==================== spram_uart_dump
File: src/rtl/spram_uart_dump.sv
// -----------------------------------------------------------------------------
// spram_uart_dump
//
// Reads a block of 16-bit words from an SB_SPRAM256KA port and streams them to
// a UART transmitter as bytes over a valid/ready handshake. Intended as the
// read-back path triggered by the host to dump SPRAM contents.
//
// Build option:
//   SPRAM_DUMP_HEX_EN  defined   -> each word goes out as 4 uppercase ASCII hex
//                                   digits (MS nibble first) followed by CR LF,
//                                   6 bytes per word.
//                      undefined -> raw big-endian binary, 2 bytes per word.
//
// Parameters:
//   ADDR_W  SPRAM word-address width; addresses wrap modulo 2**ADDR_W
//   RD_LAT  cycles from ram_addr/ram_cs to valid ram_rdata (1..3)
//
// Ports:
//   clk         system clock, rising edge
//   rst_n       asynchronous active-low reset
//   start       1-cycle request, only honoured while idle
//   start_addr  first word address, latched with start
//   word_count  number of words to dump, latched with start (0 allowed)
//   abort       stop at the next byte boundary
//   ram_addr    SPRAM word address
//   ram_cs      SPRAM chip-select / read strobe (one cycle per word)
//   ram_rdata   SPRAM read data
//   tx_data     byte to transmit
//   tx_valid    tx_data valid
//   tx_ready    transmitter accepts (transfer on tx_valid && tx_ready)
//   busy        high from the cycle after an accepted start until done
//   done        1-cycle pulse when the dump ends (normal or aborted)
// -----------------------------------------------------------------------------
module spram_uart_dump #(
  parameter int ADDR_W = 14,
  parameter int RD_LAT = 2
) (
  input  logic              clk,
  input  logic              rst_n,
  input  logic              start,
  input  logic [ADDR_W-1:0] start_addr,
  input  logic [ADDR_W:0]   word_count,
  input  logic              abort,
  output logic [ADDR_W-1:0] ram_addr,
  output logic              ram_cs,
  input  logic [15:0]       ram_rdata,
  output logic [7:0]        tx_data,
  output logic              tx_valid,
  input  logic              tx_ready,
  output logic              busy,
  output logic              done
);

  typedef enum logic [2:0] {
    S_IDLE,
    S_RD,
    S_WAIT,
    S_SEND,
    S_FIN
  } state_t;

`ifdef SPRAM_DUMP_HEX_EN
  localparam int BYTES_PER_WORD = 6;
`else
  localparam int BYTES_PER_WORD = 2;
`endif

  localparam logic [2:0] LAST_BYTE = 3'(BYTES_PER_WORD - 1);
  localparam logic [1:0] LAT_LAST  = 2'(RD_LAT - 1);
  localparam logic [ADDR_W:0] ONE_WORD = (ADDR_W+1)'(1);

  state_t            state, state_nx;
  logic [ADDR_W-1:0] addr_q;
  logic [ADDR_W:0]   remain_q;
  logic [15:0]       word_q;
  logic [2:0]        byte_idx;
  logic [1:0]        lat_cnt;
  logic              abort_q;
  logic              done_q;

  logic              xfer;
  logic              last_byte;
  logic              stop_req;
  logic [7:0]        byte_sel;

`ifdef SPRAM_DUMP_HEX_EN
  // 'A'..'F' = 8'h41 + (n - 10) = 8'h37 + n
  function automatic logic [7:0] hex_ascii(input logic [3:0] n);
    if (n < 4'd10) hex_ascii = 8'h30 + {4'h0, n};
    else           hex_ascii = 8'h37 + {4'h0, n};
  endfunction
`endif

  assign xfer      = (state == S_SEND) && tx_ready;
  assign last_byte = (byte_idx == LAST_BYTE);
  // An abort seen earlier in this handshake is remembered until the byte goes.
  assign stop_req  = abort || abort_q;

  always_comb begin
    byte_sel = 8'h00;
`ifdef SPRAM_DUMP_HEX_EN
    case (byte_idx)
      3'd0:    byte_sel = hex_ascii(word_q[15:12]);
      3'd1:    byte_sel = hex_ascii(word_q[11:8]);
      3'd2:    byte_sel = hex_ascii(word_q[7:4]);
      3'd3:    byte_sel = hex_ascii(word_q[3:0]);
      3'd4:    byte_sel = 8'h0D;
      default: byte_sel = 8'h0A;
    endcase
`else
    byte_sel = byte_idx[0] ? word_q[7:0] : word_q[15:8];
`endif
  end

  always_comb begin
    state_nx = state;
    case (state)
      S_IDLE: begin
        // start has priority over abort while idle
        if (start) state_nx = (word_count == '0) ? S_FIN : S_RD;
      end
      S_RD: begin
        state_nx = abort ? S_FIN : S_WAIT;
      end
      S_WAIT: begin
        if (abort)                    state_nx = S_FIN;
        else if (lat_cnt == LAT_LAST) state_nx = S_SEND;
      end
      S_SEND: begin
        if (xfer) begin
          if (stop_req)                     state_nx = S_FIN;
          else if (last_byte)               state_nx = (remain_q == ONE_WORD) ? S_FIN : S_RD;
        end
      end
      S_FIN:   state_nx = S_IDLE;
      default: state_nx = S_IDLE;
    endcase
  end

  // ---- state register and datapath ----
  always_ff @(posedge clk or negedge rst_n) begin
    if (!rst_n) begin
      state    <= S_IDLE;
      addr_q   <= '0;
      remain_q <= '0;
      word_q   <= '0;
      byte_idx <= '0;
      lat_cnt  <= '0;
      abort_q  <= 1'b0;
      done_q   <= 1'b0;
    end else begin
      state  <= state_nx;
      // done follows FIN by one cycle, so it coincides with busy falling
      done_q <= (state == S_FIN);
      case (state)
        S_IDLE: begin
          if (start) begin
            addr_q   <= start_addr;
            remain_q <= word_count;
            abort_q  <= 1'b0;
          end
        end
        S_RD: begin
          lat_cnt <= '0;
        end
        S_WAIT: begin
          lat_cnt <= lat_cnt + 2'd1;
          if (lat_cnt == LAT_LAST) begin
            word_q   <= ram_rdata;
            byte_idx <= '0;
          end
        end
        S_SEND: begin
          if (abort) abort_q <= 1'b1;
          if (xfer) begin
            byte_idx <= byte_idx + 3'd1;
            if (last_byte) begin
              remain_q <= remain_q - ONE_WORD;
              addr_q   <= addr_q + ADDR_W'(1);
            end
          end
        end
        default: ;
      endcase
    end
  end

  assign ram_addr = addr_q;
  assign ram_cs   = (state == S_RD);
  assign tx_valid = (state == S_SEND);
  assign tx_data  = (state == S_SEND) ? byte_sel : 8'h00;
  assign busy     = (state != S_IDLE);
  assign done     = done_q;

endmodule
File: config.mk
export PLATFORM = sky130hd
export DESIGN_NAME = spram_uart_dump
export DESIGN_NICKNAME = d
export VERILOG_FILES = /design/src/rtl/spram_uart_dump.sv
export SDC_FILE = /design/constraint.sdc
export NUM_CORES = 1
export LEC_CHECK = 0
export ABC_CLOCK_PERIOD_IN_PS = 2000
export CORE_ASPECT_RATIO = 0.6
export CORE_UTILIZATION = 50
export DETAILED_ROUTE_END_ITERATION = 6
export PLACE_DENSITY = 0.81
export RECOVER_POWER = 100
export SLEW_MARGIN = 10
export SYNTH_ARGS = -nofsm -noshare
export SYNTH_HDL_FRONTEND = slang
export SYNTH_SLANG_ARGS = --single-unit
File: constraint.sdc
create_clock -name clk -period 2 [get_ports clk]
set_clock_uncertainty 0.15 [all_clocks]
set_input_delay 0.4 -clock clk [delete_from_list [all_inputs] [get_ports clk]]
set_output_delay 0.4 -clock clk [all_outputs]
set_load 0.03 [all_outputs]
==================== uart_apb_fifo_regs
**config.mk**
```make
export PLATFORM = sky130hd
export DESIGN_NAME = uart_apb_fifo_regs
export DESIGN_NICKNAME = d
export VERILOG_FILES = /design/src/rtl/uart_apb_fifo_regs.sv
export SDC_FILE = /design/constraint.sdc
export NUM_CORES = 1
export LEC_CHECK = 0
export CAP_MARGIN = 20
export CORE_MARGIN = 2
export CORE_UTILIZATION = 55
export DETAILED_ROUTE_END_ITERATION = 8
export MAX_ROUTING_LAYER = met4
export PLACE_DENSITY = 0.84
export SETUP_SLACK_MARGIN = 0.4
export SLEW_MARGIN = 20
export SYNTH_ARGS = -nofsm -noshare
export SYNTH_HDL_FRONTEND = slang
export SYNTH_SLANG_ARGS = --single-unit
export TNS_END_PERCENT = 100
```
**constraint.sdc**
```tcl
create_clock -name PCLK -period 4.1 [get_ports PCLK]
set_input_delay 0.82 -clock PCLK [delete_from_list [all_inputs] [get_ports PCLK]]
set_output_delay 0.82 -clock PCLK [all_outputs]
set_load 0.1 [all_outputs]
```
**src/rtl/uart_apb_fifo_regs.sv**
```systemverilog
// APB register front-end for a UART core: TX/RX FIFOs, control/status, CPB and IRQ.
// The core sees a simple valid/ready TX stream and a valid-only RX push.

module uart_apb_fifo_sync #(
    parameter int DATA_W = 8,
    parameter int DEPTH  = 16,
    parameter int CNT_W  = $clog2(DEPTH) + 1
) (
    input  logic              clk,
    input  logic              rst,
    input  logic              flush,
    input  logic              push,
    input  logic              pop,
    input  logic [DATA_W-1:0] wdata,
    output logic [DATA_W-1:0] rdata,
    output logic [CNT_W-1:0]  cnt
);
    localparam int PTR_W = $clog2(DEPTH);

    logic [DATA_W-1:0] mem_q [DEPTH];
    logic [PTR_W-1:0]  wptr_q, rptr_q;
    logic [CNT_W-1:0]  cnt_q;

    // Callers gate push with not-full and pop with not-empty on pre-cycle occupancy.
    always_ff @(posedge clk) begin
        if (rst || flush) begin
            wptr_q <= '0;
            rptr_q <= '0;
            cnt_q  <= '0;
        end else begin
            if (push) wptr_q <= wptr_q + PTR_W'(1);
            if (pop)  rptr_q <= rptr_q + PTR_W'(1);
            cnt_q <= cnt_q + CNT_W'(push) - CNT_W'(pop);
        end
    end

    always_ff @(posedge clk) begin
        if (push) mem_q[wptr_q] <= wdata;
    end

    assign rdata = mem_q[rptr_q];
    assign cnt   = cnt_q;
endmodule

module uart_apb_fifo_regs #(
    parameter int          DATA_W     = 8,
    parameter int          FIFO_DEPTH = 16,
    parameter int unsigned CPB_RESET  = 217
) (
    input  logic              PCLK,
    input  logic              PRESET,
    input  logic [31:0]       PADDR,
    input  logic              PSEL,
    input  logic              PENABLE,
    input  logic              PWRITE,
    input  logic [31:0]       PWDATA,
    output logic [31:0]       PRDATA,
    output logic              PREADY,
    output logic              PSLVERR,
    output logic [DATA_W-1:0] tx_data,
    output logic              tx_valid,
    input  logic              tx_ready,
    input  logic [DATA_W-1:0] rx_data,
    input  logic              rx_valid,
    output logic [31:0]       cpb,
    output logic              tx_en,
    output logic              rx_en,
    output logic              irq
);
    localparam int CNT_W = $clog2(FIFO_DEPTH) + 1;

    localparam logic [4:0] A_STATUS = 5'h00;
    localparam logic [4:0] A_TDR    = 5'h04;
    localparam logic [4:0] A_RDR    = 5'h08;
    localparam logic [4:0] A_CPB    = 5'h0C;
    localparam logic [4:0] A_CTRL   = 5'h10;
    localparam logic [4:0] A_CLR    = 5'h14;

    logic [31:0]       prdata_q, prdata_d, rd_mux;
    logic [31:0]       cpb_q, cpb_d;
    logic [4:0]        ctrl_q, ctrl_d;
    logic              ovr_q, ovr_d;
    logic              irq_q, irq_d;

    logic [4:0]        addr;
    logic              setup, access, mapped, err, ok;
    logic              tx_push, tx_pop, tx_flush, rx_push, rx_pop, rx_flush, rx_ovr;
    logic              ctrl_we, cpb_we, clr_we;
    logic [CNT_W-1:0]  tx_cnt, rx_cnt;
    logic              tx_full, tx_empty, rx_full, rx_empty;
    logic [DATA_W-1:0] rx_head;
    logic              unused_paddr;

    assign addr         = PADDR[4:0];
    assign unused_paddr = ^PADDR[31:5];
    assign setup        = PSEL & ~PENABLE;
    assign access       = PSEL & PENABLE;

    assign tx_full  = (tx_cnt == CNT_W'(FIFO_DEPTH));
    assign tx_empty = (tx_cnt == '0);
    assign rx_full  = (rx_cnt == CNT_W'(FIFO_DEPTH));
    assign rx_empty = (rx_cnt == '0);

    assign mapped = (addr == A_STATUS) || (addr == A_TDR) || (addr == A_RDR) ||
                    (addr == A_CPB) || (addr == A_CTRL) || (addr == A_CLR);

    // Errors are judged on the access cycle, against the same occupancy the push/pop uses.
    assign err = ~mapped
               | ( PWRITE & ((addr == A_STATUS) || (addr == A_RDR)))
               | ( PWRITE & (addr == A_TDR) & tx_full)
               | (~PWRITE & (addr == A_RDR) & rx_empty);

    assign ok      = access & ~err & ~PRESET;
    assign PSLVERR = access & err & ~PRESET;
    assign PREADY  = 1'b1;

    assign tx_push  = ok &  PWRITE & (addr == A_TDR);
    assign rx_pop   = ok & ~PWRITE & (addr == A_RDR);
    assign cpb_we   = ok &  PWRITE & (addr == A_CPB);
    assign ctrl_we  = ok &  PWRITE & (addr == A_CTRL);
    assign clr_we   = ok &  PWRITE & (addr == A_CLR);
    assign tx_flush = clr_we & PWDATA[1];
    assign rx_flush = clr_we & PWDATA[2];

    assign tx_valid = ctrl_q[0] & ~tx_empty;
    assign tx_pop   = tx_valid & tx_ready;
    assign rx_push  = rx_valid & ctrl_q[1] & ~rx_full;
    assign rx_ovr   = rx_valid & ctrl_q[1] &  rx_full;

    uart_apb_fifo_sync #(.DATA_W(DATA_W), .DEPTH(FIFO_DEPTH), .CNT_W(CNT_W)) u_tx_fifo (
        .clk(PCLK), .rst(PRESET), .flush(tx_flush), .push(tx_push), .pop(tx_pop),
        .wdata(PWDATA[DATA_W-1:0]), .rdata(tx_data), .cnt(tx_cnt)
    );

    uart_apb_fifo_sync #(.DATA_W(DATA_W), .DEPTH(FIFO_DEPTH), .CNT_W(CNT_W)) u_rx_fifo (
        .clk(PCLK), .rst(PRESET), .flush(rx_flush), .push(rx_push), .pop(rx_pop),
        .wdata(rx_data), .rdata(rx_head), .cnt(rx_cnt)
    );

    always_comb begin
        rd_mux = '0;
        case (addr)
            A_STATUS: rd_mux = {8'h0, 8'(rx_cnt), 8'(tx_cnt), 3'b0,
                                ovr_q, rx_full, ~rx_empty, tx_full, tx_empty};
            A_RDR:    rd_mux = rx_empty ? 32'h0 : 32'(rx_head);
            A_CPB:    rd_mux = cpb_q;
            A_CTRL:   rd_mux = 32'(ctrl_q);
            default:  rd_mux = '0;
        endcase
    end

    always_comb begin
        prdata_d = (setup & ~PWRITE) ? rd_mux : 32'h0;
        cpb_d    = cpb_we  ? PWDATA      : cpb_q;
        ctrl_d   = ctrl_we ? PWDATA[4:0] : ctrl_q;
        ovr_d    = ovr_q;
        if (clr_we && PWDATA[0]) ovr_d = 1'b0;
        if (rx_ovr)              ovr_d = 1'b1;  // a same-cycle overrun beats the clear
        irq_d    = (ctrl_q[2] & tx_empty) | (ctrl_q[3] & ~rx_empty) | (ctrl_q[4] & ovr_q);
    end

    always_ff @(posedge PCLK) begin
        if (PRESET) begin
            prdata_q <= '0;
            cpb_q    <= 32'(CPB_RESET);
            ctrl_q   <= '0;
            ovr_q    <= 1'b0;
            irq_q    <= 1'b0;
        end else begin
            prdata_q <= prdata_d;
            cpb_q    <= cpb_d;
            ctrl_q   <= ctrl_d;
            ovr_q    <= ovr_d;
            irq_q    <= irq_d;
        end
    end

    assign PRDATA = prdata_q;
    assign cpb    = cpb_q;
    assign tx_en  = ctrl_q[0];
    assign rx_en  = ctrl_q[1];
    assign irq    = irq_q;
endmodule

```
==================== alu_seq_core
===== src/rtl/alu_seq_pkg.sv =====
// Shared types for the registered sequential ALU: opcodes, FSM states and flag bit positions.
package alu_seq_pkg;

    typedef enum logic [2:0] {
        OP_ADD = 3'b000,
        OP_SUB = 3'b001,
        OP_AND = 3'b010,
        OP_OR  = 3'b011,
        OP_XOR = 3'b100,
        OP_SHL = 3'b101,
        OP_SHR = 3'b110,
        OP_MUL = 3'b111
    } alu_op_e;

    typedef enum logic [1:0] {
        ST_IDLE = 2'd0,
        ST_BUSY = 2'd1,
        ST_DONE = 2'd2
    } alu_state_e;

    localparam int FLAG_Z   = 0;
    localparam int FLAG_C   = 1;
    localparam int FLAG_N   = 2;
    localparam int FLAG_V   = 3;
    localparam int FLAG_ILL = 4;
    localparam int FLAG_W   = 5;

endpackage


===== src/rtl/alu_seq_mul.sv =====
// Iterative WIDTH x WIDTH shift-add multiplier, one partial product per clock, WIDTH iterations.
// done and product are combinational so the caller can capture the final sum on the last iteration edge.
module alu_seq_mul
    import alu_seq_pkg::*;
#(
    parameter int WIDTH = 16
) (
    input  logic                 clk,
    input  logic                 rst,
    input  logic                 start,
    input  logic [WIDTH-1:0]     a,
    input  logic [WIDTH-1:0]     b,
    output logic                 done,
    output logic [2*WIDTH-1:0]   product
);

    localparam int CW = $clog2(WIDTH);

    logic [2*WIDTH-1:0] acc_q, acc_d;
    logic [2*WIDTH-1:0] mcand_q, mcand_d;
    logic [WIDTH-1:0]   mplier_q, mplier_d;
    logic [CW-1:0]      cnt_q, cnt_d;
    logic               busy_q, busy_d;
    logic [2*WIDTH-1:0] pp;

    always_comb begin
        // NOTE: every signal gets a default first so no path leaves it unassigned (no latch).
        pp       = mplier_q[0] ? mcand_q : '0;
        acc_d    = acc_q;
        mcand_d  = mcand_q;
        mplier_d = mplier_q;
        cnt_d    = cnt_q;
        busy_d   = busy_q;
        if (start) begin
            acc_d    = '0;
            mcand_d  = {{WIDTH{1'b0}}, a};
            mplier_d = b;
            cnt_d    = CW'(WIDTH - 1);
            busy_d   = 1'b1;
        end else if (busy_q) begin
            acc_d    = acc_q + pp;
            mcand_d  = mcand_q << 1;
            mplier_d = mplier_q >> 1;
            if (cnt_q == '0) begin
                busy_d = 1'b0;
            end else begin
                cnt_d = cnt_q - 1'b1;
            end
        end
    end

    assign done    = busy_q && (cnt_q == '0);
    assign product = acc_q + pp;

    always_ff @(posedge clk) begin
        // NOTE: datapath registers are reset too, so an aborted multiply leaves no stale partial sum.
        if (rst) begin
            acc_q    <= '0;
            mcand_q  <= '0;
            mplier_q <= '0;
            cnt_q    <= '0;
            busy_q   <= 1'b0;
        end else begin
            // NOTE: non-blocking assignments so every flop samples pre-edge values.
            acc_q    <= acc_d;
            mcand_q  <= mcand_d;
            mplier_q <= mplier_d;
            cnt_q    <= cnt_d;
            busy_q   <= busy_d;
        end
    end

endmodule


===== src/rtl/alu_seq_core.sv =====
// Registered ALU with valid/ready on both sides; single-cycle ops, flags and the IDLE/BUSY/DONE FSM.
// Define ALU_SEQ_MUL_EN to build opcode 111 as the iterative multiply; otherwise it reports ILL.
module alu_seq_core
    import alu_seq_pkg::*;
#(
    parameter int WIDTH = 16
) (
    input  logic             clk,
    input  logic             rst,
    input  logic [WIDTH-1:0] A,
    input  logic [WIDTH-1:0] B,
    input  logic [2:0]       ALU_SEL,
    input  logic             IN_VALID,
    output logic             IN_READY,
    output logic [WIDTH-1:0] ALU_OUT,
    output logic [4:0]       FLAGS,
    output logic             OUT_VALID,
    input  logic             OUT_READY
);

    localparam int SW = $clog2(WIDTH);

    alu_state_e          state_q, state_d;
    logic [WIDTH-1:0]    alu_out_q, alu_out_d;
    logic [FLAG_W-1:0]   flags_q, flags_d;

    logic                accept;
    alu_op_e             op;
    logic [SW-1:0]       sh;
    logic [WIDTH:0]      wide;
    logic [WIDTH-1:0]    res;
    logic                c_flag, v_flag, ill_flag;

    function automatic logic [FLAG_W-1:0] pack_flags(input logic [WIDTH-1:0] r,
                                                      input logic c, input logic v,
                                                      input logic ill);
        logic [FLAG_W-1:0] f;
        f           = '0;
        f[FLAG_Z]   = (r == '0);
        f[FLAG_N]   = r[WIDTH-1];
        f[FLAG_C]   = c;
        f[FLAG_V]   = v;
        f[FLAG_ILL] = ill;
        return f;
    endfunction

    assign IN_READY  = !rst && (state_q == ST_IDLE || (state_q == ST_DONE && OUT_READY));
    assign accept    = IN_VALID && IN_READY;
    assign op        = alu_op_e'(ALU_SEL);
    assign sh        = B[SW-1:0];
    assign OUT_VALID = (state_q == ST_DONE);
    assign ALU_OUT   = alu_out_q;
    assign FLAGS     = flags_q;

    // Single-cycle datapath; shifts carry the last bit out through the extra bit of wide.
    always_comb begin
        wide     = '0;
        res      = '0;
        c_flag   = 1'b0;
        v_flag   = 1'b0;
        ill_flag = 1'b0;
        case (op)
            OP_ADD: begin
                wide   = {1'b0, A} + {1'b0, B};
                res    = wide[WIDTH-1:0];
                c_flag = wide[WIDTH];
                v_flag = (A[WIDTH-1] == B[WIDTH-1]) && (res[WIDTH-1] != A[WIDTH-1]);
            end
            OP_SUB: begin
                wide   = {1'b0, A} - {1'b0, B};
                res    = wide[WIDTH-1:0];
                c_flag = wide[WIDTH];
                v_flag = (A[WIDTH-1] != B[WIDTH-1]) && (res[WIDTH-1] != A[WIDTH-1]);
            end
            OP_AND: res = A & B;
            OP_OR:  res = A | B;
            OP_XOR: res = A ^ B;
            OP_SHL: begin
                wide   = {1'b0, A} << sh;
                res    = wide[WIDTH-1:0];
                c_flag = wide[WIDTH];
            end
            OP_SHR: begin
                wide   = {A, 1'b0} >> sh;
                res    = wide[WIDTH:1];
                c_flag = wide[0];
            end
            OP_MUL: begin
`ifndef ALU_SEQ_MUL_EN
                ill_flag = 1'b1;
`endif
            end
            default: ;
        endcase
    end

`ifdef ALU_SEQ_MUL_EN
    logic                 mul_start;
    logic                 mul_done;
    logic [2*WIDTH-1:0]   mul_product;

    alu_seq_mul #(.WIDTH(WIDTH)) u_mul (
        .clk     (clk),
        .rst     (rst),
        .start   (mul_start),
        .a       (A),
        .b       (B),
        .done    (mul_done),
        .product (mul_product)
    );
`endif

    always_comb begin
        state_d   = state_q;
        alu_out_d = alu_out_q;
        flags_d   = flags_q;
`ifdef ALU_SEQ_MUL_EN
        mul_start = 1'b0;
`endif
        case (state_q)
            ST_IDLE, ST_DONE: begin
                if (accept) begin
                    state_d   = ST_DONE;
                    alu_out_d = res;
                    flags_d   = pack_flags(res, c_flag, v_flag, ill_flag);
`ifdef ALU_SEQ_MUL_EN
                    if (op == OP_MUL) begin
                        state_d   = ST_BUSY;
                        alu_out_d = alu_out_q;
                        flags_d   = flags_q;
                        mul_start = 1'b1;
                    end
`endif
                end else if (state_q == ST_DONE && OUT_READY) begin
                    state_d = ST_IDLE;
                end
            end
`ifdef ALU_SEQ_MUL_EN
            ST_BUSY: begin
                if (mul_done) begin
                    state_d   = ST_DONE;
                    alu_out_d = mul_product[WIDTH-1:0];
                    flags_d   = pack_flags(mul_product[WIDTH-1:0],
                                           |mul_product[2*WIDTH-1:WIDTH], 1'b0, 1'b0);
                end
            end
`endif
            default: state_d = ST_IDLE;
        endcase
    end

    always_ff @(posedge clk) begin
        if (rst) begin
            state_q   <= ST_IDLE;
            alu_out_q <= '0;
            flags_q   <= '0;
        end else begin
            state_q   <= state_d;
            alu_out_q <= alu_out_d;
            flags_q   <= flags_d;
        end
    end

endmodule

===== config.mk =====
export PLATFORM = sky130hd
export DESIGN_NAME = alu_seq_core
export DESIGN_NICKNAME = d
export VERILOG_FILES = /design/src/rtl/alu_seq_pkg.sv /design/src/rtl/alu_seq_mul.sv /design/src/rtl/alu_seq_core.sv
export SDC_FILE = /design/constraint.sdc
export NUM_CORES = 1
export LEC_CHECK = 0
export CORE_UTILIZATION = 25
export CTS_BUF_LIST = sky130_fd_sc_hd__clkbuf_4 sky130_fd_sc_hd__clkbuf_8
export CTS_CLUSTER_DIAMETER = 120
export DETAILED_ROUTE_END_ITERATION = 12
export PLACE_DENSITY_LB_ADDON = 0.25
export REMOVE_ABC_BUFFERS = 1
export SLEW_MARGIN = 20
export SYNTH_ARGS = -nofsm -noshare
export SYNTH_HDL_FRONTEND = slang
export SYNTH_SLANG_ARGS = --single-unit

===== constraint.sdc =====
create_clock -name clk -period 3.7 [get_ports clk]
set_input_delay 0.37 -clock clk [delete_from_list [all_inputs] [get_ports clk]]
set_output_delay 0.37 -clock clk [all_outputs]
set_load 0.01 [all_outputs]

==================== apb_master_bridge
### config.mk
export PLATFORM = sky130hd
export DESIGN_NAME = apb_master_bridge
export DESIGN_NICKNAME = d
export VERILOG_FILES = /design/src/rtl/apb_master_bridge.sv
export SDC_FILE = /design/constraint.sdc
export NUM_CORES = 1
export LEC_CHECK = 0
export ABC_CLOCK_PERIOD_IN_PS = 1900
export CORE_MARGIN = 3
export CORE_UTILIZATION = 30
export CTS_BUF_LIST = sky130_fd_sc_hd__clkbuf_8
export DETAILED_ROUTE_END_ITERATION = 8
export PLACE_DENSITY = 0.65
export REMOVE_ABC_BUFFERS = 1
export SYNTH_ARGS = -nofsm -noshare
export SYNTH_HDL_FRONTEND = slang
export SYNTH_SLANG_ARGS = --single-unit
### constraint.sdc
create_clock -name clk -period 1.9 [get_ports clk]
set_input_delay 0.19 -clock clk [delete_from_list [all_inputs] [get_ports clk]]
set_output_delay 0.19 -clock clk [all_outputs]
set_load 0.1 [all_outputs]
### src/rtl/apb_master_bridge.sv
// APB requester: turns single valid/ready commands into APB SETUP->ACCESS transfers
// and returns read data, or a timeout error, on a valid/ready response port.
module apb_master_bridge #(
    parameter int ADDR_W  = 4,
    parameter int DATA_W  = 32,
    parameter int TIMEOUT = 16
) (
    input  logic              clk,
    input  logic              PRESET,
    input  logic              cmd_valid,
    output logic              cmd_ready,
    input  logic              cmd_write,
    input  logic [ADDR_W-1:0] cmd_addr,
    input  logic [DATA_W-1:0] cmd_wdata,
    output logic              rsp_valid,
    input  logic              rsp_ready,
    output logic [DATA_W-1:0] rsp_rdata,
    output logic              rsp_err,
    output logic              PSEL,
    output logic              PENABLE,
    output logic              PWRITE,
    output logic [ADDR_W-1:0] PADDR,
    output logic [DATA_W-1:0] PWDATA,
    input  logic [DATA_W-1:0] PRDATA,
    input  logic              PREADY
);

    // A zero TIMEOUT still needs a 1-bit counter so the vector stays legal.
    localparam int CNT_W = (TIMEOUT > 0) ? $clog2(TIMEOUT + 1) : 1;
    localparam bit TIMEOUT_EN = (TIMEOUT != 0);
    localparam logic [CNT_W-1:0] CNT_LIMIT = CNT_W'((TIMEOUT > 0) ? TIMEOUT - 1 : 0);
    localparam logic [CNT_W-1:0] CNT_MAX = {CNT_W{1'b1}};

    typedef enum logic [1:0] {
        IDLE   = 2'd0,
        SETUP  = 2'd1,
        ACCESS = 2'd2
    } state_e;

    state_e            state_q, state_d;
    logic              psel_q, psel_d;
    logic              penable_q, penable_d;
    logic              pwrite_q, pwrite_d;
    logic [ADDR_W-1:0] paddr_q, paddr_d;
    logic [DATA_W-1:0] pwdata_q, pwdata_d;
    logic              rsp_valid_q, rsp_valid_d;
    logic [DATA_W-1:0] rsp_rdata_q, rsp_rdata_d;
    logic              rsp_err_q, rsp_err_d;
    logic [CNT_W-1:0]  wait_cnt_q, wait_cnt_d;

    assign cmd_ready = (state_q == IDLE) && !rsp_valid_q;
    assign PSEL      = psel_q;
    assign PENABLE   = penable_q;
    assign PWRITE    = pwrite_q;
    assign PADDR     = paddr_q;
    assign PWDATA    = pwdata_q;
    assign rsp_valid = rsp_valid_q;
    assign rsp_rdata = rsp_rdata_q;
    assign rsp_err   = rsp_err_q;

    always_ff @(posedge clk) begin
        if (PRESET) begin
            state_q     <= IDLE;
            psel_q      <= 1'b0;
            penable_q   <= 1'b0;
            pwrite_q    <= 1'b0;
            paddr_q     <= '0;
            pwdata_q    <= '0;
            rsp_valid_q <= 1'b0;
            rsp_rdata_q <= '0;
            rsp_err_q   <= 1'b0;
            wait_cnt_q  <= '0;
        end else begin
            state_q     <= state_d;
            psel_q      <= psel_d;
            penable_q   <= penable_d;
            pwrite_q    <= pwrite_d;
            paddr_q     <= paddr_d;
            pwdata_q    <= pwdata_d;
            rsp_valid_q <= rsp_valid_d;
            rsp_rdata_q <= rsp_rdata_d;
            rsp_err_q   <= rsp_err_d;
            wait_cnt_q  <= wait_cnt_d;
        end
    end

    always_comb begin
        state_d     = state_q;
        psel_d      = psel_q;
        penable_d   = penable_q;
        pwrite_d    = pwrite_q;
        paddr_d     = paddr_q;
        pwdata_d    = pwdata_q;
        rsp_valid_d = rsp_valid_q;
        rsp_rdata_d = rsp_rdata_q;
        rsp_err_d   = rsp_err_q;
        wait_cnt_d  = wait_cnt_q;

        if (rsp_valid_q && rsp_ready) begin
            rsp_valid_d = 1'b0;
        end

        unique case (state_q)
            IDLE: begin
                if (cmd_valid && cmd_ready) begin
                    paddr_d   = cmd_addr;
                    pwrite_d  = cmd_write;
                    pwdata_d  = cmd_wdata;
                    psel_d    = 1'b1;
                    penable_d = 1'b0;
                    state_d   = SETUP;
                end
            end
            SETUP: begin
                penable_d  = 1'b1;
                wait_cnt_d = '0;
                state_d    = ACCESS;
            end
            ACCESS: begin
                // Completion takes priority over a timeout landing in the same cycle.
                if (PREADY) begin
                    psel_d      = 1'b0;
                    penable_d   = 1'b0;
                    state_d     = IDLE;
                    rsp_valid_d = 1'b1;
                    rsp_err_d   = 1'b0;
                    rsp_rdata_d = pwrite_q ? '0 : PRDATA;
                end else if (TIMEOUT_EN && (wait_cnt_q == CNT_LIMIT)) begin
                    psel_d      = 1'b0;
                    penable_d   = 1'b0;
                    state_d     = IDLE;
                    rsp_valid_d = 1'b1;
                    rsp_err_d   = 1'b1;
                    rsp_rdata_d = '0;
                end else if (wait_cnt_q != CNT_MAX) begin
                    wait_cnt_d = wait_cnt_q + CNT_W'(1);
                end
            end
            default: begin
                state_d   = IDLE;
                psel_d    = 1'b0;
                penable_d = 1'b0;
            end
        endcase
    end

endmodule


==> notes/layouts.md <==
Pictures saved along the way, in no particular order.

Cell outlines without signal wires.
image #1
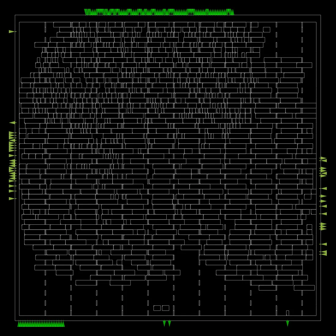
image #2
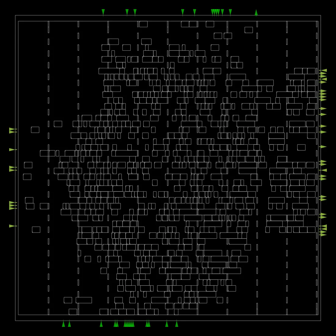
image #3
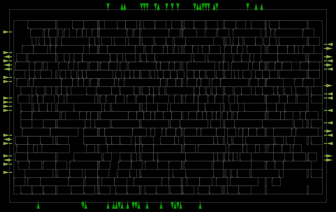
image #4
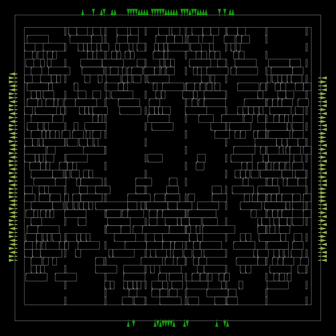
Image #3 is spram_uart_dump.
Image #4 is apb_master_bridge.
Image #1 is uart_apb_fifo_regs.
Image #2 is alu_seq_core.
Of these, lowest utilization: image #2

Figure 1. A small window of the routed layout (uart_apb_fifo_regs).
Window x 62 to 102, y 62 to 102 um. Cells in grey, sequential cells in the stronger grey; small squares are vias.
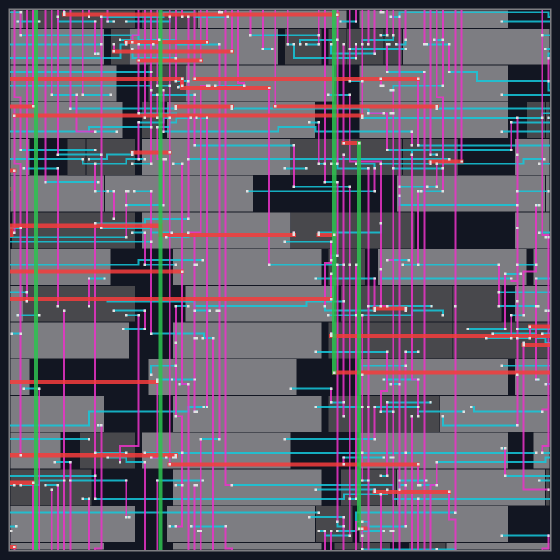
legend:
  magenta:
    layer: met2
  cyan:
    layer: met1
  green:
    layer: met4
  red:
    layer: met3
cells with their middle in the window: 57
sequential cells in the window: 32
netlist names of flops here include: u_rx_fifo.mem_q (22), u_tx_fifo.mem_q (10)
most frequent: edfxtp_1 (32), mux4_2 (6)

==> summary.txt, uart_apb_fifo_regs <==
The following summarizes the physical implementation.

Timing
For the finished layout, the period the worst path requires is 3.54 ns. The final-report setup violation count is 0. On the final layout, the worst clock skew is 0.0214 ns.

Worst setup path
The element type at the critical path end is a primary output. The setup check on the worst reg-to-reg path leaves a slack of 0.82 ns.

Finish
Non-clock inverters in the final layout number 30. Multi-input combinational cells in the finished layout were counted as 473. Per the layout report, the design carries 1635 filler cells.

CTS
The post-CTS clock slew at the launch and capture registers of the worst setup and hold paths is ~0.060 ns. TritonCTS built the clock tree.

Placement
The worst-case setup slack after placement is 0.395 ns.

Status
The flow ran to the end, and the final reports show no timing, DRC or antenna violations.

Power
The static power due to leakage is 5.48 nW.

Logic synthesis
The fraction of synthesized area in multiplexers is between 10% and 20%.

Drt
The routed length on met1 is about 12000 um.
Figure 2. Metal layers overlaid (spram_uart_dump).
Drawn at 4 px/um. Two of the layers only.
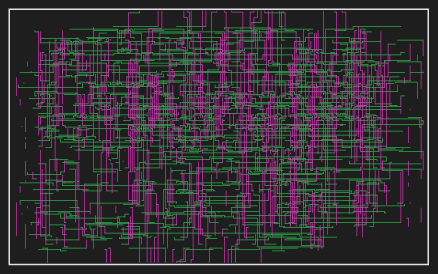
legend:
  magenta:
    layer: met2
    wire_length: 4460 um
  green:
    layer: met1
    wire_length: 4420 um
Wirelength per Cell: 18.9 um
wire length reported by the detailed router: 10100 um

==> summary.txt, spram_uart_dump <==
The following summarizes the physical implementation.

Logic synthesis
After synthesis the cells add up to 0.00315 sq mm. The dominant register cell is sky130_fd_sc_hd__dfrtp_1. For reference, compound AND-OR and OR-AND cells occupy 20.7% of the area reported after synthesis. The fraction of synthesized area in multiplexers is 9.23%.

Sorting the synthesized cells by how often they occur yields 55 x sky130_fd_sc_hd__dfrtp_1, 34 x sky130_fd_sc_hd__nand2_1, 31 x sky130_fd_sc_hd__a21oi_1. The most common cell in the synthesized netlist is sky130_fd_sc_hd__dfrtp_1. By area the synthesized netlist is led by sky130_fd_sc_hd__dfrtp_1 44%, sky130_fd_sc_hd__mux2_2 5.7%, sky130_fd_sc_hd__a21oi_1 4.9%. When the netlist entered floorplanning its net count stood at between 300 and 400. The area share of and/or/nand/nor cells after synthesis is 19.0%.

Timing
The critical path in the final layout is reported with a setup slack of -0.0153 ns. Headroom to the max-slew limit came out at 18.1%. Setup repair after global routing could not meet its margin everywhere.

The end-of-flow timing check tallies setup violations at 3. For the pin with the worst max-slew slack, the measured transition is 1.23 ns. Hold timing on the final database bottoms out at a slack of between 0.3 and 0.4 ns.

In the final timing run, aggregate negative setup slack is -0.0426 ns.

Worst setup path
The worst setup path is captured at a primary output. The worst endpoint data arrival time is 1.47 ns. The cell with the largest stage delay on the worst path is sky130_fd_sc_hd__dfrtp_1. For the worst setup path, the data required time is around 1.5 ns.

The largest driver fanout on the critical path is 5.

Placement
Logged for this run, the post-placement worst setup slack is -0.0702 ns. Summed over all nets, the half-perimeter wirelength after detailed placement is 6390 um. The placed standard-cell area is 0.00419 sq mm.

Per the placement report, the placed cell count is 505.

Power
The maximum resistive drop on vdd is 0.728 mV. Looking at the power breakdown, combinational cells take 56.8% of the total. In this run the power density over the cells is approximately 1400 mW/mm^2.

Status
The run finished, with violations left. The final reports fail on negative setup slack.

GRT
The met2 demand-to-capacity share in global routing is 46.0%. Total global-route track usage over all layers is 30.2%. The overall overflow remaining after global route is 0.

The met1 layer usage reported by global route is 43.8%.

Finish
In the final layout, flip-flops and latches occupy 0.00138 sq mm. The area-dominant cell class after layout is combinational gates. The multi-input combinational cell count is 253. In this run the layout overhead on the synthesized area is reported as 49.8%. The number of standard cells in the final layout excluding fillers is approximately 540. The core utilization of the finished layout is about four fifths.

Floorplan
The floorplan step defined a die boundary enclosing 0.00662 sq mm.

Run
The report counts max-capacitance violations totalling 0.

Worst hold path
Checking hold timing, the worst path is listed with class reg2reg. In this run the most critical hold path is launched from lat_cnt[1].

CTS
The TritonCTS clock tree is yes. The clock net sink count is 55.

Drt
The highest signal layer in the routed design is met4. The detail route stage leaves a number of antenna-violating nets equal to 0.
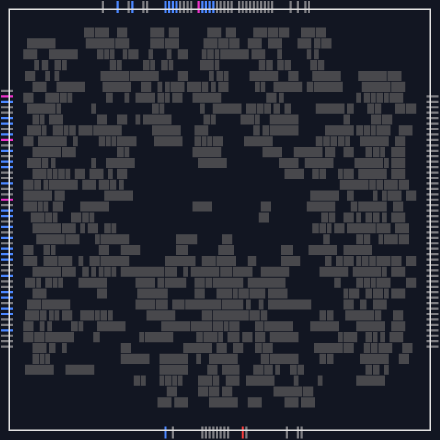
Figure 3: apb_master_bridge, pin placement.
Drawn at 4 px/um. Pins as bars across the die edge, other pins in grey.
legend:
  blue:
    port: cmd_wdata
    pins: 32
    direction: input
    edge: 21 left, 10 top, 1 bottom
  red:
    port: rsp_ready
    pins: 1
    direction: input
    edge: bottom
  magenta:
    port: cmd_addr
    pins: 4
    direction: input
    edge: 3 left, 1 top
all pins by edge: 48 left, 47 right, 38 top, 15 bottom
Chip Height: 105 um
IO buf count: 147
die width: 105 um

==> summary.txt, apb_master_bridge <==
The following summarizes the physical implementation.

Status
The flow ran to the end, but the final reports show violations. The checks that failed: negative setup slack.

GRT
The met3 track demand over resource in global routing is 6.05%. The maximum number of pins on one net before global-route repair is approximately 46. Global routing consumed, on the met2 layer, 22.5% of the routing resources.

The global routing stage identified its most utilized layer as met2.

CTS
The TritonCTS clock tree is yes. TritonCTS created 9 clock buffers. The number of gates given a new drive strength after cts is 11. The number of hold buffers added after cts is 0. The clock net sink count is 79. The CTS root buffer is sky130_fd_sc_hd__clkbuf_8. For the worst-skew pair, the clock arrives at the later sink with an insertion delay of 0.34 ns.

Drt
The post-detailed-route wirelength per cell is roughly 13 um. Routed signal wires occupy layers up through met4. For this block, wires on met1 add up to around 3600 um. In the routed design, unresolved DRC markers number 0. The wire length reported by the detailed router is 8300 um.

Logic synthesis
The summed standard-cell area reported by yosys is between 0.002 and 0.003 sq mm. In this run, the synthesized area fraction spent on AND-OR/OR-AND gates is recorded as around a fifth. Synthesis handed over a netlist of ~360 instances.

The async set-reset flop share out of synthesis is 0%. Per the synthesis report, the single largest cell type by area occupies a little over half of cell area. The main area contributors are sky130_fd_sc_hd__dfxtp_1 54%, sky130_fd_sc_hd__nand2_1 14%, sky130_fd_sc_hd__a21oi_1 12%. The count of library flops with an enable pin is 0.

The most common cell in the synthesized netlist is sky130_fd_sc_hd__nand2_1. The cell type that accounts for the most area after synthesis is sky130_fd_sc_hd__dfxtp_1. A synthesized cell averages 8.15 sq um. Of the synthesized area, sequential elements account for 53.9%.

The synthesized-area fraction occupied by adder cells is 1.28%. Of the post-synthesis cell area, the part taken by muxes is 0%. The synthesized netlist was found by Yosys to have 360 cells.

Timing
The part of the cycle the worst path needs is 103%. For the finished layout, the period the worst path requires is 1.97 ns. The maximum clock rate is between 500 and 600 MHz. The final-report setup violation count is 3.

The worst setup margin is -0.0652 ns. The hold violation total from the final report is 0.

Power
The combinational power reported by the tool is 1.05 mW. VDD sags by at most 0.408 mV. The internal cell power is between 2 and 3 mW.

Placement
Once placement completed, the tool counted placed cells totaling a little over 600. Logged for this run, the post-placement worst setup slack is -0.146 ns.

Worst hold path
The min-delay analysis places its worst path in the category in2reg. Looking at the hold checks, the worst path lands on rsp_rdata[7].

Floorplan
Before placement the cells fill a little under a third of the core. In this run the standard cell core region covers 0.00937 sq mm.

Worst setup path
The termination of the worst setup path is wait_cnt_q[2]. The slowest stage of the critical path is the sky130_fd_sc_hd__or4b_4 cell. The largest driver fanout on the critical path is 3. The worst setup path is launched from a flip-flop. The count of cell instances traversed by the critical path is 6. In this design, the stage delay of the slowest critical-path cell is 0.51 ns.

Finish
In the final layout, flip-flops and latches occupy 0.00158 sq mm. The number of sequential storage elements is 79. After layout, the buffer instance count without clock buffers stands at about 170. The number of signal-net inverters in the final layout is 4. The core utilization of the finished layout is 50.9%. The buffering overhead is a little under a third.

Run
The stage-log warning count is 28.
Figure 4. Pin placement (alu_seq_core).
Drawn at 3 px/um. Pins as bars across the die edge, other pins in grey.
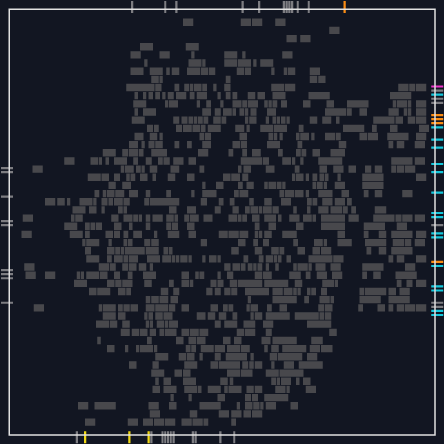
legend:
  yellow:
    port: ALU_SEL
    pins: 3
    direction: input
    edge: bottom
  cyan:
    port: ALU_OUT
    pins: 16
    direction: output
    edge: right
  orange:
    port: FLAGS
    pins: 5
    direction: output
    edge: 4 right, 1 top
  magenta:
    port: OUT_READY
    pins: 1
    direction: input
    edge: right
IO buf count: 61
Chip Height: 141 um
die width: 141 um

Figure 5. Metal layers overlaid (alu_seq_core).
Drawn at 3 px/um. Two of the layers only.
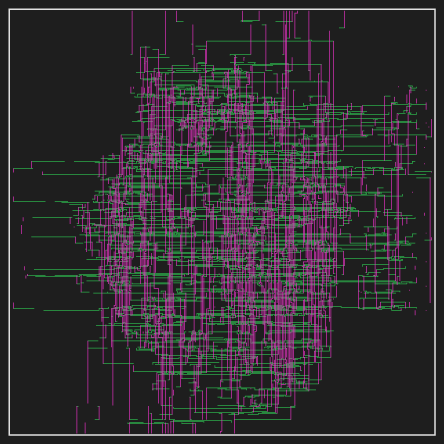
legend:
  magenta:
    layer: met2
    wire_length: 8390 um
  green:
    layer: met1
    wire_length: 8770 um
GRT Resource Usage Total: 18.8%
total via count in the routed design: 5330
wire length reported by the detailed router: 19000 um

==> summary.txt, alu_seq_core <==
The following summarizes the physical implementation.

Finish
The number of standard cells in the final layout excluding fillers is 993. The most frequently placed logic cell in the final layout is sky130_fd_sc_hd__buf_4. The clock-cell share of area is less than 1%.

The number of clock buffer instances in the layout is 4.

Drt
After detailed routing, the number of remaining DRC violations is 0.

Worst setup path
The start point of the critical path is A[6]. The endpoint of the lowest-slack register-to-register path is FLAGS[0]. Along the critical path, the tally of buffer and inverter instances is 2. The top cell family by delay on the critical path is AND-OR/OR-AND gates.

CTS
The number of hold buffers added after cts is 0.

GRT
The met1 layer usage reported by global route is 26.2%.

Logic synthesis
After synthesis, the largest family of logic cells by area is AND-OR/OR-AND gates. Counting flops with an async set or reset pin after synthesis yields a share of 0%. The number of synthesis warnings is 0.

Run
The number of violations of the max-capacitance limit is 0.

Power
The internal cell power is 0.706 mW.

Status
The run finished with clean final reports.

==================== order_reader
Figure 6. Metal layers overlaid (order_reader).
Drawn at 4 px/um. Two of the layers only.
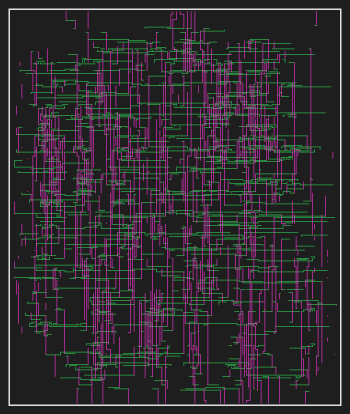

**src/rtl/order_reader.sv**
```systemverilog
// order_reader: streams a list of image indices held in a 1-cycle-latency RAM
// out through a valid/ready port, buffered by a 2-entry skid FIFO.
// Optional build macro: ORDER_READER_RANGE_CHECK_EN enables the sticky
// err_index flag for indices >= the latched entry count.
module order_reader (
    input  logic        clk,
    input  logic        reset,
    input  logic        start,
    input  logic [8:0]  num_images,
    input  logic [11:0] base_addr,
    output logic [11:0] rd_A,
    output logic        rd_CSB,
    output logic        rd_OEB,
    output logic        rd_WEB,
    input  logic [31:0] rd_O,
    output logic [8:0]  out_index,
    output logic        out_valid,
    input  logic        out_ready,
    output logic        out_last,
    output logic        busy,
    output logic        done,
    output logic        err_index
);

    typedef enum logic [1:0] {IDLE, FETCH, DRAIN, DONE} state_t;

    state_t      state, state_nxt;
    logic [8:0]  num_q;
    logic [11:0] base_q;
    logic [8:0]  rd_cnt;
    logic [8:0]  wr_cnt;
    logic        in_flight;
    logic [8:0]  fifo_mem [2];
    logic        rd_ptr, wr_ptr;
    logic [1:0]  count;
    logic        accept, issue, push, pop;
    logic [2:0]  level;
    logic        unused_rd_hi;

    // Only the low 9 bits of a RAM word carry the index.
    assign unused_rd_hi = ^rd_O[31:9];

    assign accept    = (state == IDLE) && start;
    assign push      = in_flight;
    assign out_valid = (count != 2'd0);
    assign pop       = out_valid && out_ready;
    assign out_index = out_valid ? fifo_mem[rd_ptr] : 9'd0;
    // The head entry's ordinal equals the number of transfers completed so far.
    assign out_last  = out_valid && (wr_cnt == num_q - 9'd1);
    assign busy      = (state != IDLE);
    assign done      = (state == DONE);
    assign rd_WEB    = 1'b1;

    // Slots the FIFO must still hold once this cycle's pop and the pending
    // read land; a new read is allowed only if that leaves room for it.
    assign level = {1'b0, count} + {2'b00, in_flight} - {2'b00, pop};

    // Next-state decode and RAM read issue.
    always_comb begin
        // NOTE: every output of this block gets a default first so no path
        // through the case statement can leave one unassigned (no latches).
        state_nxt = state;
        issue     = 1'b0;
        rd_A      = 12'd0;
        rd_CSB    = 1'b1;
        rd_OEB    = 1'b1;
        case (state)
            IDLE: begin
                if (start) state_nxt = (num_images == 9'd0) ? DONE : FETCH;
            end
            FETCH: begin
                if (rd_cnt == num_q) begin
                    state_nxt = DRAIN;
                end else if (level < 3'd2) begin
                    issue  = 1'b1;
                    rd_A   = base_q + {3'b000, rd_cnt};
                    rd_CSB = 1'b0;
                    rd_OEB = 1'b0;
                end
            end
            DRAIN: begin
                if (pop && (wr_cnt + 9'd1 == num_q)) state_nxt = DONE;
            end
            DONE: state_nxt = IDLE;
            default: state_nxt = IDLE;
        endcase
    end

    // State register.
    always_ff @(posedge clk or negedge reset) begin
        // NOTE: sequential state uses non-blocking assignments so every
        // register samples pre-edge values regardless of block ordering.
        if (!reset) state <= IDLE;
        else        state <= state_nxt;
    end

    // Latched parameters, read/transfer counters and the in-flight flag.
    always_ff @(posedge clk or negedge reset) begin
        if (!reset) begin
            num_q     <= 9'd0;
            base_q    <= 12'd0;
            rd_cnt    <= 9'd0;
            wr_cnt    <= 9'd0;
            in_flight <= 1'b0;
        end else begin
            in_flight <= issue;
            if (accept) begin
                num_q  <= num_images;
                base_q <= base_addr;
                rd_cnt <= 9'd0;
                wr_cnt <= 9'd0;
            end else begin
                if (issue) rd_cnt <= rd_cnt + 9'd1;
                if (pop)   wr_cnt <= wr_cnt + 9'd1;
            end
        end
    end

    // Skid FIFO pointers and occupancy; push+pop together keeps occupancy.
    always_ff @(posedge clk or negedge reset) begin
        if (!reset) begin
            rd_ptr <= 1'b0;
            wr_ptr <= 1'b0;
            count  <= 2'd0;
        end else begin
            if (push) wr_ptr <= ~wr_ptr;
            if (pop)  rd_ptr <= ~rd_ptr;
            case ({push, pop})
                2'b10:   count <= count + 2'd1;
                2'b01:   count <= count - 2'd1;
                default: count <= count;
            endcase
        end
    end

    // Skid FIFO storage, written with the RAM word that arrives this cycle.
    always_ff @(posedge clk) begin
        // NOTE: storage is not reset; out_index is masked while the FIFO is
        // empty, so stale contents are never visible.
        if (push) fifo_mem[wr_ptr] <= rd_O[8:0];
    end

`ifdef ORDER_READER_RANGE_CHECK_EN
    logic err_q;
    logic bad_head;

    assign bad_head  = out_valid && (out_index >= num_q);
    assign err_index = err_q || bad_head;

    // Sticky range error, cleared by the next accepted start.
    always_ff @(posedge clk or negedge reset) begin
        if (!reset)        err_q <= 1'b0;
        else if (accept)   err_q <= 1'b0;
        else if (bad_head) err_q <= 1'b1;
    end
`else
    assign err_index = 1'b0;
`endif

endmodule
```
**config.mk**
```make
export PLATFORM = sky130hd
export DESIGN_NAME = order_reader
export DESIGN_NICKNAME = d
export VERILOG_FILES = /design/src/rtl/order_reader.sv
export SDC_FILE = /design/constraint.sdc
export NUM_CORES = 1
export LEC_CHECK = 0
export CAP_MARGIN = 20
export CORE_ASPECT_RATIO = 1.2
export CORE_UTILIZATION = 50
export DETAILED_ROUTE_END_ITERATION = 10
export PLACE_DENSITY_LB_ADDON = 0.12
export SYNTH_ARGS = -nofsm -noshare
export SYNTH_HDL_FRONTEND = slang
export SYNTH_SLANG_ARGS = --single-unit
```
**constraint.sdc**
```tcl
create_clock -name clk -period 3.9 [get_ports clk]
set_input_delay 0.585 -clock clk [delete_from_list [all_inputs] [get_ports clk]]
set_output_delay 0.585 -clock clk [all_outputs]
set_load 0.01 [all_outputs]
```
==================== lane_fifo_array_flat
**src/rtl/lane_fifo_pkg.sv**
```systemverilog
// rtl/lane_fifo_pkg.sv - shared constants, width helpers and mask type for lane_fifo_array
// Default lane count follows the global data bus width when one is provided.
`ifndef PAR_GLB_DATA_BITS
`define PAR_GLB_DATA_BITS 64
`endif

package lane_fifo_pkg;
   localparam int LANE_BITS_DFLT = 16;
   localparam int LANES_DFLT     = `PAR_GLB_DATA_BITS / 16;
   localparam int DEPTH_DFLT     = 4;

   typedef logic [LANES_DFLT-1:0] lane_mask_t;

   function automatic int ptr_bits(input int depth);
      return (depth > 1) ? $clog2(depth) : 1;
   endfunction

   function automatic int level_bits(input int depth);
      return $clog2(depth) + 1;
   endfunction
endpackage

```
**src/rtl/lane_fifo_array_if.sv**
```systemverilog
// rtl/lane_fifo_array_if.sv - write/read handshake bundle of lane_fifo_array
// LANE_FIFO_STALL_CNT_EN adds the stall counter output to the bundle.
interface lane_fifo_array_if
   import lane_fifo_pkg::*;
#(
   parameter int LANE_BITS = LANE_BITS_DFLT,
   parameter int LANES     = LANES_DFLT,
   parameter int DEPTH     = DEPTH_DFLT
);
   localparam int LW = level_bits(DEPTH);

   logic [LANES*LANE_BITS-1:0] ivG_data;
   logic [LANES-1:0]           ivG_lane_en;
   logic                       ib_valid;
   logic                       ob_ready;
   logic [LANES*LANE_BITS-1:0] ovG_data;
   logic                       ob_valid;
   logic                       ib_ready;
   logic [LW-1:0]              ovG_level;

`ifdef LANE_FIFO_STALL_CNT_EN
   logic [15:0]                ovG_stall_cnt;

   modport master (output ivG_data, ivG_lane_en, ib_valid, ib_ready,
                   input  ob_ready, ovG_data, ob_valid, ovG_level, ovG_stall_cnt);
   modport slave  (input  ivG_data, ivG_lane_en, ib_valid, ib_ready,
                   output ob_ready, ovG_data, ob_valid, ovG_level, ovG_stall_cnt);
`else
   modport master (output ivG_data, ivG_lane_en, ib_valid, ib_ready,
                   input  ob_ready, ovG_data, ob_valid, ovG_level);
   modport slave  (input  ivG_data, ivG_lane_en, ib_valid, ib_ready,
                   output ob_ready, ovG_data, ob_valid, ovG_level);
`endif
endinterface

```
**src/rtl/lane_fifo_slice.sv**
```systemverilog
// rtl/lane_fifo_slice.sv - one lane of storage plus its per-entry enable bit
// Payload is only overwritten for enabled lanes; the mask bit is written on every push.
module lane_fifo_slice
   import lane_fifo_pkg::*;
#(
   parameter int LANE_BITS = LANE_BITS_DFLT,
   parameter int DEPTH     = DEPTH_DFLT
) (
   input  logic                          ib_clk,
   input  logic                          we_i,
   input  logic                          lane_en_i,
   input  logic [ptr_bits(DEPTH)-1:0]    wr_ptr_i,
   input  logic [ptr_bits(DEPTH)-1:0]    rd_ptr_i,
   input  logic [LANE_BITS-1:0]          data_i,
   output logic [LANE_BITS-1:0]          data_o
);
   logic [LANE_BITS-1:0] mem_q  [DEPTH];
   logic                 mask_q [DEPTH];

   always_ff @(posedge ib_clk) begin
      if (we_i) begin
         mask_q[wr_ptr_i] <= lane_en_i;
         if (lane_en_i) begin
            mem_q[wr_ptr_i] <= data_i;
         end
      end
   end

   assign data_o = mask_q[rd_ptr_i] ? mem_q[rd_ptr_i] : '0;
endmodule

```
**src/rtl/lane_fifo_array.sv**
```systemverilog
// rtl/lane_fifo_array.sv - multi-lane FIFO: shared pointers, level, run flag and handshake
// LANE_FIFO_STALL_CNT_EN adds a saturating count of stalled write requests.
module lane_fifo_array
   import lane_fifo_pkg::*;
#(
   parameter int PAR_LANE_BITS = LANE_BITS_DFLT,
   parameter int PAR_LANES     = LANES_DFLT,
   parameter int PAR_DEPTH     = DEPTH_DFLT
) (
   input  logic              ib_clk,
   input  logic              ib_rst_n,
   lane_fifo_array_if.slave  bus
);
   localparam int PW = ptr_bits(PAR_DEPTH);
   localparam int LW = level_bits(PAR_DEPTH);

   logic [PW-1:0] wr_ptr_q, wr_ptr_d, rd_ptr_q, rd_ptr_d;
   logic [LW-1:0] level_q, level_d;
   logic          run_q;
   logic          ready, valid, wr_fire, rd_fire;
   logic [PAR_LANES*PAR_LANE_BITS-1:0] head;

   // Ready depends only on registered state so a same-cycle read never opens a write slot.
   assign ready   = run_q & (level_q != LW'(PAR_DEPTH));
   assign valid   = (level_q != '0);
   assign wr_fire = bus.ib_valid & ready;
   assign rd_fire = bus.ib_ready & valid;

   always_comb begin
      wr_ptr_d = wr_ptr_q;
      rd_ptr_d = rd_ptr_q;
      level_d  = level_q;
      if (wr_fire) wr_ptr_d = wr_ptr_q + PW'(1);
      if (rd_fire) rd_ptr_d = rd_ptr_q + PW'(1);
      case ({wr_fire, rd_fire})
         2'b10:   level_d = level_q + LW'(1);
         2'b01:   level_d = level_q - LW'(1);
         default: level_d = level_q;
      endcase
   end

   always_ff @(posedge ib_clk or negedge ib_rst_n) begin
      if (!ib_rst_n) begin
         wr_ptr_q <= '0;
         rd_ptr_q <= '0;
         level_q  <= '0;
         run_q    <= 1'b0;
      end else begin
         wr_ptr_q <= wr_ptr_d;
         rd_ptr_q <= rd_ptr_d;
         level_q  <= level_d;
         run_q    <= 1'b1;
      end
   end

   for (genvar k = 0; k < PAR_LANES; k++) begin : g_lane
      lane_fifo_slice #(
         .LANE_BITS (PAR_LANE_BITS),
         .DEPTH     (PAR_DEPTH)
      ) u_slice (
         .ib_clk    (ib_clk),
         .we_i      (wr_fire),
         .lane_en_i (bus.ivG_lane_en[k]),
         .wr_ptr_i  (wr_ptr_q),
         .rd_ptr_i  (rd_ptr_q),
         .data_i    (bus.ivG_data[k*PAR_LANE_BITS +: PAR_LANE_BITS]),
         .data_o    (head[k*PAR_LANE_BITS +: PAR_LANE_BITS])
      );
   end

   assign bus.ob_ready  = ready;
   assign bus.ob_valid  = valid;
   assign bus.ovG_level = level_q;
   assign bus.ovG_data  = valid ? head : '0;

`ifdef LANE_FIFO_STALL_CNT_EN
   logic [15:0] stall_q, stall_d;

   always_comb begin
      stall_d = stall_q;
      if (run_q & bus.ib_valid & ~ready & (stall_q != 16'hFFFF)) begin
         stall_d = stall_q + 16'd1;
      end
   end

   always_ff @(posedge ib_clk or negedge ib_rst_n) begin
      if (!ib_rst_n) stall_q <= '0;
      else           stall_q <= stall_d;
   end

   assign bus.ovG_stall_cnt = stall_q;
`endif
endmodule

```
**src/flat_wrapper.sv**
```systemverilog
// flat-port wrapper written by rule: the top's interface ports become plain ports
module lane_fifo_array_flat import lane_fifo_pkg::*;
#(
   parameter int PAR_LANE_BITS = LANE_BITS_DFLT,
   parameter int PAR_LANES     = LANES_DFLT,
   parameter int PAR_DEPTH     = DEPTH_DFLT
)
  (ib_clk, ib_rst_n, bus_ivG_data, bus_ivG_lane_en, bus_ib_valid, bus_ib_ready, bus_ob_ready, bus_ovG_data, bus_ob_valid, bus_ovG_level);
  lane_fifo_array_if #(.LANE_BITS((16)), .LANES((4)), .DEPTH((4))) bus_i ();
  input  logic ib_clk;
  input  logic ib_rst_n;
  input wire logic [$bits(bus_i.ivG_data)-1:0] bus_ivG_data;
  input wire logic [$bits(bus_i.ivG_lane_en)-1:0] bus_ivG_lane_en;
  input wire logic [$bits(bus_i.ib_valid)-1:0] bus_ib_valid;
  input wire logic [$bits(bus_i.ib_ready)-1:0] bus_ib_ready;
  output wire logic [$bits(bus_i.ob_ready)-1:0] bus_ob_ready;
  output wire logic [$bits(bus_i.ovG_data)-1:0] bus_ovG_data;
  output wire logic [$bits(bus_i.ob_valid)-1:0] bus_ob_valid;
  output wire logic [$bits(bus_i.ovG_level)-1:0] bus_ovG_level;
  assign bus_i.ivG_data = bus_ivG_data;
  assign bus_i.ivG_lane_en = bus_ivG_lane_en;
  assign bus_i.ib_valid = bus_ib_valid;
  assign bus_i.ib_ready = bus_ib_ready;
  assign bus_ob_ready = bus_i.ob_ready;
  assign bus_ovG_data = bus_i.ovG_data;
  assign bus_ob_valid = bus_i.ob_valid;
  assign bus_ovG_level = bus_i.ovG_level;
  lane_fifo_array #(.PAR_LANE_BITS(PAR_LANE_BITS), .PAR_LANES(PAR_LANES), .PAR_DEPTH(PAR_DEPTH)) u_core (.ib_clk(ib_clk), .ib_rst_n(ib_rst_n), .bus(bus_i));
endmodule
```
**config.mk**
```make
export PLATFORM = sky130hd
export DESIGN_NAME = lane_fifo_array_flat
export DESIGN_NICKNAME = d
export VERILOG_FILES = /design/src/rtl/lane_fifo_pkg.sv /design/src/rtl/lane_fifo_array_if.sv /design/src/rtl/lane_fifo_slice.sv /design/src/rtl/lane_fifo_array.sv /design/src/flat_wrapper.sv
export SDC_FILE = /design/constraint.sdc
export NUM_CORES = 1
export LEC_CHECK = 0
export CORE_ASPECT_RATIO = 0.9
export CORE_MARGIN = 2
export CORE_UTILIZATION = 40
export DETAILED_ROUTE_END_ITERATION = 8
export GPL_TIMING_DRIVEN = 0
export HOLD_SLACK_MARGIN = 0.02
export PLACE_DENSITY = 0.61
export SETUP_SLACK_MARGIN = 0.15
export SLEW_MARGIN = 10
export SYNTH_ARGS = -nofsm -noshare
export SYNTH_HDL_FRONTEND = slang
export SYNTH_HIERARCHICAL = 1
export SYNTH_SLANG_ARGS = --single-unit
```
**constraint.sdc**
```tcl
create_clock -name ib_clk -period 3.45 [get_ports ib_clk]
set_input_delay 0.69 -clock ib_clk [delete_from_list [all_inputs] [get_ports ib_clk]]
set_output_delay 0.69 -clock ib_clk [all_outputs]
set_load 0.01 [all_outputs]
```
==================== lcd_spi_rx
### config.mk
export PLATFORM = sky130hd
export DESIGN_NAME = lcd_spi_rx
export DESIGN_NICKNAME = d
export VERILOG_FILES = /design/src/rtl/lcd_spi_rx_pkg.sv /design/src/rtl/lcd_spi_deser.sv /design/src/rtl/lcd_spi_rx.sv
export SDC_FILE = /design/constraint.sdc
export NUM_CORES = 1
export LEC_CHECK = 0
export ABC_AREA = 0
export CAP_MARGIN = 20
export CELL_PAD_IN_SITES_DETAIL_PLACEMENT = 0
export CELL_PAD_IN_SITES_GLOBAL_PLACEMENT = 1
export CORE_UTILIZATION = 46
export DETAILED_ROUTE_END_ITERATION = 6
export PLACE_DENSITY_LB_ADDON = 0.12
export SYNTH_ARGS = -nofsm -noshare
export SYNTH_HDL_FRONTEND = slang
export SYNTH_SLANG_ARGS = --single-unit
### constraint.sdc
create_clock -name sys_clk_50MHz -period 2.4 [get_ports sys_clk_50MHz]
set_input_delay 0.24 -clock sys_clk_50MHz [delete_from_list [all_inputs] [get_ports sys_clk_50MHz]]
set_output_delay 0.24 -clock sys_clk_50MHz [all_outputs]
set_load 0.02 [all_outputs]
### src/rtl/lcd_spi_rx_pkg.sv
// Shared definitions for the LCD SPI receiver: command codes, parser
// states and the layout of the 9-bit {dc, byte} bus word.
package lcd_spi_rx_pkg;

  // ST7789-style command codes understood by the parser
  localparam logic [7:0] CMD_CASET = 8'h2A;
  localparam logic [7:0] CMD_RASET = 8'h2B;
  localparam logic [7:0] CMD_RAMWR = 8'h2C;

  // Bus word layout: bit 8 carries dc, bits 7:0 the byte
  localparam int WORD_W = 9;
  localparam int DC_BIT = 8;

  // Default panel geometry
  localparam int H_RES_DEF = 240;
  localparam int V_RES_DEF = 320;

  // Command-stream parser states
  typedef enum logic [1:0] {
    ST_IDLE    = 2'd0,
    ST_CASET_P = 2'd1,
    ST_RASET_P = 2'd2,
    ST_RAMWR   = 2'd3
  } parser_state_t;

  // True when a word is a command (dc low)
  function automatic logic is_cmd(input logic [WORD_W-1:0] word);
    return ~word[DC_BIT];
  endfunction

endpackage

### src/rtl/lcd_spi_deser.sv
// SPI front end: synchronizes the asynchronous LCD pins into the system
// clock domain, detects sclk rising edges and assembles MSB-first bytes
// tagged with the dc level seen on the 8th edge.
module lcd_spi_deser
  import lcd_spi_rx_pkg::*;
(
  input  logic              clk,
  input  logic              rst_n,
  input  logic              cs,
  input  logic              dc,
  input  logic              sclk,
  input  logic              mosi,
  output logic [WORD_W-1:0] rx_data,
  output logic              rx_valid,
  output logic              part_err
);

  // Two-stage synchronizers; cs idles high so it resets to 1
  logic cs_meta, cs_sync;
  logic dc_meta, dc_sync;
  logic mosi_meta, mosi_sync;
  logic sclk_meta, sclk_sync, sclk_prev;

  logic       sclk_rise;
  logic [2:0] bit_cnt;
  logic [6:0] shift;

  // Pin synchronizers plus a third sclk stage for edge detection
  always_ff @(posedge clk or negedge rst_n) begin
    if (!rst_n) begin
      cs_meta   <= 1'b1;
      cs_sync   <= 1'b1;
      dc_meta   <= 1'b0;
      dc_sync   <= 1'b0;
      mosi_meta <= 1'b0;
      mosi_sync <= 1'b0;
      sclk_meta <= 1'b0;
      sclk_sync <= 1'b0;
      sclk_prev <= 1'b0;
    end else begin
      cs_meta   <= cs;
      cs_sync   <= cs_meta;
      dc_meta   <= dc;
      dc_sync   <= dc_meta;
      mosi_meta <= mosi;
      mosi_sync <= mosi_meta;
      sclk_meta <= sclk;
      sclk_sync <= sclk_meta;
      sclk_prev <= sclk_sync;
    end
  end

  // Mode 0: data is valid on the rising edge of sclk
  assign sclk_rise = sclk_sync & ~sclk_prev;

  // Shift in bits while cs is low; a cs release drops any partial byte
  always_ff @(posedge clk or negedge rst_n) begin
    if (!rst_n) begin
      bit_cnt  <= 3'd0;
      shift    <= 7'd0;
      rx_data  <= '0;
      rx_valid <= 1'b0;
      part_err <= 1'b0;
    end else begin
      rx_valid <= 1'b0;
      part_err <= 1'b0;
      if (cs_sync) begin
        // Bytes never straddle a cs deassertion
        if (bit_cnt != 3'd0) begin
          part_err <= 1'b1;
        end
        bit_cnt <= 3'd0;
      end else if (sclk_rise) begin
        shift   <= {shift[5:0], mosi_sync};
        bit_cnt <= bit_cnt + 3'd1;
        if (bit_cnt == 3'd7) begin
          rx_data  <= {dc_sync, shift, mosi_sync};
          rx_valid <= 1'b1;
        end
      end
    end
  end

endmodule

### src/rtl/lcd_spi_rx.sv
// LCD SPI receiver / display emulator: turns the 4-wire LCD bus back into
// {dc, byte} words, tracks the CASET/RASET window and reports every RGB565
// pixel written by RAMWR together with its x/y coordinate.
module lcd_spi_rx
  import lcd_spi_rx_pkg::*;
#(
  parameter int         H_RES     = lcd_spi_rx_pkg::H_RES_DEF,
  parameter int         V_RES     = lcd_spi_rx_pkg::V_RES_DEF,
  parameter logic [7:0] CMD_CASET = lcd_spi_rx_pkg::CMD_CASET,
  parameter logic [7:0] CMD_RASET = lcd_spi_rx_pkg::CMD_RASET,
  parameter logic [7:0] CMD_RAMWR = lcd_spi_rx_pkg::CMD_RAMWR
) (
  input  logic              sys_clk_50MHz,
  input  logic              sys_rst_n,
  input  logic              cs,
  input  logic              dc,
  input  logic              sclk,
  input  logic              mosi,
  output logic [WORD_W-1:0] rx_data,
  output logic              rx_valid,
  output logic              cmd_valid,
  output logic              pixel_valid,
  output logic [8:0]        pixel_x,
  output logic [8:0]        pixel_y,
  output logic [15:0]       pixel_rgb,
  output logic              frame_done,
  output logic              proto_err
);

  localparam logic [8:0] XE_RST = 9'(H_RES - 1);
  localparam logic [8:0] YE_RST = 9'(V_RES - 1);

  logic part_err;

  lcd_spi_deser u_deser (
    .clk      (sys_clk_50MHz),
    .rst_n    (sys_rst_n),
    .cs       (cs),
    .dc       (dc),
    .sclk     (sclk),
    .mosi     (mosi),
    .rx_data  (rx_data),
    .rx_valid (rx_valid),
    .part_err (part_err)
  );

  parser_state_t state;

  // Address window and current write pointer
  logic [8:0] xs, xe, ys, ye;
  logic [8:0] x, y;

  // Parameter collection: only the bits that reach the 9-bit window
  logic [1:0] param_cnt;
  logic       p0_bit;
  logic [7:0] p1_byte;
  logic       p2_bit;

  // Pixel byte phase: high byte held until the low byte arrives
  logic       pix_phase;
  logic [7:0] pix_hi;

  logic [7:0] rx_byte;
  logic       rx_is_cmd;
  logic       at_xe, at_ye;

  assign rx_byte   = rx_data[7:0];
  assign rx_is_cmd = is_cmd(rx_data);
  assign at_xe     = (x == xe);
  assign at_ye     = (y == ye);

  // Command parser, window registers and pixel address generator
  always_ff @(posedge sys_clk_50MHz or negedge sys_rst_n) begin
    if (!sys_rst_n) begin
      state       <= ST_IDLE;
      xs          <= 9'd0;
      xe          <= XE_RST;
      ys          <= 9'd0;
      ye          <= YE_RST;
      x           <= 9'd0;
      y           <= 9'd0;
      param_cnt   <= 2'd0;
      p0_bit      <= 1'b0;
      p1_byte     <= 8'd0;
      p2_bit      <= 1'b0;
      pix_phase   <= 1'b0;
      pix_hi      <= 8'd0;
      cmd_valid   <= 1'b0;
      pixel_valid <= 1'b0;
      pixel_x     <= 9'd0;
      pixel_y     <= 9'd0;
      pixel_rgb   <= 16'd0;
      frame_done  <= 1'b0;
      proto_err   <= 1'b0;
    end else begin
      cmd_valid   <= 1'b0;
      pixel_valid <= 1'b0;
      frame_done  <= 1'b0;

      if (part_err) begin
        proto_err <= 1'b1;
      end

      if (rx_valid) begin
        if (rx_is_cmd) begin
          // A command always wins, whatever was in progress
          cmd_valid <= 1'b1;
          if (state == ST_CASET_P || state == ST_RASET_P ||
              (state == ST_RAMWR && pix_phase)) begin
            proto_err <= 1'b1;
          end
          param_cnt <= 2'd0;
          pix_phase <= 1'b0;
          if (rx_byte == CMD_CASET) begin
            state <= ST_CASET_P;
          end else if (rx_byte == CMD_RASET) begin
            state <= ST_RASET_P;
          end else if (rx_byte == CMD_RAMWR) begin
            state <= ST_RAMWR;
            x     <= xs;
            y     <= ys;
          end else begin
            state <= ST_IDLE;
          end
        end else begin
          case (state)
            ST_CASET_P, ST_RASET_P: begin
              case (param_cnt)
                2'd0: p0_bit  <= rx_byte[0];
                2'd1: p1_byte <= rx_byte;
                2'd2: p2_bit  <= rx_byte[0];
                default: begin
                  // Window commits only once all four bytes are in
                  if (state == ST_CASET_P) begin
                    xs <= {p0_bit, p1_byte};
                    xe <= {p2_bit, rx_byte};
                  end else begin
                    ys <= {p0_bit, p1_byte};
                    ye <= {p2_bit, rx_byte};
                  end
                  state <= ST_IDLE;
                end
              endcase
              param_cnt <= param_cnt + 2'd1;
            end
            ST_RAMWR: begin
              if (!pix_phase) begin
                pix_hi    <= rx_byte;
                pix_phase <= 1'b1;
              end else begin
                pix_phase   <= 1'b0;
                pixel_valid <= 1'b1;
                pixel_rgb   <= {pix_hi, rx_byte};
                pixel_x     <= x;
                pixel_y     <= y;
                frame_done  <= at_xe & at_ye;
                // Raster advance; an inverted window wraps through 511
                if (at_xe) begin
                  x <= xs;
                  y <= at_ye ? ys : y + 9'd1;
                end else begin
                  x <= x + 9'd1;
                end
              end
            end
            default: ;
          endcase
        end
      end
    end
  end

endmodule
==================== flash_cmd_decoder
<file path="src/rtl/flash_cmd_decoder.sv">
// Serial flash command decoder: shifts bytes MSB-first from sdaIn and decodes
// the AA,55,<cmd>[,addr[,data]] unlock sequence into one-cycle command strobes.
module flash_cmd_decoder (
  input  logic       SCL,
  input  logic       reset,
  input  logic       sdaIn,
  input  logic       frameActive,
  output logic [7:0] addrOut,
  output logic [7:0] dataOut,
  output logic       chipEraseStb,
  output logic       progStb,
  output logic       sectEraseStb,
  output logic       readStb,
  output logic       seqError,
  output logic       busy
);

  typedef enum logic [2:0] {IDLE, UNLK, CMD, ADDR, DATA, HOLD} state_t;
  typedef enum logic [1:0] {OP_NONE, OP_PROG, OP_SECT, OP_READ} op_t;

  state_t     state, state_next;
  op_t        op, op_next;
  logic [2:0] bit_cnt;
  // Only the low 7 shifted bits ever reach a completed byte, so bit 7 is not stored.
  logic [6:0] shift;
  logic [7:0] byte_val;
  logic       byte_done;
  logic       chip_d, prog_d, sect_d, read_d, err_d;
  logic       addr_load, data_load;

  assign byte_val  = {shift, sdaIn};
  assign byte_done = frameActive && (bit_cnt == 3'd7);

  always_ff @(posedge SCL or posedge reset) begin
    if (reset) begin
      state <= IDLE;
      op    <= OP_NONE;
    end else begin
      state <= state_next;
      op    <= op_next;
    end
  end

  always_comb begin
    state_next = state;
    op_next    = op;
    if (!frameActive) begin
      state_next = IDLE;
      op_next    = OP_NONE;
    end else if (byte_done) begin
      case (state)
        IDLE: state_next = (byte_val == 8'hAA) ? UNLK : HOLD;
        UNLK: state_next = (byte_val == 8'h55) ? CMD : HOLD;
        CMD: begin
          case (byte_val)
            8'hC0: begin
              state_next = ADDR;
              op_next    = OP_PROG;
            end
            8'hD0: begin
              state_next = ADDR;
              op_next    = OP_SECT;
            end
            8'hE0: begin
              state_next = ADDR;
              op_next    = OP_READ;
            end
            default: state_next = HOLD;
          endcase
        end
        ADDR:    state_next = (op == OP_PROG) ? DATA : HOLD;
        DATA:    state_next = HOLD;
        HOLD:    state_next = HOLD;
        default: state_next = IDLE;
      endcase
    end
  end

  always_comb begin
    chip_d    = 1'b0;
    prog_d    = 1'b0;
    sect_d    = 1'b0;
    read_d    = 1'b0;
    err_d     = 1'b0;
    addr_load = 1'b0;
    data_load = 1'b0;
    busy      = (state != IDLE);
    if (byte_done) begin
      case (state)
        IDLE: err_d = (byte_val != 8'hAA);
        UNLK: err_d = (byte_val != 8'h55);
        CMD: begin
          case (byte_val)
            8'hB0:               chip_d = 1'b1;
            8'hC0, 8'hD0, 8'hE0: ;
            default:             err_d = 1'b1;
          endcase
        end
        ADDR: begin
          addr_load = 1'b1;
          sect_d    = (op == OP_SECT);
          read_d    = (op == OP_READ);
        end
        DATA: begin
          data_load = 1'b1;
          prog_d    = 1'b1;
        end
        default: ;
      endcase
    end
  end

  always_ff @(posedge SCL or posedge reset) begin
    if (reset) begin
      bit_cnt      <= '0;
      shift        <= '0;
      addrOut      <= '0;
      dataOut      <= '0;
      chipEraseStb <= 1'b0;
      progStb      <= 1'b0;
      sectEraseStb <= 1'b0;
      readStb      <= 1'b0;
      seqError     <= 1'b0;
    end else begin
      chipEraseStb <= chip_d;
      progStb      <= prog_d;
      sectEraseStb <= sect_d;
      readStb      <= read_d;
      seqError     <= err_d;
      if (!frameActive) begin
        bit_cnt <= '0;
        shift   <= '0;
      end else begin
        bit_cnt <= bit_cnt + 3'd1;
        shift   <= byte_val[6:0];
      end
      if (addr_load) addrOut <= byte_val;
      if (data_load) dataOut <= byte_val;
    end
  end

endmodule

</file>
<file path="config.mk">
export PLATFORM = sky130hd
export DESIGN_NAME = flash_cmd_decoder
export DESIGN_NICKNAME = d
export VERILOG_FILES = /design/src/rtl/flash_cmd_decoder.sv
export SDC_FILE = /design/constraint.sdc
export NUM_CORES = 1
export LEC_CHECK = 0
export ABC_CLOCK_PERIOD_IN_PS = 1980
export CAP_MARGIN = 20
export CORE_UTILIZATION = 52
export DETAILED_ROUTE_END_ITERATION = 6
export GPL_TIMING_DRIVEN = 0
export HOLD_SLACK_MARGIN = 0.03
export PLACE_DENSITY = 0.78
export SYNTH_ARGS = -nofsm -noshare
export SYNTH_HDL_FRONTEND = slang
export SYNTH_SLANG_ARGS = --single-unit
</file>
<file path="constraint.sdc">
create_clock -name SCL -period 1.98 [get_ports SCL]
set_clock_uncertainty 0.05 [all_clocks]
set_input_delay 0.495 -clock SCL [delete_from_list [all_inputs] [get_ports SCL]]
set_output_delay 0.495 -clock SCL [all_outputs]
set_load 0.005 [all_outputs]
</file>
Figure 7. Cell outlines without signal wires (flash_cmd_decoder).
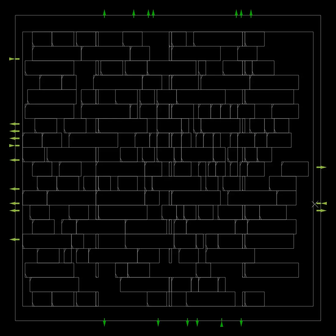
Final Core Density: 71.0%
flop share of the area: 44.9%

==> summary.txt, flash_cmd_decoder <==
The following summarizes the physical implementation.

Status
The flow ran to the end, but the final reports show violations. The checks that failed: design-rule violations.

Drt
In the per-layer breakdown of the detailed-route log, met1 shows 1310 um. After detailed routing, the total wire length is 3010 um. Once detail routing completed, the nets flagged for antenna violations numbered 0.

The post-detailed-route wirelength per cell is 15.7 um. After detailed routing, the number of remaining DRC violations is 1. The met2 wirelength from detailed routing is approximately 1500 um. In the detailed route, the total length drawn on met3 is 182 um.

Power
Per report_power, the clock group accounts for 32.9% of the total. The internal cell power is 0.944 mW. The power report lists the combinational group at 0.0575 mW. The switching portion of total power is 21.8%. Per report_power, the combinational group accounts for 4.8% of the total.

Worst setup path
The endpoint of the lowest-slack register-to-register path is dataOut[5]. The worst setup path is captured at a primary output. The kind of cell with the highest combined delay along the critical path is buffers and inverters. STA shows the worst reg2reg path with a cell count of 5. Per STA, the highest per-stage delay on the worst path measures 0.38 ns. According to the timing report, the critical path is captured at busy. The worst endpoint data arrival time is roughly 1.4 ns.

Logic synthesis
The flip-flop and latch count after synthesis is 36. Looking at area per cell type in the netlist, the leader is sky130_fd_sc_hd__dfrtp_1. The mapped netlist covers 0.00160 sq mm.

After synthesis, the cell types taking the most area are sky130_fd_sc_hd__dfrtp_1 56%, sky130_fd_sc_hd__mux2_2 9.8%, sky130_fd_sc_hd__clkbuf_8 3.4%. In this run the mean area of a mapped cell was around 13 sq um. The most common cell in the synthesized netlist is sky130_fd_sc_hd__dfrtp_1. The number of nets in the synthesized netlist is 132. The area share of and/or/nand/nor cells after synthesis is 18.0%.

Per Yosys stat, the portion of area used by sequential elements is between 50% and 60%. The synthesized netlist was found by Yosys to have 126 cells.

Finish
The clock-cell share of area is 2.93%. Non-clock buffering takes up roughly 18% of total cell area after layout. The design area is around 0.0020 sq mm.

The multi-input logic area is 621 sq um. The largest registers in the layout are addrOut (8), dataOut (8), shift (7). The layout buffer count excluding clock buffers is 34. 78 cells are multi-input combinational gates. The final-stage net count is roughly 170. The total inserted antenna cells is 0. The layout overhead on the synthesized area is 25.3%. The number of signal-net inverters in the final layout is 5.

CTS
For reference, the clock transition at the flip-flops on the worst setup and hold paths is 0.10 ns. The deepest clock path buffer count is 2. The number of H-tree levels is 2. The total CTS buffers is 5. The CTS root buffer is sky130_fd_sc_hd__clkbuf_4.

GRT
The met1 layer usage reported by global route is 25.7%. On met3, the global router reports a usage of 8.84%. Recorded from the global router log, the overflow total was 0. The global routing stage identified its most utilized layer as met2.

Placement
The routability congestion estimate is 0.861. The worst-case setup slack after placement is -0.490 ns. The detailed-placement wirelength estimate is 2140 um.

Floorplan
The floorplan report gives the top-level pin count as 26. The floorplan step records an initial core utilization of 56.7%. The floorplan step set the die width to 57.5 um.

Worst hold path
STA lists the startpoint of the worst hold path as frameActive. The cell depth of the worst hold path is 2.

Timing
The tightest hold path in the finished design has a slack of 0.388 ns. The setup TNS after final layout is 0 ns.

Run
The stage-log warning count is 26.
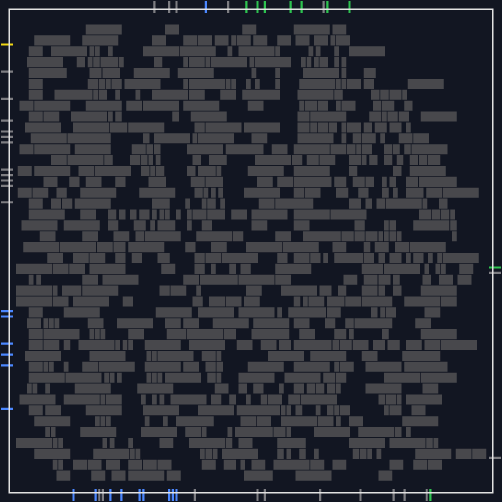
Figure 8: lcd_spi_rx, pin placement.
Drawn at 4 px/um. Pins as bars across the die edge, other pins in grey.
legend:
  blue:
    port: pixel_rgb
    pins: 16
    direction: output
    edge: 9 bottom, 6 left, 1 top
  green:
    port: pixel_y
    pins: 9
    direction: output
    edge: 7 top, 1 bottom, 1 right
  yellow:
    port: sys_clk_50MHz
    pins: 1
    direction: input
    edge: left
all pins by edge: 20 bottom, 18 left, 13 top, 3 right
die width: 120 um
IO buf count: 53
Chip Height: 120 um

==> summary.txt, lcd_spi_rx <==
The following summarizes the physical implementation.

GRT
For met3 alone, demand over resource in global routing was 5.09%. The global-route usage over all layers is 22.7%. The first global-routing pass estimated around 25000 um of wire. The overall overflow remaining after global route is 0.

Timing
The maximum clock rate is 445 MHz. Per the final timing report, the hold violations number 0. The setup clock skew after layout is 0.00947 ns. The tightest hold path in the finished design has a slack of 0.229 ns.

Floorplan
The initial standard-cell utilization of the core is 48.0%. According to the floorplan report, the placeable core area is 0.0135 sq mm. During I/O placement, the number of pins put on the boundary was 54.

Finish
In the final layout, excluding clock inverters the inverter count is 20. Summing all multi-input logic gate instances after layout gives 0.00262 sq mm. The number of standard cells in the final layout excluding fillers is 837. With fillers left out, the area of the finished cells amounts to between 0.007 and 0.008 sq mm.

Drt
After detailed routing, the number of vias per cell comes to 5.43. The routed length on met1 is 6880 um. The sum of met3 wire segment lengths after detailed routing is 601 um. In the post-route report, total wirelength is listed as 15100 um.

Run
In this run the maximum-capacitance check reported violations numbering 0.

Logic synthesis
The share of the synthesized netlist area taken by xor and xnor gates is 2.71%. Per the synthesis report, the dominant area consumer among library cells is sky130_fd_sc_hd__dfrtp_1. The flip-flop and latch count after synthesis is 145. Counting flops with an async set or reset pin after synthesis yields a share of 100%.

The dominant register cell is sky130_fd_sc_hd__dfrtp_1.

Worst setup path
The termination of the worst setup path is y[8]. The worst setup slack for register-to-register paths is roughly 0.15 ns. The startpoint-to-endpoint class of the critical path is reg2reg. The top cell family by delay on the critical path is simple AND/OR/NAND/NOR gates. The required time of the worst setup path is ~2.7 ns.

CTS
The number of hold buffers added after cts is 1.

Power
Per report_power, the clock group accounts for 50.6% of the total.

Status
The flow ran to the end, and the final reports show no timing, DRC or antenna violations.

Worst hold path
Hold analysis shows the worst path with a depth of 1.
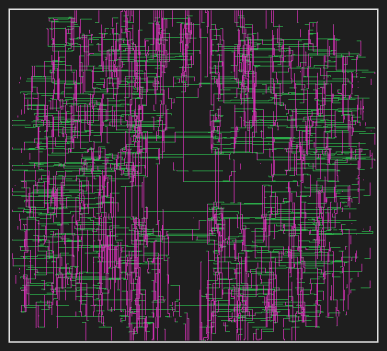
Figure 9: lane_fifo_array_flat, metal layers overlaid.
Drawn at 2 px/um. Two of the layers only.
legend:
  green:
    layer: met1
    wire_length: 9640 um
  magenta:
    layer: met2
    wire_length: 11400 um
GRT Resource Usage Total: 15.0%
total via count in the routed design: 5816

==> summary.txt, lane_fifo_array_flat <==
The following summarizes the physical implementation.

Power
The power dissipated in the clock network is 3.07 mW. The final power report lists total power as 11.1 mW. The sequential group share of total power is 37.5%.

Combinational cells account for 35.0% of the total power. The total net switching power is 3.11 mW.

Run
The stage-log warning count is 28.

Finish
The layout overhead on the synthesized area is 28.0%. Clock buffers in the final layout number 38. The multi-input logic area is 0.00306 sq mm. The area taken by flip-flops and latches is about 0.0084 sq mm.

Of the cells placed in the final design, the portion with a size suffix greater than 1 is 15.9%. The number of signal-net inverters in the final layout is 4. The library cells used most frequently in the layout, excluding fill and tap cells, are 272 x sky130_fd_sc_hd__edfxtp_1, 129 x sky130_fd_sc_hd__and2_1, 76 x sky130_fd_sc_hd__clkdlybuf4s50_1.

Placement
Counting tap cells, the placed design contains a total of 1090 instances. After legalization and detailed placement, the total HPWL measured 15000 um. Summing all placed instances gives a cell area of 0.0137 sq mm.

Timing
The maximum clock rate is 307 MHz. Post-route period utilization is reported as 94.3%. In the final report, the number of pins over their slew limit comes to 0. The worst-case max-slew headroom was logged as 25.6%.

Status
The run finished with clean final reports.

Drt
After the first detailed-routing iteration, the DRC count stood at ~250. Per the detail_route log, met3 wirelength is roughly 1100 um. The met2 wirelength from detailed routing is 11400 um. Once detail routing completed, the nets flagged for antenna violations numbered 0.

Per the detail_route report, routed wire per instance is 19.2 um. The highest signal layer in the routed design is met4. The wire length reported by the detailed router is ~22000 um. The total iterations of the first detailed-routing run is 4.

Floorplan
The core region area is 0.0287 sq mm. The count of pins on the block boundary is 141. The initial standard-cell utilization of the core is 40.4%.

In this run the vertical extent of the chip is 166 um.

Worst setup path
In this run the critical path is formed by buf_4 -> buf_8 -> mux4_2 -> buf_4 -> buf_6 -> and2_1 -> and2_1 -> dlygate4sd2_1. The largest driver fanout on the critical path is 10. The startpoint-to-endpoint class of the critical path is reg2out. The cell with the largest stage delay on the worst path is sky130_fd_sc_hd__mux4_2. The worst endpoint data arrival time is 2.56 ns.

CTS
The clock tree has to reach 280 sinks. The CTS root buffer is sky130_fd_sc_hd__clkbuf_16. Buffers added to address setup during post-CTS repair amount to 20. The number of H-tree levels is 1. Per the post-CTS timing run, clock transition at the registers of the reported paths is 0.06 ns. The TritonCTS clock tree is yes.

Logic synthesis
Summing the sequential cell areas from Yosys gives 72.1% of the chip area. Per the synthesis report, the adder-cell share of the synthesized area is 0.280%. The area share of and/or/nand/nor cells after synthesis is under 10%.

The number of cells produced by synthesis is between 500 and 600.

GRT
The first-pass GRT wire length is 34900 um.

Worst hold path
The most critical min-delay path falls under in2async.
Figure 10. Cell outlines without signal wires (order_reader).
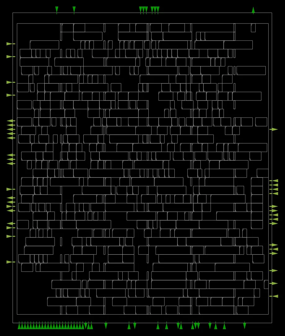
floorplan row count: 34
flop share of the area: 35.1%
tally of non-filler cells in the final layout: 560
# fillers: 637

Notes on Figure 6 above:
legend:
  green:
    layer: met1
    wire_length: 3550 um
  magenta:
    layer: met2
    wire_length: 4100 um
Wirelength per Cell: 14.5 um
total via count in the routed design: 2934
GRT Resource Usage Total: 22.1%
wire length reported by the detailed router: 8130 um

==> summary.txt, order_reader <==
The following summarizes the physical implementation.

Finish
The multi-input combinational cell count is 306. The number of clock buffer instances in the layout is 9. The register name with the most flops is fifo_mem. The fraction of layout instances using a drive strength above 1 is between 9 and 10%. The design area is 0.00482 sq mm. The buffering overhead is 15.0%. The final layout report lists a non-clock inverter count of 14. Non-clock buffers in the final layout number ~70. Between the synthesized netlist and the finished layout, the area growth was recorded as 23.9%. The area taken by flip-flops and latches is between 0.0015 and 0.002 sq mm.

GRT
Entering global routing, the biggest net connects 47 pins. The met3 track demand over resource in global routing is 5.56%. The met2 demand-to-capacity share in global routing is 37.8%.

Timing
The final timing report lists a hold violation count of 0. For the final routed database, the setup TNS stands at 0 ns.

Worst setup path
The element type at the critical path start is an input port. According to the timing report, the critical path is launched from out_ready.

Power
In the power breakdown, the internal column shows 2.02 mW. The total net switching power is between 1 and 1.5 mW. The highest supply drop recorded on VDD is 0.341 mV. Dividing total power by cell area gives a power density of 686 mW/mm^2. Per report_power, the top consumer among the power groups is combinational logic. The flip-flop and latch power is 1.12 mW. The power report puts the leakage power at 2.35 nW.

Floorplan
The die footprint is 0.00814 sq mm. The vertical die dimension reported for this design is 98.6 um. The initial standard-cell utilization of the core is a little over half.

Run
The stage-log warning count is between 50 and 60.

Drt
The number of design-rule violations left by the first detailed-router iteration is between 80 and 90. The highest signal layer in the routed design is met4.

CTS
The number of gates given a new drive strength after cts is 2. The total CTS buffers is 9. The CTS root buffer is sky130_fd_sc_hd__clkbuf_8. The number of setup buffers added after CTS is 1. The number of hold buffers added after cts is 0.

Logic synthesis
The largest family of logic cells by area is simple AND/OR/NAND/NOR gates. The summed standard-cell area reported by yosys is 0.00389 sq mm.

Placement
Port buffering added approximately 60 buffers.

Status
The flow ran to the end, and the final reports show no timing, DRC or antenna violations.

==> screenshots <==
Met2 routing.
(a)
Drawn at 2 px/um. Cells faint in the background.
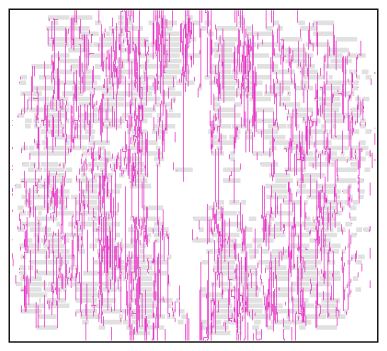
(b)
Drawn at 6 px/um. Cells faint in the background.
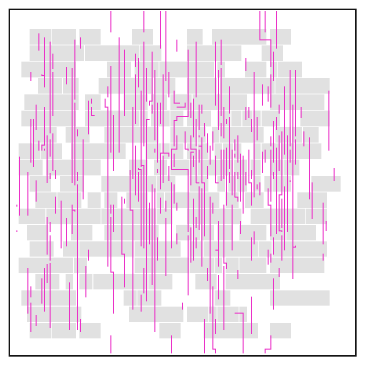
(c)
Drawn at 3 px/um. Cells faint in the background.
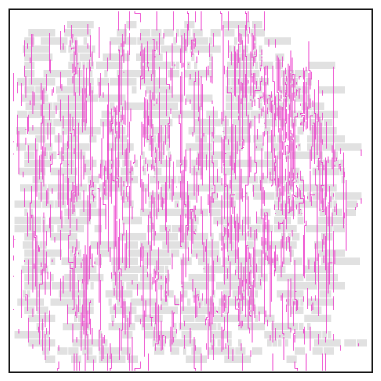
(d)
Drawn at 4 px/um. Cells faint in the background.
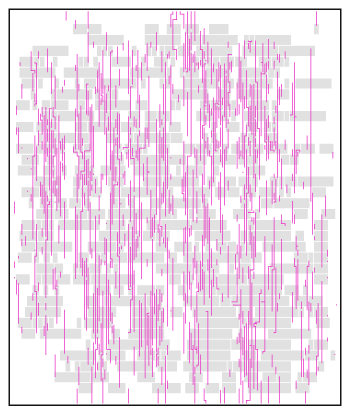
Of these, largest die: (a)
- (a) = lane_fifo_array_flat
- (d) = order_reader
- (b) = flash_cmd_decoder
- (c) = lcd_spi_rx

Key to (b):
wire length on this layer: 1470 um
nets with wire on the layer: 146
share of all routed wire: 49%
main direction: vertical



==> notes/layouts.md <==
Pictures saved along the way, in no particular order.

A small window of the routed layout.
Plate I
Window x 51 to 91, y 51 to 91 um. Cells in grey, sequential cells in the stronger grey; small squares are vias.
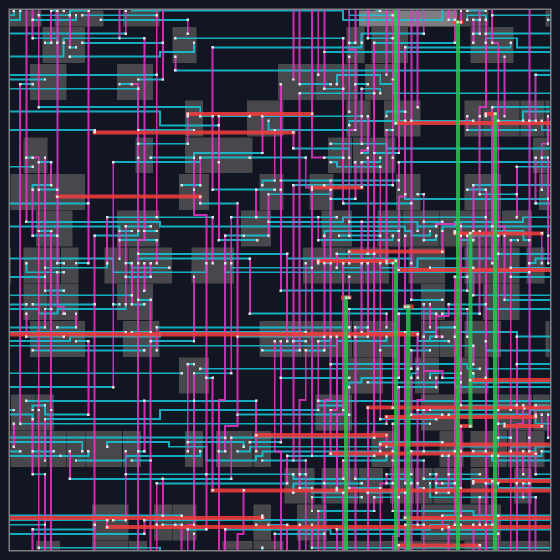
Plate II
Window x 72 to 112, y 63 to 103 um. Cells in grey, sequential cells in the stronger grey; small squares are vias.
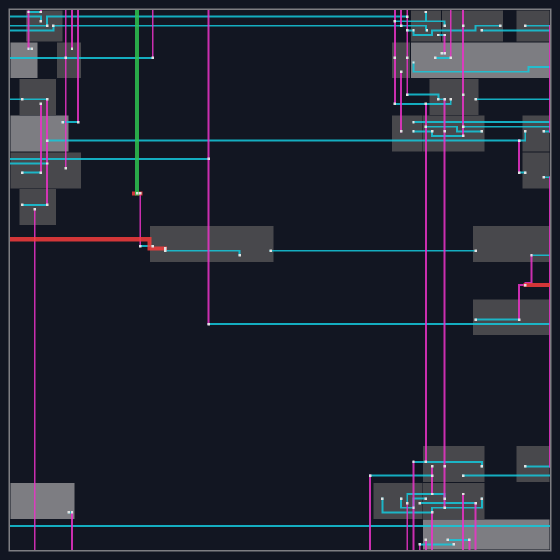
Plate III
Window x 32 to 72, y 32 to 72 um. Cells in grey, sequential cells in the stronger grey; small squares are vias.
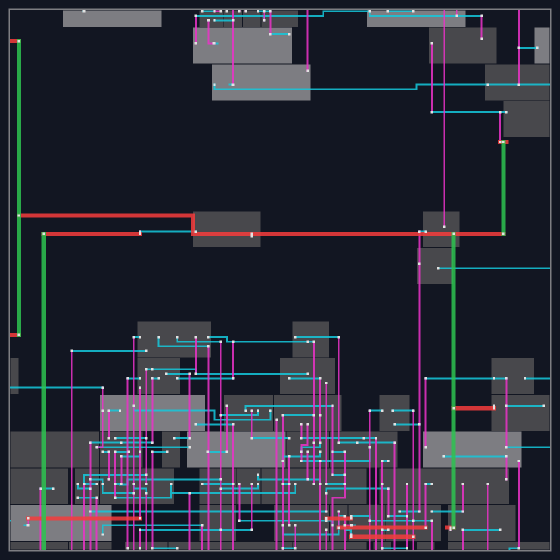
Plate IV
Window x 40 to 80, y 40 to 80 um. Cells in grey, sequential cells in the stronger grey; small squares are vias.
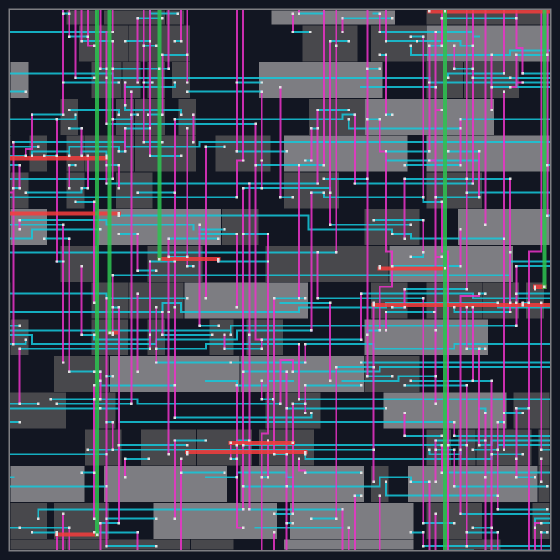
Plate V
Window x 32 to 72, y 12 to 52 um. Cells in grey, sequential cells in the stronger grey; small squares are vias.
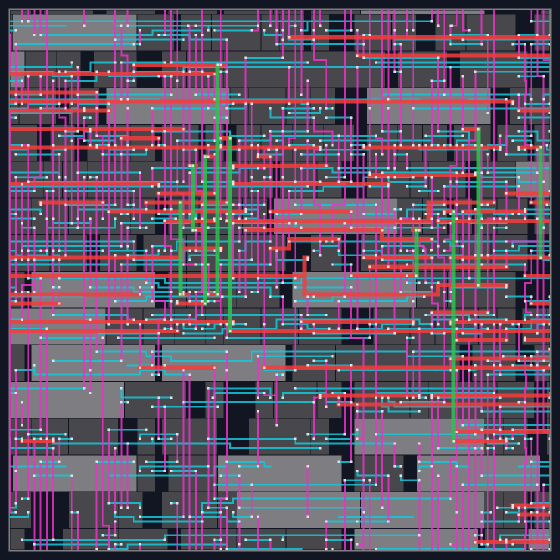
Plate VI
Window x 21 to 61, y 29 to 69 um. Cells in grey, sequential cells in the stronger grey; small squares are vias.
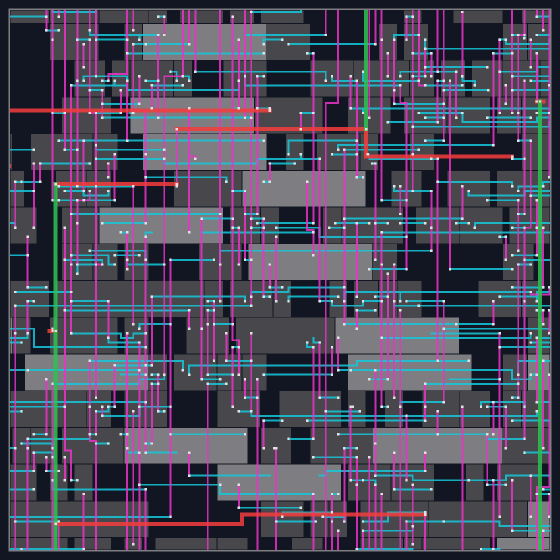
Plate I comes from alu_seq_core.
Plate V comes from spram_uart_dump.
Plate IV comes from lcd_spi_rx.
Plate II comes from lane_fifo_array_flat.
Plate III comes from apb_master_bridge.
Plate VI comes from order_reader.

Key to Plate VI:
legend:
  magenta:
    layer: met2
  red:
    layer: met3
  cyan:
    layer: met1
  green:
    layer: met4
most frequent: xor2_1 (16), nand2_1 (12), dfrtp_1 (11)
sequential cells in the window: 12
netlist names of flops here include: rd_cnt (6), num_q (3)
cells with their middle in the window: 117


==> gallery <==
Metal layers overlaid.
picture 1
Drawn at 2 px/um. Two of the layers only.
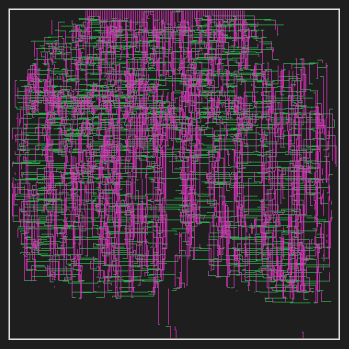
picture 2
Drawn at 3 px/um. Two of the layers only.
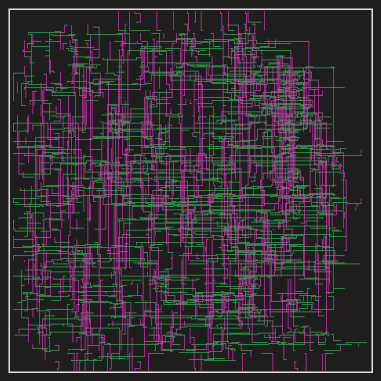
picture 3
Drawn at 6 px/um. Two of the layers only.
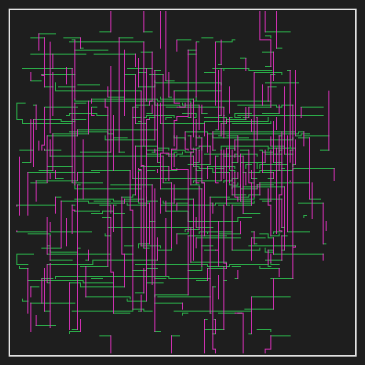
picture 4
Drawn at 4 px/um. Two of the layers only.
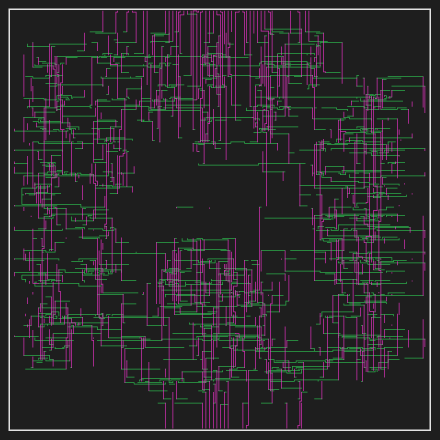
picture 3: flash_cmd_decoder
picture 2: lcd_spi_rx
picture 1: uart_apb_fifo_regs
picture 4: apb_master_bridge

Key to picture 3:
legend:
  magenta:
    layer: met2
    wire_length: 1470 um
  green:
    layer: met1
    wire_length: 1310 um

No activity file was given, so power comes from the tool's default toggle rates.
